=== block 1 ===
[src/rtl/ram_loader_pkg.sv]
// ram_loader_pkg: shared constants, FSM state type and bank-select decode
// for the 32x8 burst-loaded memory (ram_loader_32x8 and ram_bank_8x8).
package ram_loader_pkg;

    localparam int unsigned ADDR_W = 5;   // 32 locations
    localparam int unsigned DATA_W = 8;   // byte wide
    localparam int unsigned BANKS  = 4;   // four 8x8 banks
    localparam int unsigned ROW_W  = 3;   // row address inside one bank
    localparam int unsigned CNT_W  = 6;   // burst length 0..32

    typedef enum logic [1:0] {
        IDLE = 2'd0,
        LOAD = 2'd1,
        DONE = 2'd2
    } state_t;

    // 2-to-4 one-hot decode of the bank field (address bits [4:3])
    function automatic logic [BANKS-1:0] dec2to4(input logic [1:0] sel);
        logic [BANKS-1:0] onehot;
        onehot = '0;
        onehot[sel] = 1'b1;
        return onehot;
    endfunction

endpackage

[src/rtl/ram_bank_8x8.sv]
// ram_bank_8x8: one 8x8 storage bank of the 32x8 memory.
// Ports:
//   clk    in   rising-edge clock
//   rst_n  in   synchronous active-low clear of all eight bytes
//   cs     in   bank select (one-hot across the four banks)
//   we     in   write enable, qualified by cs
//   addr   in   3-bit write row
//   din    in   8-bit write data
//   raddr  in   3-bit read row (independent read port)
//   dout   out  8-bit combinational read data
module ram_bank_8x8
    import ram_loader_pkg::*;
(
    input  logic              clk,
    input  logic              rst_n,
    input  logic              cs,
    input  logic              we,
    input  logic [ROW_W-1:0]  addr,
    input  logic [DATA_W-1:0] din,
    input  logic [ROW_W-1:0]  raddr,
    output logic [DATA_W-1:0] dout
);

    logic [DATA_W-1:0] r_mem [8];

    always_ff @(posedge clk) begin
        if (!rst_n) begin
            for (int unsigned i = 0; i < 8; i++) begin
                r_mem[i] <= '0;
            end
        end else if (cs && we) begin
            r_mem[addr] <= din;
        end
    end

    assign dout = r_mem[raddr];

endmodule

[src/rtl/ram_loader_32x8.sv]
// ram_loader_32x8: writable 32x8 memory filled by a sequential burst loader.
// A start in IDLE captures base_addr/count; each accepted valid/ready beat
// writes wr_data to the current address, which then advances modulo 32.
// Storage is four 8x8 banks selected by address bits [4:3].
// Ports:
//   clk, rst_n      clock, synchronous active-low reset
//   start           begin burst (sampled only in IDLE)
//   base_addr[4:0]  first write address
//   count[5:0]      beats in burst, 0..32
//   wr_data[7:0]    write byte; wr_valid/wr_ready handshake
//   busy            high in LOAD and DONE
//   done            one-cycle pulse when the burst completes
//   addrb[4:0], read_en, datab[7:0]  combinational read port (0 when disabled)
//   csum[7:0]       running byte checksum, present only with CHECKSUM_EN defined
module ram_loader_32x8
    import ram_loader_pkg::*;
(
    input  logic              clk,
    input  logic              rst_n,
    input  logic              start,
    input  logic [ADDR_W-1:0] base_addr,
    input  logic [CNT_W-1:0]  count,
    input  logic [DATA_W-1:0] wr_data,
    input  logic              wr_valid,
    output logic              wr_ready,
    output logic              busy,
    output logic              done,
    input  logic [ADDR_W-1:0] addrb,
    input  logic              read_en,
`ifdef CHECKSUM_EN
    output logic [DATA_W-1:0] csum,
`endif
    output logic [DATA_W-1:0] datab
);

    state_t            r_state;
    state_t            w_state_nxt;
    logic [ADDR_W-1:0] r_wr_addr;
    logic [CNT_W-1:0]  r_remaining;
    logic              w_start_acc;
    logic              w_beat;
    logic [BANKS-1:0]  w_bank_sel;
    logic [DATA_W-1:0] w_bank_dout [BANKS];

    // State register
    always_ff @(posedge clk) begin
        if (!rst_n) begin
            r_state <= IDLE;
        end else begin
            r_state <= w_state_nxt;
        end
    end

    // Next state and Moore/handshake outputs
    always_comb begin
        w_state_nxt = r_state;
        wr_ready    = 1'b0;
        busy        = 1'b0;
        done        = 1'b0;
        w_start_acc = 1'b0;
        w_beat      = 1'b0;
        case (r_state)
            IDLE: begin
                if (start) begin
                    w_start_acc = 1'b1;
                    w_state_nxt = (count == '0) ? DONE : LOAD;
                end
            end
            LOAD: begin
                wr_ready = 1'b1;
                busy     = 1'b1;
                if (wr_valid) begin
                    w_beat = 1'b1;
                    if (r_remaining == CNT_W'(1)) begin
                        w_state_nxt = DONE;
                    end
                end
            end
            DONE: begin
                busy        = 1'b1;
                done        = 1'b1;
                w_state_nxt = IDLE;
            end
            default: begin
                w_state_nxt = IDLE;
            end
        endcase
    end

    // Burst address / beat counter; the 5-bit add wraps 31 -> 0 naturally
    always_ff @(posedge clk) begin
        if (!rst_n) begin
            r_wr_addr   <= '0;
            r_remaining <= '0;
        end else if (w_start_acc) begin
            r_wr_addr   <= base_addr;
            r_remaining <= count;
        end else if (w_beat) begin
            r_wr_addr   <= r_wr_addr + ADDR_W'(1);
            r_remaining <= r_remaining - CNT_W'(1);
        end
    end

`ifdef CHECKSUM_EN
    logic [DATA_W-1:0] r_csum;

    always_ff @(posedge clk) begin
        if (!rst_n) begin
            r_csum <= '0;
        end else if (w_start_acc) begin
            r_csum <= '0;
        end else if (w_beat) begin
            r_csum <= r_csum + wr_data;
        end
    end

    assign csum = r_csum;
`endif

    assign w_bank_sel = dec2to4(r_wr_addr[ADDR_W-1:ROW_W]);

    for (genvar b = 0; b < BANKS; b++) begin : g_bank
        ram_bank_8x8 u_bank (
            .clk   (clk),
            .rst_n (rst_n),
            .cs    (w_bank_sel[b]),
            .we    (w_beat),
            .addr  (r_wr_addr[ROW_W-1:0]),
            .din   (wr_data),
            .raddr (addrb[ROW_W-1:0]),
            .dout  (w_bank_dout[b])
        );
    end

    assign datab = read_en ? w_bank_dout[addrb[ADDR_W-1:ROW_W]] : '0;

endmodule

[config.mk]
export PLATFORM = sky130hd
export DESIGN_NAME = ram_loader_32x8
export DESIGN_NICKNAME = d
export VERILOG_FILES = /design/src/rtl/ram_loader_pkg.sv /design/src/rtl/ram_bank_8x8.sv /design/src/rtl/ram_loader_32x8.sv
export SDC_FILE = /design/constraint.sdc
export NUM_CORES = 1
export LEC_CHECK = 0
export ABC_AREA = 1
export CAP_MARGIN = 20
export CORE_ASPECT_RATIO = 2
export CORE_MARGIN = 10
export CORE_UTILIZATION = 60
export DETAILED_ROUTE_END_ITERATION = 6
export MAX_ROUTING_LAYER = met4
export PLACE_DENSITY = 0.83
export SYNTH_ARGS = -nofsm -noshare
export SYNTH_HDL_FRONTEND = slang
export SYNTH_HIERARCHICAL = 1
export SYNTH_SLANG_ARGS = --single-unit
[constraint.sdc]
create_clock -name clk -period 2.2 [get_ports clk]
set_input_delay 0.55 -clock clk [delete_from_list [all_inputs] [get_ports clk]]
set_output_delay 0.55 -clock clk [all_outputs]
set_load 0.01 [all_outputs]
=== block 2 ===
**src/rtl/vga_timing_pkg.sv**
```systemverilog
// Shared 640x480@60 VGA timing constants and sync-level helper.
// Downstream renderers import this package for screen bounds.
package vga_timing_pkg;

    localparam int unsigned CNT_W = 10;

    localparam int unsigned VGA_H_DISPLAY = 640;
    localparam int unsigned VGA_H_FRONT   = 16;
    localparam int unsigned VGA_H_SYNC    = 96;
    localparam int unsigned VGA_H_BACK    = 48;
    localparam int unsigned VGA_V_DISPLAY = 480;
    localparam int unsigned VGA_V_FRONT   = 10;
    localparam int unsigned VGA_V_SYNC    = 2;
    localparam int unsigned VGA_V_BACK    = 33;
    localparam bit          VGA_SYNC_ACTIVE = 1'b0;

    localparam int unsigned VGA_H_TOTAL =
        VGA_H_DISPLAY + VGA_H_FRONT + VGA_H_SYNC + VGA_H_BACK;
    localparam int unsigned VGA_V_TOTAL =
        VGA_V_DISPLAY + VGA_V_FRONT + VGA_V_SYNC + VGA_V_BACK;

    localparam int unsigned VGA_H_SYNC_START = VGA_H_DISPLAY + VGA_H_FRONT;
    localparam int unsigned VGA_H_SYNC_END   = VGA_H_SYNC_START + VGA_H_SYNC - 1;
    localparam int unsigned VGA_V_SYNC_START = VGA_V_DISPLAY + VGA_V_FRONT;
    localparam int unsigned VGA_V_SYNC_END   = VGA_V_SYNC_START + VGA_V_SYNC - 1;

    function automatic logic sync_level(input logic active, input logic pulse);
        return pulse ? active : ~active;
    endfunction

endpackage

```
**src/rtl/vga_sync_gen.sv**
```systemverilog
// VGA raster timing generator: counters, sync decode and per-frame strobes.
// Optional frame_count output is enabled by defining VGA_FRAME_COUNT_EN.
module vga_sync_gen
    import vga_timing_pkg::*;
#(
    parameter int unsigned H_DISPLAY   = VGA_H_DISPLAY,
    parameter int unsigned H_FRONT     = VGA_H_FRONT,
    parameter int unsigned H_SYNC      = VGA_H_SYNC,
    parameter int unsigned H_BACK      = VGA_H_BACK,
    parameter int unsigned V_DISPLAY   = VGA_V_DISPLAY,
    parameter int unsigned V_FRONT     = VGA_V_FRONT,
    parameter int unsigned V_SYNC      = VGA_V_SYNC,
    parameter int unsigned V_BACK      = VGA_V_BACK,
    parameter bit          SYNC_ACTIVE = VGA_SYNC_ACTIVE
) (
    input  logic             clk,
    input  logic             reset,
    output logic [CNT_W-1:0] hpos,
    output logic [CNT_W-1:0] vpos,
    output logic             display_on,
    output logic             hsync,
    output logic             vsync,
    output logic             frame_start,
`ifdef VGA_FRAME_COUNT_EN
    output logic             vblank_start,
    output logic [7:0]       frame_count
`else
    output logic             vblank_start
`endif
);

    localparam int unsigned H_TOTAL = H_DISPLAY + H_FRONT + H_SYNC + H_BACK;
    localparam int unsigned V_TOTAL = V_DISPLAY + V_FRONT + V_SYNC + V_BACK;

    localparam logic [CNT_W-1:0] H_LAST   = CNT_W'(H_TOTAL - 1);
    localparam logic [CNT_W-1:0] V_LAST   = CNT_W'(V_TOTAL - 1);
    localparam logic [CNT_W-1:0] H_ACT    = CNT_W'(H_DISPLAY);
    localparam logic [CNT_W-1:0] V_ACT    = CNT_W'(V_DISPLAY);
    localparam logic [CNT_W-1:0] HS_START = CNT_W'(H_DISPLAY + H_FRONT);
    localparam logic [CNT_W-1:0] HS_END   = CNT_W'(H_DISPLAY + H_FRONT + H_SYNC - 1);
    localparam logic [CNT_W-1:0] VS_START = CNT_W'(V_DISPLAY + V_FRONT);
    localparam logic [CNT_W-1:0] VS_END   = CNT_W'(V_DISPLAY + V_FRONT + V_SYNC - 1);

    logic             h_wrap;
    logic [CNT_W-1:0] next_h;
    logic [CNT_W-1:0] next_v;

    always_comb begin
        h_wrap = (hpos == H_LAST);
        next_h = h_wrap ? '0 : hpos + CNT_W'(1);
        next_v = vpos;
        if (h_wrap) begin
            next_v = (vpos == V_LAST) ? '0 : vpos + CNT_W'(1);
        end
    end

    // Decode from next_h/next_v so registered outputs line up with the registered counters.
    always_ff @(posedge clk) begin
        if (reset) begin
            hpos         <= H_LAST;
            vpos         <= V_LAST;
            display_on   <= 1'b0;
            hsync        <= sync_level(SYNC_ACTIVE, 1'b0);
            vsync        <= sync_level(SYNC_ACTIVE, 1'b0);
            frame_start  <= 1'b0;
            vblank_start <= 1'b0;
        end else begin
            hpos         <= next_h;
            vpos         <= next_v;
            display_on   <= (next_h < H_ACT) && (next_v < V_ACT);
            hsync        <= sync_level(SYNC_ACTIVE, (next_h >= HS_START) && (next_h <= HS_END));
            vsync        <= sync_level(SYNC_ACTIVE, (next_v >= VS_START) && (next_v <= VS_END));
            frame_start  <= (next_h == '0) && (next_v == '0);
            vblank_start <= (next_h == '0) && (next_v == V_ACT);
        end
    end

`ifdef VGA_FRAME_COUNT_EN
    always_ff @(posedge clk) begin
        if (reset) begin
            frame_count <= '0;
        end else if ((next_h == '0) && (next_v == '0)) begin
            frame_count <= frame_count + 8'd1;
        end
    end
`endif

endmodule

```
**config.mk**
```make
export PLATFORM = sky130hd
export DESIGN_NAME = vga_sync_gen
export DESIGN_NICKNAME = d
export VERILOG_FILES = /design/src/rtl/vga_timing_pkg.sv /design/src/rtl/vga_sync_gen.sv
export SDC_FILE = /design/constraint.sdc
export NUM_CORES = 1
export LEC_CHECK = 0
export ABC_AREA = 1
export CAP_MARGIN = 0
export CORE_MARGIN = 2
export CORE_UTILIZATION = 50
export CTS_CLUSTER_SIZE = 20
export DETAILED_ROUTE_END_ITERATION = 16
export GPL_TIMING_DRIVEN = 1
export PLACE_DENSITY = 0.74
export SYNTH_ARGS = -nofsm -noshare
export SYNTH_HDL_FRONTEND = slang
export SYNTH_SLANG_ARGS = --single-unit
```
**constraint.sdc**
```tcl
create_clock -name clk -period 3.45 [get_ports clk]
set_input_delay 0.69 -clock clk [delete_from_list [all_inputs] [get_ports clk]]
set_output_delay 0.69 -clock clk [all_outputs]
set_load 0.03 [all_outputs]
```
=== block 3 ===
**config.mk**
```make
export PLATFORM = sky130hd
export DESIGN_NAME = pwm_duty_sweeper
export DESIGN_NICKNAME = d
export VERILOG_FILES = /design/src/rtl/pwm_duty_sweeper.sv
export SDC_FILE = /design/constraint.sdc
export NUM_CORES = 1
export LEC_CHECK = 0
export CAP_MARGIN = 20
export CELL_PAD_IN_SITES_DETAIL_PLACEMENT = 1
export CELL_PAD_IN_SITES_GLOBAL_PLACEMENT = 2
export CORE_UTILIZATION = 36
export CTS_BUF_LIST = sky130_fd_sc_hd__clkbuf_8
export DETAILED_ROUTE_END_ITERATION = 10
export HOLD_SLACK_MARGIN = 0.05
export PLACE_DENSITY = 0.9
export SYNTH_ARGS = -nofsm -noshare
export SYNTH_HDL_FRONTEND = slang
export SYNTH_SLANG_ARGS = --single-unit
```
**constraint.sdc**
```tcl
create_clock -name clk -period 5.3 [get_ports clk]
set_input_delay 0.53 -clock clk [delete_from_list [all_inputs] [get_ports clk]]
set_output_delay 0.53 -clock clk [all_outputs]
set_load 0.005 [all_outputs]
```
**src/rtl/pwm_duty_sweeper.sv**
```systemverilog
// Duty-cycle sweep generator for the 8-bit PWM stage; threshold changes only on frame boundaries.
// Optional build macro PWM_DUTY_SWEEPER_GAMMA_EN squares the duty value ((duty*duty)>>8) before output.
module pwm_duty_sweeper #(
  parameter int FRAME_LOG2 = 8,
  parameter int HOLD_W     = 8
) (
  input  logic              clk,
  input  logic              rst_n,
  input  logic              cfg_valid,
  output logic              cfg_ready,
  input  logic [7:0]        cfg_min,
  input  logic [7:0]        cfg_max,
  input  logic [7:0]        cfg_step,
  input  logic [HOLD_W-1:0] cfg_hold,
  input  logic [1:0]        cfg_mode,
  input  logic              stop,
  output logic [7:0]        threshold,
  output logic              frame_start,
  output logic              busy,
  output logic              done
);

  // state    | meaning
  // IDLE     | waiting for configuration, frame counter parked at 0
  // RUN_UP   | duty rising toward max on each update point
  // RUN_DOWN | duty falling toward min (triangle mode only)
  // DONE     | one-shot sweep finished, otherwise identical to IDLE
  typedef enum logic [1:0] {IDLE, RUN_UP, RUN_DOWN, DONE} state_t;

  state_t                state, state_nx;
  logic [FRAME_LOG2-1:0] frame_cnt, frame_cnt_nx;
  logic [HOLD_W-1:0]     hold_cnt, hold_cnt_nx;
  logic [7:0]            duty, duty_nx;
  logic                  done_q, done_nx;

  logic [7:0]            min_q, max_q, step_q;
  logic [HOLD_W-1:0]     hold_q;
  logic [1:0]            mode_q;

  logic                  accept, frame_end, hold_last;
  logic [8:0]            up_sum, dn_diff;
  logic [7:0]            up_val, dn_clamp, dn_val;

  assign busy        = (state == RUN_UP) || (state == RUN_DOWN);
  assign cfg_ready   = ((state == IDLE) || (state == DONE)) && !stop;
  assign accept      = cfg_valid && cfg_ready;
  assign frame_start = busy && (frame_cnt == '0);
  assign frame_end   = (frame_cnt == '1);
  assign hold_last   = (hold_cnt == hold_q - HOLD_W'(1));
  assign done        = done_q;

  // 9-bit arithmetic so saturation at max and clamping at 0 are exact
  assign up_sum   = {1'b0, duty} + {1'b0, step_q};
  assign up_val   = (up_sum > {1'b0, max_q}) ? max_q : up_sum[7:0];
  assign dn_diff  = {1'b0, duty} - {1'b0, step_q};
  assign dn_clamp = dn_diff[8] ? 8'd0 : dn_diff[7:0];
  assign dn_val   = (dn_clamp < min_q) ? min_q : dn_clamp;

  always_comb begin
    state_nx     = state;
    duty_nx      = duty;
    frame_cnt_nx = frame_cnt;
    hold_cnt_nx  = hold_cnt;
    done_nx      = 1'b0;
    case (state)
      IDLE, DONE: begin
        frame_cnt_nx = '0;
        hold_cnt_nx  = '0;
        if (accept) begin
          duty_nx  = cfg_min;
          state_nx = RUN_UP;
        end
      end
      RUN_UP, RUN_DOWN: begin
        if (stop) begin
          state_nx     = IDLE;
          frame_cnt_nx = '0;
          hold_cnt_nx  = '0;
        end else begin
          frame_cnt_nx = frame_cnt + FRAME_LOG2'(1);
          if (frame_end) begin
            if (!hold_last) begin
              hold_cnt_nx = hold_cnt + HOLD_W'(1);
            end else begin
              hold_cnt_nx = '0;
              if (state == RUN_UP) begin
                if (duty < max_q) begin
                  duty_nx = up_val;
                end else begin
                  case (mode_q)
                    2'd1: duty_nx = min_q;
                    2'd2: begin
                      state_nx = RUN_DOWN;
                      duty_nx  = dn_val;
                    end
                    default: begin
                      state_nx = DONE;
                      done_nx  = 1'b1;
                    end
                  endcase
                end
              end else begin
                if (duty > min_q) begin
                  duty_nx = dn_val;
                end else begin
                  state_nx = RUN_UP;
                  duty_nx  = up_val;
                end
              end
            end
          end
        end
      end
      default: state_nx = IDLE;
    endcase
  end

  always_ff @(posedge clk or negedge rst_n) begin
    if (!rst_n) begin
      state     <= IDLE;
      frame_cnt <= '0;
      hold_cnt  <= '0;
      duty      <= 8'd0;
      done_q    <= 1'b0;
    end else begin
      state     <= state_nx;
      frame_cnt <= frame_cnt_nx;
      hold_cnt  <= hold_cnt_nx;
      duty      <= duty_nx;
      done_q    <= done_nx;
    end
  end

  // Zero step/hold are promoted to 1 and mode 3 folds to one-shot at latch time
  always_ff @(posedge clk or negedge rst_n) begin
    if (!rst_n) begin
      min_q  <= 8'd0;
      max_q  <= 8'd0;
      step_q <= 8'd1;
      hold_q <= HOLD_W'(1);
      mode_q <= 2'd0;
    end else if (accept) begin
      min_q  <= cfg_min;
      max_q  <= (cfg_max < cfg_min) ? cfg_min : cfg_max;
      step_q <= (cfg_step == 8'd0) ? 8'd1 : cfg_step;
      hold_q <= (cfg_hold == '0) ? HOLD_W'(1) : cfg_hold;
      mode_q <= (cfg_mode == 2'd3) ? 2'd0 : cfg_mode;
    end
  end

`ifdef PWM_DUTY_SWEEPER_GAMMA_EN
  logic [15:0] duty_sq;
  logic [7:0]  thr_q;

  // Square the next duty so the curved value lands on the same edge as the raw one
  assign duty_sq = {8'd0, duty_nx} * {8'd0, duty_nx};

  always_ff @(posedge clk or negedge rst_n) begin
    if (!rst_n) begin
      thr_q <= 8'd0;
    end else begin
      thr_q <= duty_sq[15:8];
    end
  end

  assign threshold = thr_q;
`else
  assign threshold = duty;
`endif

endmodule

```
block_3/final_congestion.png
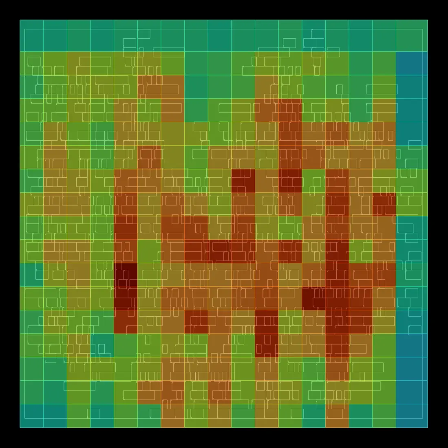
M3 GR Usage: 4.33%
gr usage total: 23.4%

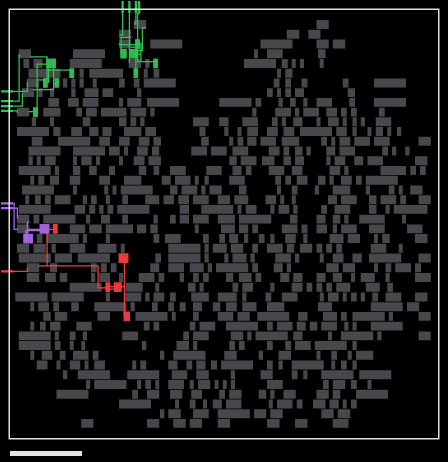
block_3/port_nets.png
Scale bar: 20 um.
Red marks `stop`, bits 1, direction input, edge left, end cells 5, buffers 1, wire 67.1 um. Purple marks `cfg_mode`, bits 2, direction input, edge left, end cells 2, buffers 2, wire 30.3 um. Green marks `cfg_hold`, bits 8, direction input, edge 4 top, 4 left, end cells 10, buffers 8, wire 176 um.
Ports: 50
I/O Buffers: 49

==> flow_summary.toml, block 3 <==
# implementation run metrics
[status]
status = "finished, final reports clean"

[yosys]
ys.flop_type = "dfrtp_1"
fp_nets = 682
synth_cells = 582
yosys_warnings = 0
synth.distinct_cells = 65
edf_count = 0
ys.flops = 61
top_cell_area_share_pct = 29.6
yosysTopAreaCell = "dfrtp_1"
yosys_area_um2 = 4980

[setup_path]
rr_endpoint = "threshold[2]"
r2r-start = "threshold[0]"
path_class = "reg -> reg"
arrival_ps = 4810
critPathCaptureType = "flop"

[placement]
dp_cells = 796
place_hpwl_mm = 12.1

[sta]
rsz0062_at_grt = "no"
whs_ps = 333
timing.setup.tns_ps = 0
slew_headroom_pct = 32.3
finalHoldViolations = 0

[clocking]
cts_tree = "yes"
clock_path_buffers = 2
cts_setup_buffers = 0
postCtsHoldBufs = 0
root_buffer = "clkbuf_8"

[cells_and_area]
final_cell_mix = "nand2_1, ha_1, dfrtp_1"
layout.cells.non_filler = 812
logic_area_um2 = 3190
dominant_cells = "multi-input combinational cells"
lay_top_count = "nand2_1"
seq_area_share_pct = 26.1

[route]
wl_per_cell_um = 19.3
ant_nets = 0
drc_errors = 0

[global_route]
grt_pass1_vias = 4898
grt_overflow = 0

[floorplan]
die_y_um = 120

[min_path]
hp-class = "in -> async"
-- block 3: state kept, by name (all words and copies together) (netlist names) --
name / cells
done: 1
frame_cnt: 8
hold_cnt: 8
hold_q: 8
max_q: 8
min_q: 8
mode_q: 2
state: 2
step_q: 8
threshold: 8
-- block 3: cell families after synthesis --
logic type | count (synthesis) | share of synthesized area [%]
and+or+nand+nor | 193 | 18.8
AOI/OAI and AO/OA | 142 | 19.1
buffers and inverters | 70 | 5.30
adders and majority gates | 62 | 15.9
DFF | 61 | 30.7
xor gates and xnor gates | 29 | 5.10
muxes | 25 | 5.20
-- block 3: metal layers --
layer  GRT usage, %  share of wire (%)  vias up
met5              0                  0        -
li1               -                  -     2158
met2           40.6                 50       87
met4           10.2                2.9        0
met1           28.1                 43     2206
met3           4.33                4.4       26
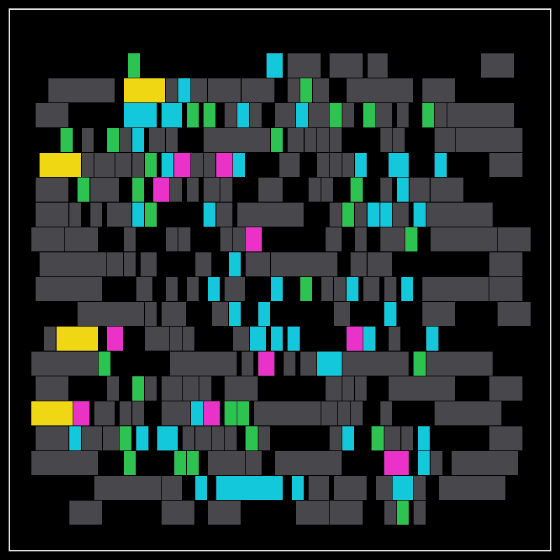
block_2/gate_families.png
Green marks inverters, cells 30, most used inv_1. Magenta marks inverting AOI/OAI gates, cells 10, most used o21ai_0. Cyan marks NOR gates, cells 43, most used nor2_1. Yellow marks adder and majority cells, cells 4, most used ha_1.
Comb/total area: 48.1%
Commonest Layout Cell: nand2_1
Post-Layout Cell Count: 294

==> flow_summary.toml, block 2 <==
# implementation run metrics
[setup_path]
slowest_stage = "clkdlybuf4s50_1"
reg2reg_slack_ps = 1450
crit_end = "vpos[4]"
crit_buf_inv = 1
cp_cell_sequence = "clkdlybuf4s50_1"

[global_route]
antenna_found_initial = 0
grt_overflow = 0

[min_path]
min_path_cells = 1

[yosys]
top_cells_by_area = "dfxtp_1, nand2_1, nand3_1, nor2_1, inv_1"
synthTopCellsByCount = "nand2_1, nor2_1, nand3_1"
yosysMostFrequentCell = "nand2_1"
yosysSeqAreaShare_pct = 32.9

[status]
status = "finished, final reports clean"

[placement]
postPlaceCellArea_um2 = 1780
block 2: kinds of logic (layout without fill, tap and decap cells):
kind of cell | after synthesis | count (layout) | share of synthesized area, %
AOI/OAI and AO/OA | 10 | 10 | 3.46
adders and majority gates | 4 | 4 | 3.30
DFF | 25 | 25 | 32.9
and+or+nand+nor | 162 | 162 | 49.5
xor gates and xnor gates | 2 | 2 | 1.15
buffers and inverters | 34 | 60 | 9.64
block 2: final cells by class:
cell class | count | area (um2)
fillers | 271 | 1010
multi-input cells | 178 | 872
flip-flops and latches | 25 | 500
repair buffers | 26 | 260
inverters | 30 | 113
well taps | 31 | 38.8
clock buffers | 3 | 22.5
clock inverters | 1 | 7.51
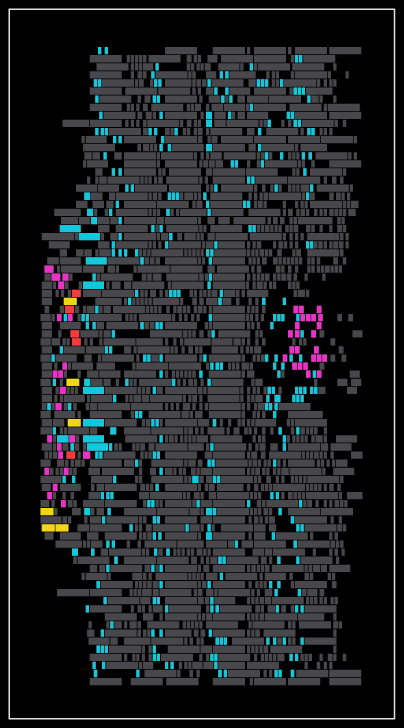
block_1/gate_families.png
Cyan marks NOR gates, cells 322, most used nor2_1. Red marks XOR/XNOR gates, cells 5, most used xor2_1, where middle left. Yellow marks adder and majority cells, cells 6, most used ha_1. Magenta marks inverting AOI/OAI gates, cells 45, most used a21oi_1, where a horizontal strip, middle.
Commonest Layout Cell: nand2_1
Comb/total area: 29.0%

==> flow_summary.toml, block 1 <==
# implementation run metrics
[status]
status = "finished, violations left"
violations = "negative setup slack"

[cells_and_area]
fin_area_um2 = 16800
post-route-util_pct = 72.2

[sta]
finalHoldViolations = 0
whs_ps = 498
setup-violations-final = 8
postLayoutSetupSlackWorst_ps = -343
max_freq_mhz = 393

[floorplan]
fp_util_pct = 61.2
core_um2 = 23300

[placement]
io_buffers = 39

[min_path]
hp-class = "reg -> reg"

[yosys]
yosysTopAreaCell = "edfxtp_1"
ys_top_logic_family = "simple AND/OR/NAND/NOR gates"
simple_gate_area_share_pct = 30.6
top_cells_by_area = "edfxtp_1, nand2_1, inv_1, nor2_1, nand3_1"
xor_share_pct = 0.307
ys.flop_type = "edfxtp_1"
synthArstFlopShare_pct = 0
edf_count = 256

[clocking]
h-tree-depth = 1

[setup_path]
path_class = "reg -> out"
arrival_ps = 1990

[route]
drc_errors = 0
top_layer = "met4"
vias = 11600

[global_route]
grt_usage_pct = 26.0
## block 1: layout make-up
type / count / area [um2]
Clock buffer: 24 / 579
Inverter: 338 / 1310
Timing Repair Buffer: 143 / 1540
Multi-Input combinational cell: 1042 / 4890
Tap cell: 283 / 354
Sequential cell: 269 / 7950
Fill cell: 1639 / 6480
Clock inverter: 18 / 231
## block 1: worst max-delay path, cell delays in order (launching register included)
cell and delay [ps]:
edfxtp_1 440, inv_1 60, nand2_1 80, nand3_2 70, nand2_2 80, nand2_1 50
nand2_1 70, nor2_1 50, nor2_1 150, o21ai_1 100, a21oi_1 130, buf_2 160
## block 1: worst paths after layout
kind                           startpoint                           end  slack (ps)  cells after the start
max          g_bank[0].u_bank/r_mem[0][3]                      datab[3]        -340                     11
min                            r_state[0]                    r_state[0]         500                      2
max reg2reg                    r_state[1]  g_bank[1].u_bank/r_mem[3][7]         110                     10
min reg2reg                    r_state[0]                    r_state[0]         500                      2
## block 1: repair_timing
action | in CTS | in global routing
setup endpoints to repair | 35 | 94
resized | 96 | 29
gates cloned | 2 | 0
buffers inserted | 4 | 0
pin swaps | 26 | 30

## Gallery

The metal 2 layer.
Plate I
Scale bar: 20 um.
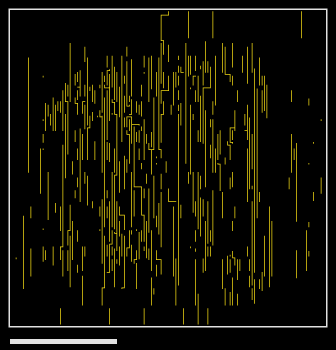
Plate II
Scale bar: 50 um.
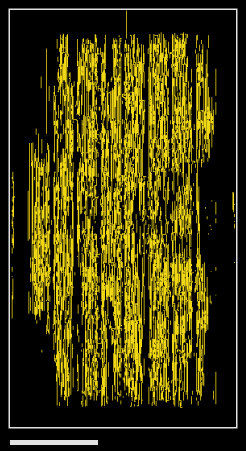
Plate III
Scale bar: 20 um.
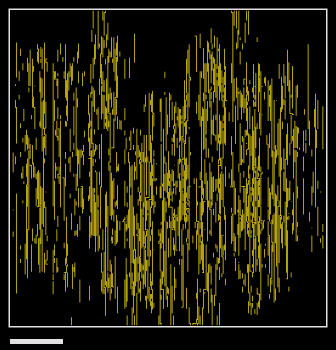
| picture | from |
|---|---|
| Plate II | block 1 |
| Plate III | block 3 |
| Plate I | block 2 |

Key to Plate I:
The wires run mostly vertical. The layer carries 1570 um of wire. The longest straight run is 38.1 um. The layer holds 43% of the routed length. 202 nets have wire on it.


=== block 4 ===
block_4/final_congestion.png
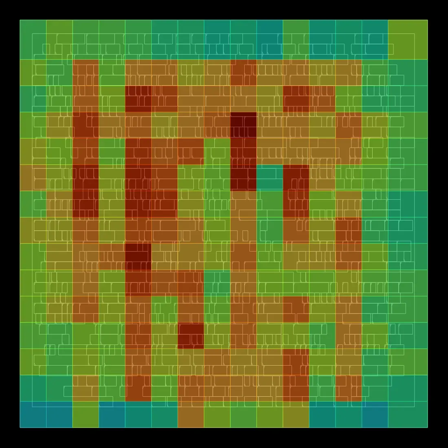

===== src/rtl/noekeon_key_loader_if.sv =====
// rtl/noekeon_key_loader_if.sv - host word stream and key-register write bundle for noekeon_key_loader
// Optional inAbort signal present only when NOEKEON_KEYLD_ABORT_EN is defined.
interface noekeon_key_loader_if #(
  parameter int WORD_W = 32,
  parameter int KEY_W  = 128
);
  localparam int NWORDS = KEY_W / WORD_W;
  localparam int CNT_W  = (NWORDS > 1) ? $clog2(NWORDS) : 1;

  logic              inValid;
  logic [WORD_W-1:0] inData;
  logic              outReady;
  logic              inCoreBusy;
  logic              outKeyWr;
  logic [KEY_W-1:0]  outKeyData;
  logic              outKeyValid;
  logic [CNT_W-1:0]  outWordCnt;
`ifdef NOEKEON_KEYLD_ABORT_EN
  logic              inAbort;
`endif

  modport slave (
`ifdef NOEKEON_KEYLD_ABORT_EN
    input  inAbort,
`endif
    input  inValid, inData, inCoreBusy,
    output outReady, outKeyWr, outKeyData, outKeyValid, outWordCnt
  );

  modport master (
`ifdef NOEKEON_KEYLD_ABORT_EN
    output inAbort,
`endif
    output inValid, inData, inCoreBusy,
    input  outReady, outKeyWr, outKeyData, outKeyValid, outWordCnt
  );
endinterface


===== src/rtl/noekeon_key_loader.sv =====
// rtl/noekeon_key_loader.sv - collects a 128-bit Noekeon key word by word and strobes it into the key register
// Define NOEKEON_KEYLD_ABORT_EN to add the inAbort partial-key discard input.
module noekeon_key_loader #(
  parameter int WORD_W = 32,
  parameter int KEY_W  = 128
) (
  input  logic                 inClk,
  input  logic                 inReset,
  noekeon_key_loader_if.slave  bus
);
  localparam int NWORDS = KEY_W / WORD_W;
  localparam int CNT_W  = (NWORDS > 1) ? $clog2(NWORDS) : 1;

  typedef enum logic {COLLECT = 1'b0, COMMIT = 1'b1} state_t;

  state_t            state, nextState;
  logic [CNT_W-1:0]  count;
  logic [KEY_W-1:0]  shadow;
  logic              keyValid;
  logic              ready;
  logic              keyWr;
  logic              xfer;
  logic              lastWord;
  logic              abort;

`ifdef NOEKEON_KEYLD_ABORT_EN
  assign abort = bus.inAbort;
`else
  assign abort = 1'b0;
`endif

  assign xfer     = bus.inValid & ready;
  assign lastWord = (count == CNT_W'(NWORDS - 1));

  always_ff @(posedge inClk) begin
    if (inReset) begin
      state <= COLLECT;
    end else begin
      state <= nextState;
    end
  end

  always_comb begin
    nextState = state;
    case (state)
      COLLECT: if (xfer && lastWord) nextState = COMMIT;
      COMMIT:  if (!bus.inCoreBusy) nextState = COLLECT;
      default: nextState = COLLECT;
    endcase
    if (abort) nextState = COLLECT;
  end

  // Abort masks both the handshake and the strobe so a cancelled commit never reaches the key register.
  always_comb begin
    ready = 1'b0;
    keyWr = 1'b0;
    case (state)
      COLLECT: ready = ~abort;
      COMMIT:  keyWr = ~bus.inCoreBusy & ~abort;
      default: begin
        ready = 1'b0;
        keyWr = 1'b0;
      end
    endcase
  end

  // Big-endian placement: word 0 lands in the most significant slice.
  always_ff @(posedge inClk) begin
    if (inReset) begin
      count    <= '0;
      shadow   <= '0;
      keyValid <= 1'b0;
    end else if (abort) begin
      count    <= '0;
      shadow   <= '0;
    end else begin
      if (xfer) begin
        for (int k = 0; k < NWORDS; k++) begin
          if (count == CNT_W'(k)) begin
            shadow[KEY_W-1-k*WORD_W -: WORD_W] <= bus.inData;
          end
        end
        count <= lastWord ? '0 : count + 1'b1;
      end
      if (keyWr) keyValid <= 1'b1;
    end
  end

  assign bus.outReady    = ready;
  assign bus.outKeyWr    = keyWr;
  assign bus.outKeyData  = shadow;
  assign bus.outKeyValid = keyValid;
  assign bus.outWordCnt  = count;
endmodule


===== src/flat_wrapper.sv =====
// flat-port wrapper written by rule: the top's interface ports become plain ports
module noekeon_key_loader_flat 
#(
  parameter int WORD_W = 32,
  parameter int KEY_W  = 128
)
  (inClk, inReset, bus_inValid, bus_inData, bus_inCoreBusy, bus_outReady, bus_outKeyWr, bus_outKeyData, bus_outKeyValid, bus_outWordCnt);
  noekeon_key_loader_if #(.WORD_W(WORD_W), .KEY_W(KEY_W)) bus_i ();
  input  logic inClk;
  input  logic inReset;
  input wire logic [$bits(bus_i.inValid)-1:0] bus_inValid;
  input wire logic [$bits(bus_i.inData)-1:0] bus_inData;
  input wire logic [$bits(bus_i.inCoreBusy)-1:0] bus_inCoreBusy;
  output wire logic [$bits(bus_i.outReady)-1:0] bus_outReady;
  output wire logic [$bits(bus_i.outKeyWr)-1:0] bus_outKeyWr;
  output wire logic [$bits(bus_i.outKeyData)-1:0] bus_outKeyData;
  output wire logic [$bits(bus_i.outKeyValid)-1:0] bus_outKeyValid;
  output wire logic [$bits(bus_i.outWordCnt)-1:0] bus_outWordCnt;
  assign bus_i.inValid = bus_inValid;
  assign bus_i.inData = bus_inData;
  assign bus_i.inCoreBusy = bus_inCoreBusy;
  assign bus_outReady = bus_i.outReady;
  assign bus_outKeyWr = bus_i.outKeyWr;
  assign bus_outKeyData = bus_i.outKeyData;
  assign bus_outKeyValid = bus_i.outKeyValid;
  assign bus_outWordCnt = bus_i.outWordCnt;
  noekeon_key_loader #(.WORD_W(WORD_W), .KEY_W(KEY_W)) u_core (.inClk(inClk), .inReset(inReset), .bus(bus_i));
endmodule

===== config.mk =====
export PLATFORM = sky130hd
export DESIGN_NAME = noekeon_key_loader_flat
export DESIGN_NICKNAME = d
export VERILOG_FILES = /design/src/rtl/noekeon_key_loader_if.sv /design/src/rtl/noekeon_key_loader.sv /design/src/flat_wrapper.sv
export SDC_FILE = /design/constraint.sdc
export NUM_CORES = 1
export LEC_CHECK = 0
export CAP_MARGIN = 20
export CORE_MARGIN = 3
export CORE_UTILIZATION = 49
export DETAILED_ROUTE_END_ITERATION = 10
export GPL_ROUTABILITY_DRIVEN = 0
export GPL_TIMING_DRIVEN = 0
export PLACE_DENSITY_LB_ADDON = 0.15
export RECOVER_POWER = 50
export SLEW_MARGIN = 20
export SYNTH_ARGS = -nofsm -noshare
export SYNTH_HDL_FRONTEND = slang
export SYNTH_SLANG_ARGS = --single-unit

===== constraint.sdc =====
create_clock -name inClk -period 2.3 [get_ports inClk]
set_input_delay 0.345 -clock inClk [delete_from_list [all_inputs] [get_ports inClk]]
set_output_delay 0.345 -clock inClk [all_outputs]
set_load 0.03 [all_outputs]

=== block 5 ===
### config.mk
export PLATFORM = sky130hd
export DESIGN_NAME = seq_det
export DESIGN_NICKNAME = d
export VERILOG_FILES = /design/src/rtl/seq_det.sv
export SDC_FILE = /design/constraint.sdc
export NUM_CORES = 1
export LEC_CHECK = 0
export CORE_AREA = 2 2 39 41
export CTS_CLUSTER_DIAMETER = 60
export DETAILED_ROUTE_END_ITERATION = 8
export DIE_AREA = 0 0 41 43
export PLACE_DENSITY = 0.41
export SLEW_MARGIN = 5
export SYNTH_ARGS = -nofsm -noshare
export SYNTH_HDL_FRONTEND = slang
export SYNTH_SLANG_ARGS = --single-unit
### constraint.sdc
create_clock -name clk -period 3.5 [get_ports clk]
set_input_delay 0.35 -clock clk [delete_from_list [all_inputs] [get_ports clk]]
set_output_delay 0.35 -clock clk [all_outputs]
set_load 0.01 [all_outputs]
### src/rtl/seq_det.sv
`default_nettype none
// ============================================================================
//  Module      : seq_det
//  Description : Serial bit-pattern detector. A PAT_W-bit shift register holds
//                the most recent input bits and is compared against PATTERN
//                (oldest bit = PATTERN MSB). A match raises a one-cycle
//                registered pulse on out in the cycle after the edge that
//                sampled the last pattern bit.
//  Config      : SEQ_DET_NO_OVERLAP_EN - when defined, history and fill
//                count are cleared on a match, so matches cannot overlap.
//                When undefined (default), overlapping matches are reported.
//  Revision    : 1.0 - initial release
// ============================================================================
module seq_det #(
   parameter int               PAT_W   = 4,
   parameter logic [PAT_W-1:0] PATTERN = 4'b1011
) (
   input  logic clk,
   input  logic rst,
   input  logic In,
   output logic out
);

   // Fill counter saturates at PAT_W, so it needs enough bits to hold PAT_W.
   localparam int                c_FILL_W   = $clog2(PAT_W + 1);
   localparam logic [c_FILL_W-1:0] c_FILL_MAX = c_FILL_W'(PAT_W);
   // Before the edge that completes a window, PAT_W-1 bits must already be in.
   localparam logic [c_FILL_W-1:0] c_FILL_ARM = c_FILL_W'(PAT_W - 1);
   localparam logic [c_FILL_W-1:0] c_FILL_ONE = c_FILL_W'(1);

   logic [PAT_W-1:0]    r_hist;
   logic [c_FILL_W-1:0] r_fill;
   logic                r_out;

   logic [PAT_W-1:0]    w_nxt;
   logic                w_match;

   // Next history word and match decision; the fill qualifier keeps the
   // zeros left by reset from ever forming a match on their own.
   always_comb begin
      w_nxt   = {r_hist[PAT_W-2:0], In};
      w_match = (w_nxt == PATTERN) && (r_fill >= c_FILL_ARM);
   end

   // History shift, saturating fill count and registered detect pulse.
   always_ff @(posedge clk) begin
      if (rst) begin
         r_hist <= '0;
         r_fill <= '0;
         r_out  <= 1'b0;
      end else begin
         r_out <= w_match;
`ifdef SEQ_DET_NO_OVERLAP_EN
         if (w_match) begin
            // Restart framing: the next match needs PAT_W fresh bits.
            r_hist <= '0;
            r_fill <= '0;
         end else begin
            r_hist <= w_nxt;
            if (r_fill != c_FILL_MAX) begin
               r_fill <= r_fill + c_FILL_ONE;
            end
         end
`else
         r_hist <= w_nxt;
         if (r_fill != c_FILL_MAX) begin
            r_fill <= r_fill + c_FILL_ONE;
         end
`endif
      end
   end

   assign out = r_out;

endmodule
`default_nettype wire

block_5/met2.png
Scale bar: 10 um.
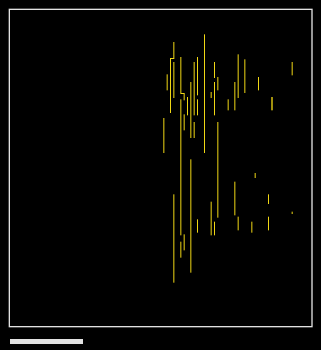
The layer holds 39% of the routed length. The wires run mostly vertical.

==> flow_summary.toml, block 5 <==
# implementation run metrics
[sta]
setup-violations-final = 0
maxSlewViolCount = 0
rsz0062_at_grt = "no"
max_freq_mhz = 702

[route]
drtPass1Iterations = 2
drc_errors = 0
drt-total-wl_um = 462
vias = 200
dr_wl_met3_um = 36
ant_nets = 0
wl_per_cell_um = 9.24

[yosys]
ys.flops = 7
synth.distinct_cells = 13
yosysSeqAreaShare_pct = 49.3
fp_nets = 33
ys_cells = 27
syn_area_per_cell_um2 = 10.5
yosys_area_um2 = 284
synth_cells = 27
syn_area_um2 = 284

[cells_and_area]
drive_gt1_share_pct = 14.7
fin_area_um2 = 360
n_antenna_cell = 0
area_growth_pct = 26.9
logic_area_um2 = 133
nNetsFinal = 41

[floorplan]
die_y_um = 43
rows = 14
io_pins = 4
die_w_um = 41
dieArea_um2 = 1760

[pwr]
total_power_w = 0.000232
p_comb_w = 0.0000507
swShare_pct = 30.1
p_clk_share_pct = 32.4
power.internal_w = 0.000162
clk-power_w = 0.0000753
power_leader = "registers"

[clocking]
cts_setup_buffers = 0
postCtsHoldBufs = 0
root_buffer = "clkbuf_4"
tritoncts.num_buffers = 3

[global_route]
busiest_layer = "met4"
grt_overflow = 0
gr-usage-met1_pct = 5.79
grt_usage_pct = 6.73
met3_usage_pct = 4.71
grt_max_degree = 8

[min_path]
hp-start = "r_hist[1]"
min_path_cells = 1
hold_path_end = "r_hist[2]"
hp-class = "reg -> reg"

[flow_run]
tool_warnings = 27

[placement]
io_buffers = 3
place_ws_ps = 2180

[setup_path]
critPathTopFamily = "buffers and inverters"
critPathCaptureType = "output port"
crit_buf_inv = 1
path_class = "reg -> out"
cp.required_ps = 3150
startpoint_type = "flop"
cp_slowest_stage_delay_ps = 520

[status]
status = "finished, final reports clean"
[block 5: worst max path at each step]
stage / from / endpoint / slack, ps / cells past startpoint
3_3_place_gp: rst / out / 2220 / 3
4_1_cts: out / out / 2060 / 1
3_5_place_dp: rst / out / 2180 / 3
6_report: out / out / 2070 / 1
2_1_floorplan: r_fill[0] / out / 2390 / 4
5_1_grt: out / out / 2010 / 1
[block 5: area by class of cell]
type	instances	share of cell area, %
tap	16	5.56
timing repair buffer	3	8.33
multi-input combinational	17	36.8
sequential	7	38.9
inverter	3	3.12
clock buffer	4	7.29
[block 5: cells by family after synthesis]
kind of cell / count (synthesis) / share of synthesized area (%)
DFF: 7 / 49.3
AOI/OAI and AO/OA: 6 / 14.1
buffers and inverters: 3 / 3.96
and+or+nand+nor: 8 / 19.4
adders and majority gates: 3 / 13.2
[block 5: synth_stat cells, drive strengths merged]
master  number  share of area [%]
a21oi        3                5.3
ha           3                 13
inv          3                4.0
a211oi       1                2.6
a21bo        1                3.5
nand3b       1                2.6
nor3b        1                4.4
a21o         1                2.6
nor2b        3                7.5
nand3        2                3.5
nand2        1                1.3
dfxtp        7                 49
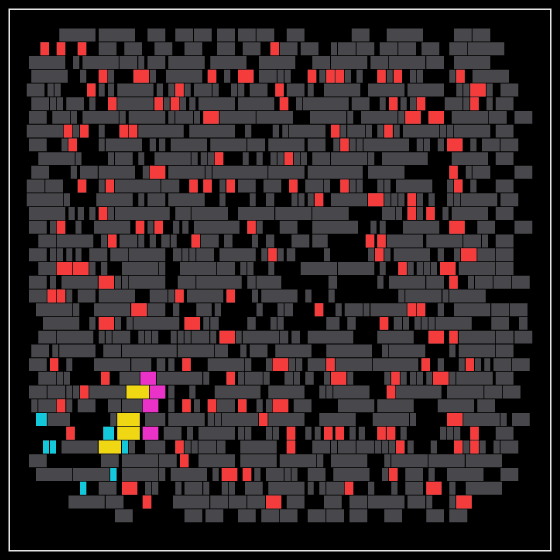
block_4/gate_families.png
Red marks inverting AOI/OAI gates, cells 129, most used a21oi_1, where spread over the die. Magenta marks AND and OR gates, cells 4, most used and3b_1, where lower left. Yellow marks adder and majority cells, cells 4, most used ha_1, where lower left. Cyan marks NOR gates, cells 7, most used nor2_1, where lower left.

About block_4/final_congestion.png:
gr usage total: 26.3%
M3 GR Usage: 7.95%
met2 track demand over resource: 43.7%
Most Crowded Layer GR: met2
routed len/inst: 16.2 um

==> flow_summary.toml, block 4 <==
# implementation run metrics
[pwr]
p_comb_w = 0.000761
power.density_nw_per_um2 = 826
sequentialPowerShare_pct = 40.9

[status]
status = "finished, final reports clean"

[cells_and_area]
sh_comb_area_pct = 26.5
nNetsFinal = 812
flops = 132
fillers = 823
n_antenna_cell = 0

[setup_path]
crit_start = "u_core.state"
critPathCaptureType = "output port"

[yosys]
ys_cells = 587
yosysTopAreaCell = "dfxtp_1"
fp_nets = 627
syn_area_per_cell_um2 = 8.51

[sta]
whs_ps = 314

[route]
vias = 4695
drtPass1Iterations = 5

[floorplan]
die_y_um = 107
==> block 4: critical path, delay by kind of cell (launching register included) <==
kind	cells	cell delay, ps
flip-flops	1	330
buffers and inverters	3	830
==> block 4: layout by cell type, fill, tap and decap left out <==
| cell | synthesis | layout |
|---|---|---|
| nor2_1 | 5 | 5 |
| buf_4 | 4 | 1 |
| dlymetal6s2s_1 | 0 | 1 |
| ha_1 | 4 | 4 |
| a21oi_1 | 69 | 99 |
| clkdlybuf4s50_1 | 0 | 165 |
| buf_2 | 18 | 17 |
| clkbuf_8 | 0 | 1 |
| clkinv_4 | 0 | 2 |
| nor2b_1 | 2 | 2 |
| a21oi_2 | 60 | 30 |
| nand2_1 | 257 | 257 |
| clkinv_2 | 0 | 3 |
| buf_1 | 1 | 1 |
| and3b_1 | 4 | 4 |
| inv_1 | 3 | 3 |
| dfxtp_1 | 132 | 132 |
| buf_6 | 11 | 1 |
| clkinvlp_4 | 0 | 3 |
| inv_6 | 0 | 1 |
| bufinv_16 | 0 | 4 |
| nand3b_2 | 4 | 4 |
| clkbuf_16 | 0 | 16 |
| clkbuf_1 | 8 | 26 |
| mux2i_1 | 2 | 2 |

=== block 6 ===
block_6/met2.png
Scale bar: 20 um.
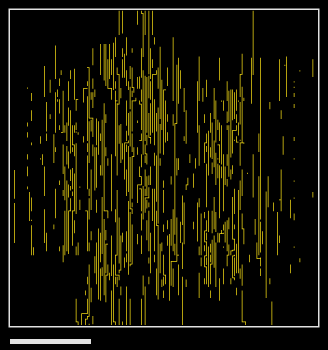

## src/rtl/red_pipe_pkg.sv

```systemverilog
// red_pkg: shared defaults, derived-width helpers and lane mode encoding for red_pipe
package red_pkg;
    localparam int LANE_W_D = 8;
    localparam int LANES_D = 2;
    localparam int OUT_W_D = 16;
    localparam logic RED_SIGNED = 1'b0;
    localparam logic RED_UNSIGNED = 1'b1;
    function automatic int full_w(int lane_w, int lanes);
        return lane_w + 1 + $clog2(lanes);
    endfunction
    function automatic int stages(int lanes);
        return 1 + $clog2(lanes);
    endfunction
endpackage

```

## src/rtl/red_pipe_if.sv

```systemverilog
// red_pipe_if: valid/ready request and result bundle of the reduction unit
//   master: drives in_valid, rs, rt, uns, out_ready; observes in_ready, out_valid, rd
//   slave:  the reduction unit (opposite directions)
interface red_pipe_if import red_pkg::*; #(
    parameter int LANE_W = LANE_W_D,
    parameter int LANES = LANES_D,
    parameter int OUT_W = OUT_W_D
);
    logic in_valid, in_ready, uns, out_valid, out_ready;
    logic [LANES*LANE_W-1:0] rs, rt;
    logic [OUT_W-1:0] rd;
    modport master (output in_valid, rs, rt, uns, out_ready, input in_ready, out_valid, rd);
    modport slave (input in_valid, rs, rt, uns, out_ready, output in_ready, out_valid, rd);
endinterface

```

## src/rtl/red_pipe_stage.sv

```systemverilog
// red_pipe_stage: one pipeline register level holding valid, mode and partial sums
//   clk, rst (async, active-high); load: capture in_v/in_u/in_d; advance: contents leave
//   v, u, d: registered valid, lane mode and data
module red_pipe_stage import red_pkg::*; #(
    parameter int W = 1
) (
    input  logic         clk,
    input  logic         rst,
    input  logic         load,
    input  logic         advance,
    input  logic         in_v,
    input  logic         in_u,
    input  logic [W-1:0] in_d,
    output logic         v,
    output logic         u,
    output logic [W-1:0] d
);
    always_ff @(posedge clk or posedge rst) begin
        if (rst) begin
            v <= 1'b0;
            u <= RED_SIGNED;
            d <= '0;
        end else if (load) begin
            v <= in_v;
            u <= in_u;
            d <= in_d;
        end else if (advance) begin
            v <= 1'b0;
        end
    end
endmodule

```

## src/rtl/red_pipe.sv

```systemverilog
// red_pipe: pipelined signed/unsigned lane reduction rd = sum(rs[i] + rt[i])
//   clk, rst (async, active-high); bus: red_pipe_if.slave (in_valid/in_ready/rs/rt/uns,
//   out_valid/out_ready/rd). Define RED_PIPE_SAT_EN to saturate rd when OUT_W < FULL_W.
module red_pipe import red_pkg::*; #(
    parameter int LANE_W = LANE_W_D,
    parameter int LANES = LANES_D,
    parameter int OUT_W = OUT_W_D
) (
    input  logic      clk,
    input  logic      rst,
    red_pipe_if.slave bus
);
    localparam int FW = full_w(LANE_W, LANES);
    localparam int ST = stages(LANES);
    localparam int TW = FW * (2 * LANES - 1);
    // Every stage is packed back to back into one flat bus, stage 0 at the bottom.
    function automatic int off(int n);
        return FW * (2 * LANES - 2 * (LANES >> n));
    endfunction
    function automatic logic [FW-1:0] ext(logic [LANE_W-1:0] x, logic m);
        return {{(FW - LANE_W){(m == RED_SIGNED) && x[LANE_W-1]}}, x};
    endfunction
    logic [TW-1:0] dn, dq;
    logic [ST-1:0] v, u, adv;
    logic [ST:0] rdy;
    logic [FW-1:0] s;
    logic su;
    // Ready ripples back from the consumer so a full pipe still accepts while draining.
    always_comb begin
        adv = '0;
        rdy = '0;
        rdy[ST] = bus.out_ready;
        for (int k = ST - 1; k >= 0; k--) begin
            adv[k] = v[k] && rdy[k+1];
            rdy[k] = !v[k] || adv[k];
        end
    end
    for (genvar k = 0; k < ST; k++) begin : g_st
        localparam int OF = off(k);
        localparam int CW = (LANES >> k) * FW;
        logic iv, iu;
        if (k == 0) begin : g_in
            assign iv = bus.in_valid;
            assign iu = bus.uns;
            for (genvar i = 0; i < LANES; i++) begin : g_l
                assign dn[i*FW +: FW] = ext(bus.rs[i*LANE_W +: LANE_W], bus.uns)
                                      + ext(bus.rt[i*LANE_W +: LANE_W], bus.uns);
            end
        end else begin : g_tree
            localparam int PO = off(k - 1);
            assign iv = v[k-1];
            assign iu = u[k-1];
            for (genvar j = 0; j < (LANES >> k); j++) begin : g_l
                assign dn[OF + j*FW +: FW] = dq[PO + 2*j*FW +: FW] + dq[PO + (2*j+1)*FW +: FW];
            end
        end
        red_pipe_stage #(.W(CW)) u_stage (
            .clk(clk), .rst(rst), .load(rdy[k]), .advance(adv[k]),
            .in_v(iv), .in_u(iu), .in_d(dn[OF +: CW]),
            .v(v[k]), .u(u[k]), .d(dq[OF +: CW])
        );
    end
    assign s = dq[TW-1 -: FW];
    assign su = u[ST-1];
    assign bus.in_ready = !rst && rdy[0];
    assign bus.out_valid = v[ST-1];
`ifdef RED_PIPE_SAT_EN
    if (OUT_W < FW) begin : g_sat
        localparam logic [OUT_W-1:0] SMIN = OUT_W'(1) << (OUT_W - 1);
        // Signed fits when the dropped bits and the new sign bit all agree.
        assign bus.rd = (su == RED_UNSIGNED)
                      ? (~|s[FW-1:OUT_W] ? s[OUT_W-1:0] : '1)
                      : ((&s[FW-1:OUT_W-1] || ~|s[FW-1:OUT_W-1]) ? s[OUT_W-1:0]
                         : (s[FW-1] ? SMIN : ~SMIN));
    end else begin : g_ext
        assign bus.rd = (su == RED_UNSIGNED) ? OUT_W'(s) : OUT_W'($signed(s));
    end
`else
    assign bus.rd = (su == RED_UNSIGNED) ? OUT_W'(s) : OUT_W'($signed(s));
`endif
endmodule

```

## src/flat_wrapper.sv

```systemverilog
// flat-port wrapper written by rule: the top's interface ports become plain ports
module red_pipe_flat import red_pkg::*;
#(
    parameter int LANE_W = LANE_W_D,
    parameter int LANES = LANES_D,
    parameter int OUT_W = OUT_W_D
)
  (clk, rst, bus_in_valid, bus_rs, bus_rt, bus_uns, bus_out_ready, bus_in_ready, bus_out_valid, bus_rd);
  red_pipe_if #(.LANE_W(LANE_W), .LANES(LANES), .OUT_W(OUT_W)) bus_i ();
  input  logic clk;
  input  logic rst;
  input wire logic [$bits(bus_i.in_valid)-1:0] bus_in_valid;
  input wire logic [$bits(bus_i.rs)-1:0] bus_rs;
  input wire logic [$bits(bus_i.rt)-1:0] bus_rt;
  input wire logic [$bits(bus_i.uns)-1:0] bus_uns;
  input wire logic [$bits(bus_i.out_ready)-1:0] bus_out_ready;
  output wire logic [$bits(bus_i.in_ready)-1:0] bus_in_ready;
  output wire logic [$bits(bus_i.out_valid)-1:0] bus_out_valid;
  output wire logic [$bits(bus_i.rd)-1:0] bus_rd;
  assign bus_i.in_valid = bus_in_valid;
  assign bus_i.rs = bus_rs;
  assign bus_i.rt = bus_rt;
  assign bus_i.uns = bus_uns;
  assign bus_i.out_ready = bus_out_ready;
  assign bus_in_ready = bus_i.in_ready;
  assign bus_out_valid = bus_i.out_valid;
  assign bus_rd = bus_i.rd;
  red_pipe #(.LANE_W(LANE_W), .LANES(LANES), .OUT_W(OUT_W)) u_core (.clk(clk), .rst(rst), .bus(bus_i));
endmodule
```

## config.mk

```make
export PLATFORM = sky130hd
export DESIGN_NAME = red_pipe_flat
export DESIGN_NICKNAME = d
export VERILOG_FILES = /design/src/rtl/red_pipe_pkg.sv /design/src/rtl/red_pipe_if.sv /design/src/rtl/red_pipe_stage.sv /design/src/rtl/red_pipe.sv /design/src/flat_wrapper.sv
export SDC_FILE = /design/constraint.sdc
export NUM_CORES = 1
export LEC_CHECK = 0
export CORE_AREA = 4 4 72 74
export CTS_BUF_LIST = sky130_fd_sc_hd__clkbuf_8
export CTS_CLUSTER_DIAMETER = 60
export DETAILED_ROUTE_END_ITERATION = 10
export DIE_AREA = 0 0 76 78
export GPL_TIMING_DRIVEN = 1
export PLACE_DENSITY = 0.86
export RECOVER_POWER = 100
export SLEW_MARGIN = 0
export SYNTH_ARGS = -nofsm -noshare
export SYNTH_HDL_FRONTEND = slang
export SYNTH_SLANG_ARGS = --single-unit
```

## constraint.sdc

```tcl
create_clock -name clk -period 3.47 [get_ports clk]
set_input_delay 0.694 -clock clk [delete_from_list [all_inputs] [get_ports clk]]
set_output_delay 0.694 -clock clk [all_outputs]
set_load 0.01 [all_outputs]
```

=== block 7 ===
[config.mk]
export PLATFORM = sky130hd
export DESIGN_NAME = handshake_sender
export DESIGN_NICKNAME = d
export VERILOG_FILES = /design/src/rtl/handshake_sender_pkg.sv /design/src/rtl/handshake_sender_ack_sync.sv /design/src/rtl/handshake_sender.sv
export SDC_FILE = /design/constraint.sdc
export NUM_CORES = 1
export LEC_CHECK = 0
export ABC_CLOCK_PERIOD_IN_PS = 2130
export CORE_AREA = 2 2 39 41
export DETAILED_ROUTE_END_ITERATION = 8
export DIE_AREA = 0 0 41 43
export DONT_BUFFER_PORTS = 1
export GPL_ROUTABILITY_DRIVEN = 0
export PLACE_DENSITY_LB_ADDON = 0.25
export SLEW_MARGIN = 5
export SYNTH_ARGS = -nofsm -noshare
export SYNTH_HDL_FRONTEND = slang
export SYNTH_SLANG_ARGS = --single-unit
[constraint.sdc]
create_clock -name clock -period 2.13 [get_ports clock]
set_clock_uncertainty 0.2 [all_clocks]
set_input_delay 0.426 -clock clock [delete_from_list [all_inputs] [get_ports clock]]
set_output_delay 0.426 -clock clock [all_outputs]
set_load 0.03 [all_outputs]
[src/rtl/handshake_sender_pkg.sv]
// Shared types for the req/ack source-side handshake.
// Sync depth helper clamps to the minimum safe chain length.
package handshake_sender_pkg;

  typedef enum logic [1:0] {
    IDLE = 2'd0,
    REQ  = 2'd1,
    DROP = 2'd2
  } state_t;

  localparam int SYNC_MIN = 2;

  function automatic int sync_depth(input int n);
    return (n < SYNC_MIN) ? SYNC_MIN : n;
  endfunction

endpackage

[src/rtl/handshake_sender_ack_sync.sv]
// N-stage single-bit synchronizer with async active-low clear.
// Generalised form of the two-stage receiver synchronizer.
module ack_sync_chain
  import handshake_sender_pkg::*;
#(
  parameter int STAGES = SYNC_MIN
) (
  input  logic clock,
  input  logic reset,
  input  logic d,
  output logic q
);

  logic [STAGES-1:0] r_sync;

  always_ff @(posedge clock or negedge reset) begin
    if (!reset) begin
      r_sync <= '0;
    end else begin
      r_sync <= {r_sync[STAGES-2:0], d};
    end
  end

  assign q = r_sync[STAGES-1];

endmodule

[src/rtl/handshake_sender.sv]
// Source half of a 4-phase req/ack CDC handshake.
// Optional abort timer enabled by HANDSHAKE_TIMEOUT_EN.
module handshake_sender
  import handshake_sender_pkg::*;
#(
  parameter int DATA_WIDTH      = 8,
  parameter int ACK_SYNC_STAGES = 2,
  parameter int TIMEOUT_CYCLES  = 1024
) (
  input  logic                  clock,
  input  logic                  reset,
  input  logic                  send_valid,
  input  logic [DATA_WIDTH-1:0] send_data,
  output logic                  send_ready,
  output logic                  req_out,
  output logic [DATA_WIDTH-1:0] data_out,
  input  logic                  ack_in,
  output logic                  done_pulse
`ifdef HANDSHAKE_TIMEOUT_EN
  ,
  output logic                  timeout_pulse
`endif
);

  localparam int STAGES = sync_depth(ACK_SYNC_STAGES);

  if (TIMEOUT_CYCLES < 1) begin : g_bad_timeout
    $error("TIMEOUT_CYCLES must be at least 1");
  end

  state_t                  r_state;
  state_t                  w_state_nxt;
  logic [DATA_WIDTH-1:0]   r_data;
  logic [DATA_WIDTH-1:0]   w_data_nxt;
  logic                    r_req;
  logic                    r_done;
  logic                    w_done_nxt;
  logic                    w_ack_s;
  logic                    w_primed;

  ack_sync_chain #(.STAGES(STAGES)) u_ack_sync (
    .clock (clock),
    .reset (reset),
    .d     (ack_in),
    .q     (w_ack_s)
  );

  // Holds off acceptance until the ack chain reflects real ack_in samples.
  ack_sync_chain #(.STAGES(STAGES)) u_prime (
    .clock (clock),
    .reset (reset),
    .d     (1'b1),
    .q     (w_primed)
  );

  assign send_ready = reset & w_primed & ~w_ack_s
                    & (r_state == IDLE);

`ifdef HANDSHAKE_TIMEOUT_EN
  localparam int CW = $clog2(TIMEOUT_CYCLES + 1);
  localparam logic [CW-1:0] TLIM = CW'(TIMEOUT_CYCLES - 1);

  logic [CW-1:0] r_cnt;
  logic [CW-1:0] w_cnt_nxt;
  logic          r_tout;
  logic          w_tout_nxt;
`endif

  always_comb begin
    w_state_nxt = r_state;
    w_data_nxt  = r_data;
    w_done_nxt  = 1'b0;
    unique case (r_state)
      IDLE: begin
        if (send_valid && send_ready) begin
          w_data_nxt  = send_data;
          w_state_nxt = REQ;
        end
      end
      REQ: begin
        if (w_ack_s) begin
          w_state_nxt = DROP;
        end
      end
      DROP: begin
        if (!w_ack_s) begin
          w_state_nxt = IDLE;
          w_done_nxt  = 1'b1;
        end
      end
      default: w_state_nxt = IDLE;
    endcase
`ifdef HANDSHAKE_TIMEOUT_EN
    w_tout_nxt = 1'b0;
    if (r_state != IDLE && r_cnt == TLIM) begin
      w_state_nxt = IDLE;
      w_done_nxt  = 1'b0;
      w_tout_nxt  = 1'b1;
    end
    if (w_state_nxt != r_state || r_state == IDLE) begin
      w_cnt_nxt = '0;
    end else begin
      w_cnt_nxt = r_cnt + 1'b1;
    end
`endif
  end

  always_ff @(posedge clock or negedge reset) begin
    if (!reset) begin
      r_state <= IDLE;
      r_data  <= '0;
      r_req   <= 1'b0;
      r_done  <= 1'b0;
    end else begin
      r_state <= w_state_nxt;
      r_data  <= w_data_nxt;
      r_req   <= (w_state_nxt == REQ);
      r_done  <= w_done_nxt;
    end
  end

`ifdef HANDSHAKE_TIMEOUT_EN
  always_ff @(posedge clock or negedge reset) begin
    if (!reset) begin
      r_cnt  <= '0;
      r_tout <= 1'b0;
    end else begin
      r_cnt  <= w_cnt_nxt;
      r_tout <= w_tout_nxt;
    end
  end

  assign timeout_pulse = r_tout;
`endif

  assign req_out    = r_req;
  assign data_out   = r_data;
  assign done_pulse = r_done;

endmodule

block_6/gate_families.png
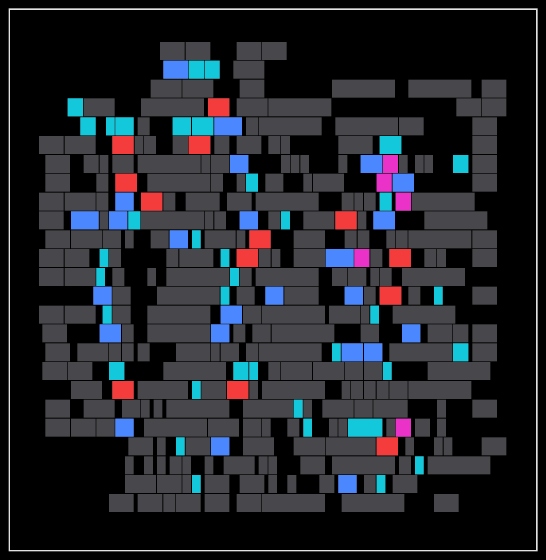
Magenta marks AND and OR gates, cells 5. Cyan marks NOR gates, cells 37, most used nor2_1. Red marks XOR/XNOR gates, cells 13, most used xor2_1. Blue marks AND-OR and OR-AND gates, cells 24, most used o21a_1.
Comb/total area: 47.5%
Post-Layout Cell Count: 375
Commonest Layout Cell: nand2_1

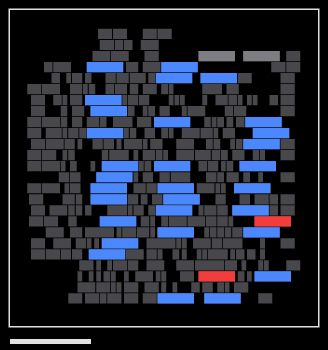
block_6/registers.png
Scale bar: 20 um. Other sequential cells in the stronger grey, the rest of the logic in the fainter grey.
Blue marks `u_core.g_st.u_stage.d`, sequential cells 30. Red marks `u_core.g_st.u_stage.v`, sequential cells 2.

Notes on block_6/met2.png above:
The wires run mostly vertical. The layer carries 2690 um of wire.
Routed WL: 5.21 mm
met2 track demand over resource: 34.4%
Vias: 2115

==> flow_summary.toml, block 6 <==
# implementation run metrics
[floorplan]
die_w_um = 76
fp_util_pct = 54.2
dieArea_um2 = 5930

[route]
drc_errors = 0
ant_nets = 0

[clocking]
cts_tree = "yes"
cts_setup_buffers = 0

[sta]
finalCriticalPeriod_ps = 2960
timing.setup.tns_ps = 0
slew_headroom_pct = -19.0
rsz0062_at_grt = "no"
maxSlewViolCount = 35
max_freq_mhz = 338

[setup_path]
cp.required_ps = 2780
crit_cells = 5
path_class = "in -> out"
cp_cell_sequence = "dlygate4sd3_1, nor2b_1, and2_0, nor2_1, dlygate4sd3_1"
critPathTopFamily = "buffers and inverters"
rr_worst_depth = 5
cp_slowest_stage_delay_ps = 600

[yosys]
top_cell_area_share_pct = 34.2
ys.flops = 34
yosys_area_um2 = 2490
synth.area.mux_share_pct = 0
synth_cells = 277
yosysTopAreaCell = "dfrtp_1"

[flow_run]
maxCapViolCount = 1

[status]
violations = "max-capacitance violations, max-slew violations"
status = "finished, violations left"

[pwr]
power.internal_w = 0.00103
clk-power_w = 0.000295
p_comb_w = 0.000729

[global_route]
grt_pass1_vias = 2153
grt_max_degree = 35
grt_usage_pct = 18.4

[cells_and_area]
dominant_cells = "multi-input combinational cells"
seqCellArea_um2 = 851
seq_area_share_pct = 27.8
inverters_excl_clock = 12
n_antenna_cell = 0
nNetsFinal = 387
flops = 34
logic_area_um2 = 1460
area_growth_pct = 23.0

[placement]
dp_cells = 367
routabilityCongestion = 0.877
-- block 6: registers in the layout, indices dropped and copies added (netlist names) --
register / count
u_core.g_st.u_stage.v: 2
u_core.g_st.u_stage.u: 2
u_core.g_st.u_stage.d: 30
-- block 6: routing by layer --
| layer | up-vias | global-route usage [%] | share of wire [%] |
|---|---|---|---|
| met2 | 62 | 34.4 | 52 |
| met4 | 0 | 10.5 | 3.5 |
| met1 | 979 | 19.1 | 40 |
| met3 | 18 | 3.13 | 4.5 |
| met5 | - | 0 | 0 |
| li1 | 1056 | - | - |
-- block 6: synth_stat cells --
library cell,count
nand2_1,35
dfrtp_1,34
ha_1,27
nor2_1,21
o21ai_0,20
a21oi_1,18
buf_4,15
inv_1,12
xor2_1,11
a211oi_1,9
nor2b_1,8
o21a_1,8
a21o_1,6
nand2b_1,4
o31a_1,4
o31ai_1,4
a2111o_1,3
and2_1,3
buf_2,3
clkbuf_1,3
fa_1,3
nor3_1,3
o21bai_1,3
o22ai_1,3
a21boi_0,2
nor3b_1,2
nor4b_1,2
or3_1,2
xnor2_1,2
a221o_1,1
a22o_1,1
a31o_1,1
nor2b_4,1
o2111ai_1,1
o211ai_1,1
o21ai_1,1
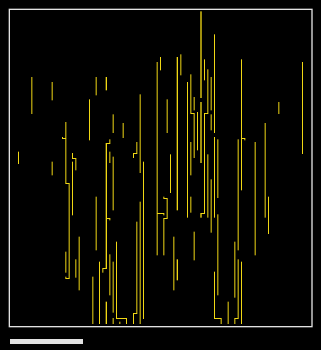
block_7/met2.png
Scale bar: 10 um.
The layer carries 565 um of wire. The layer holds 60% of the routed length. The wires run mostly vertical. The longest straight run is 26.2 um. 51 nets have wire on it.

==> flow_summary.toml, block 7 <==
# implementation run metrics
[status]
status = "finished, final reports clean"

[clocking]
cts_resized = 0

[yosys]
top_cell_area_share_pct = 67.4
synth.area.mux_share_pct = 15.2
synth_cells = 36
synthAoiAreaFrac_pct = 2.95
syn_area_per_cell_um2 = 16.5
yosysSeqAreaShare_pct = 67.4

[placement]
dp_cells = 52

[setup_path]
startpoint_type = "flop"
arrival_ps = 1220
slowest_stage = "dfrtp_1"

[floorplan]
fp_util_pct = 42.9

[sta]
max_freq_mhz = 540

[flow_run]
tool_warnings = 26
block 7: worst paths after layout:
kind                            slack, ps  cells after the start                  from              endpoint
worst max-delay path                  280                      2            r_state[0]            send_ready
worst max register to register        370                      3            r_state[1]           data_out[3]
worst min-delay path                  100                      1          send_data[5]           data_out[5]
min in group asynchronous             430                      1                 reset           data_out[3]
max in group asynchronous             870                      1                 reset     u_prime.r_sync[0]
worst min register to register        150                      0  u_ack_sync.r_sync[0]  u_ack_sync.r_sync[1]
block 7: per-layer routing:
metal	GRT usage, %	vias up	routed length, um
met5	0	-	0
met1	13.0	162	310
li1	-	136	-
met3	6.81	0	63
met4	2.00	0	0
met2	24.7	12	564
block 7: registers in the layout, indices dropped and copies added, names as in the netlist:
signal / flops
data_out: 8
done_pulse: 1
r_state: 2
req_out: 1
u_ack_sync.r_sync: 2
u_prime.r_sync: 2
block 7: power breakdown:
group	internal [W]	switching, W
clock	0.000104	0.0000853
sequential	0.000352	0.000127
combinational	0.0000422	0.0000236
block 7: area by class of cell:
type | count | area (um2)
multi-input cells | 19 | 196
repair buffers | 3 | 27.5
flip-flops and latches | 16 | 400
fillers | 118 | 703
clock buffers | 4 | 36.3
well taps | 16 | 20.0


==> screenshots <==
Routing congestion map.
panel A
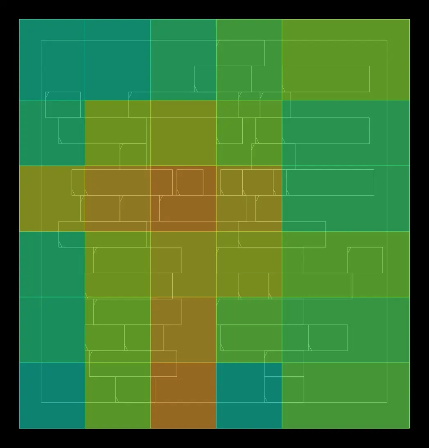
panel B
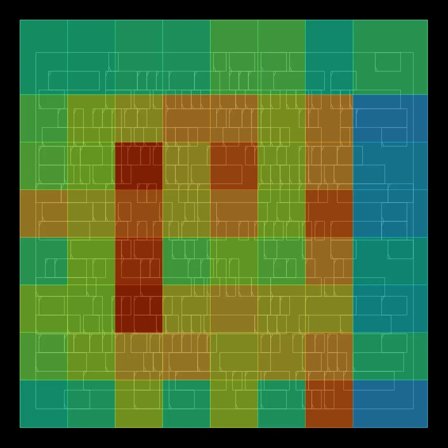
panel C
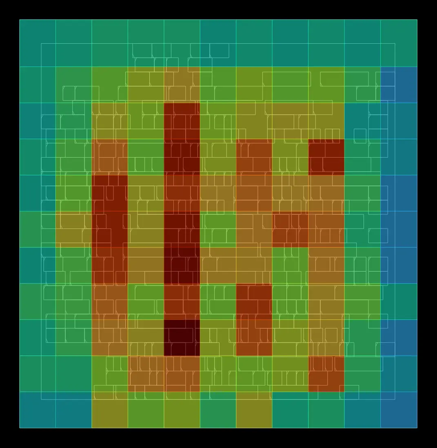
panel B: block 2
panel C: block 6
panel A: block 7


==> layout pictures side by side <==
Selected gate families.
image #1
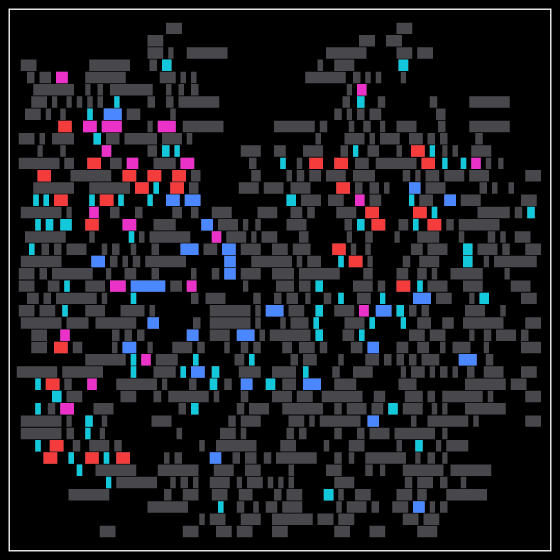
image #2
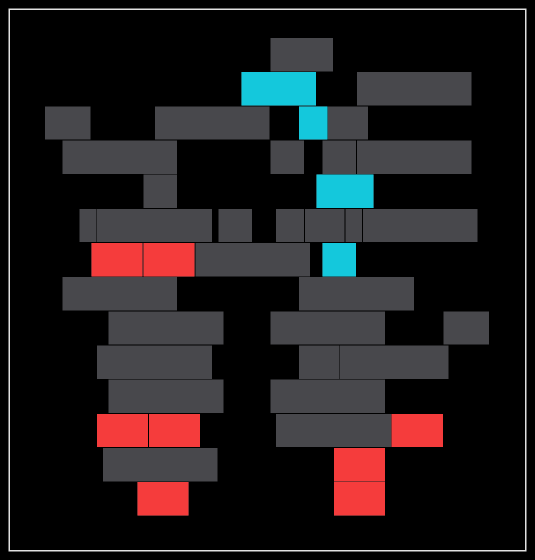
image #3
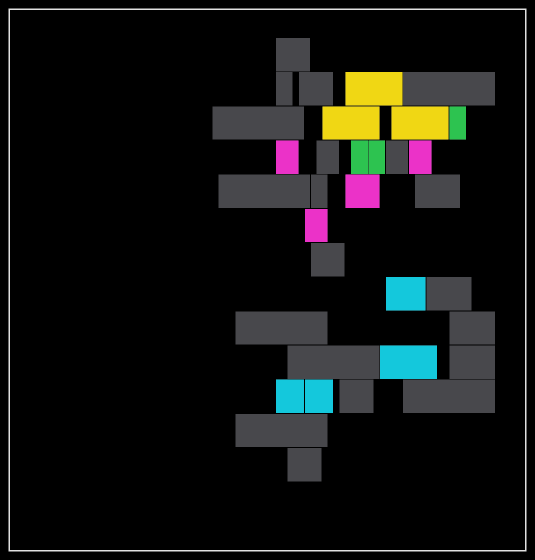
image #1: block 3
image #2: block 7
image #3: block 5
The one with the fewest cells is image #3.
The one with the most cells is image #1.

Key to image #2:
Cyan marks NOR gates, cells 4, where top centre. Red marks multiplexers, cells 8, most used mux2_2.

Power is estimated from default activity; no workload was simulated.
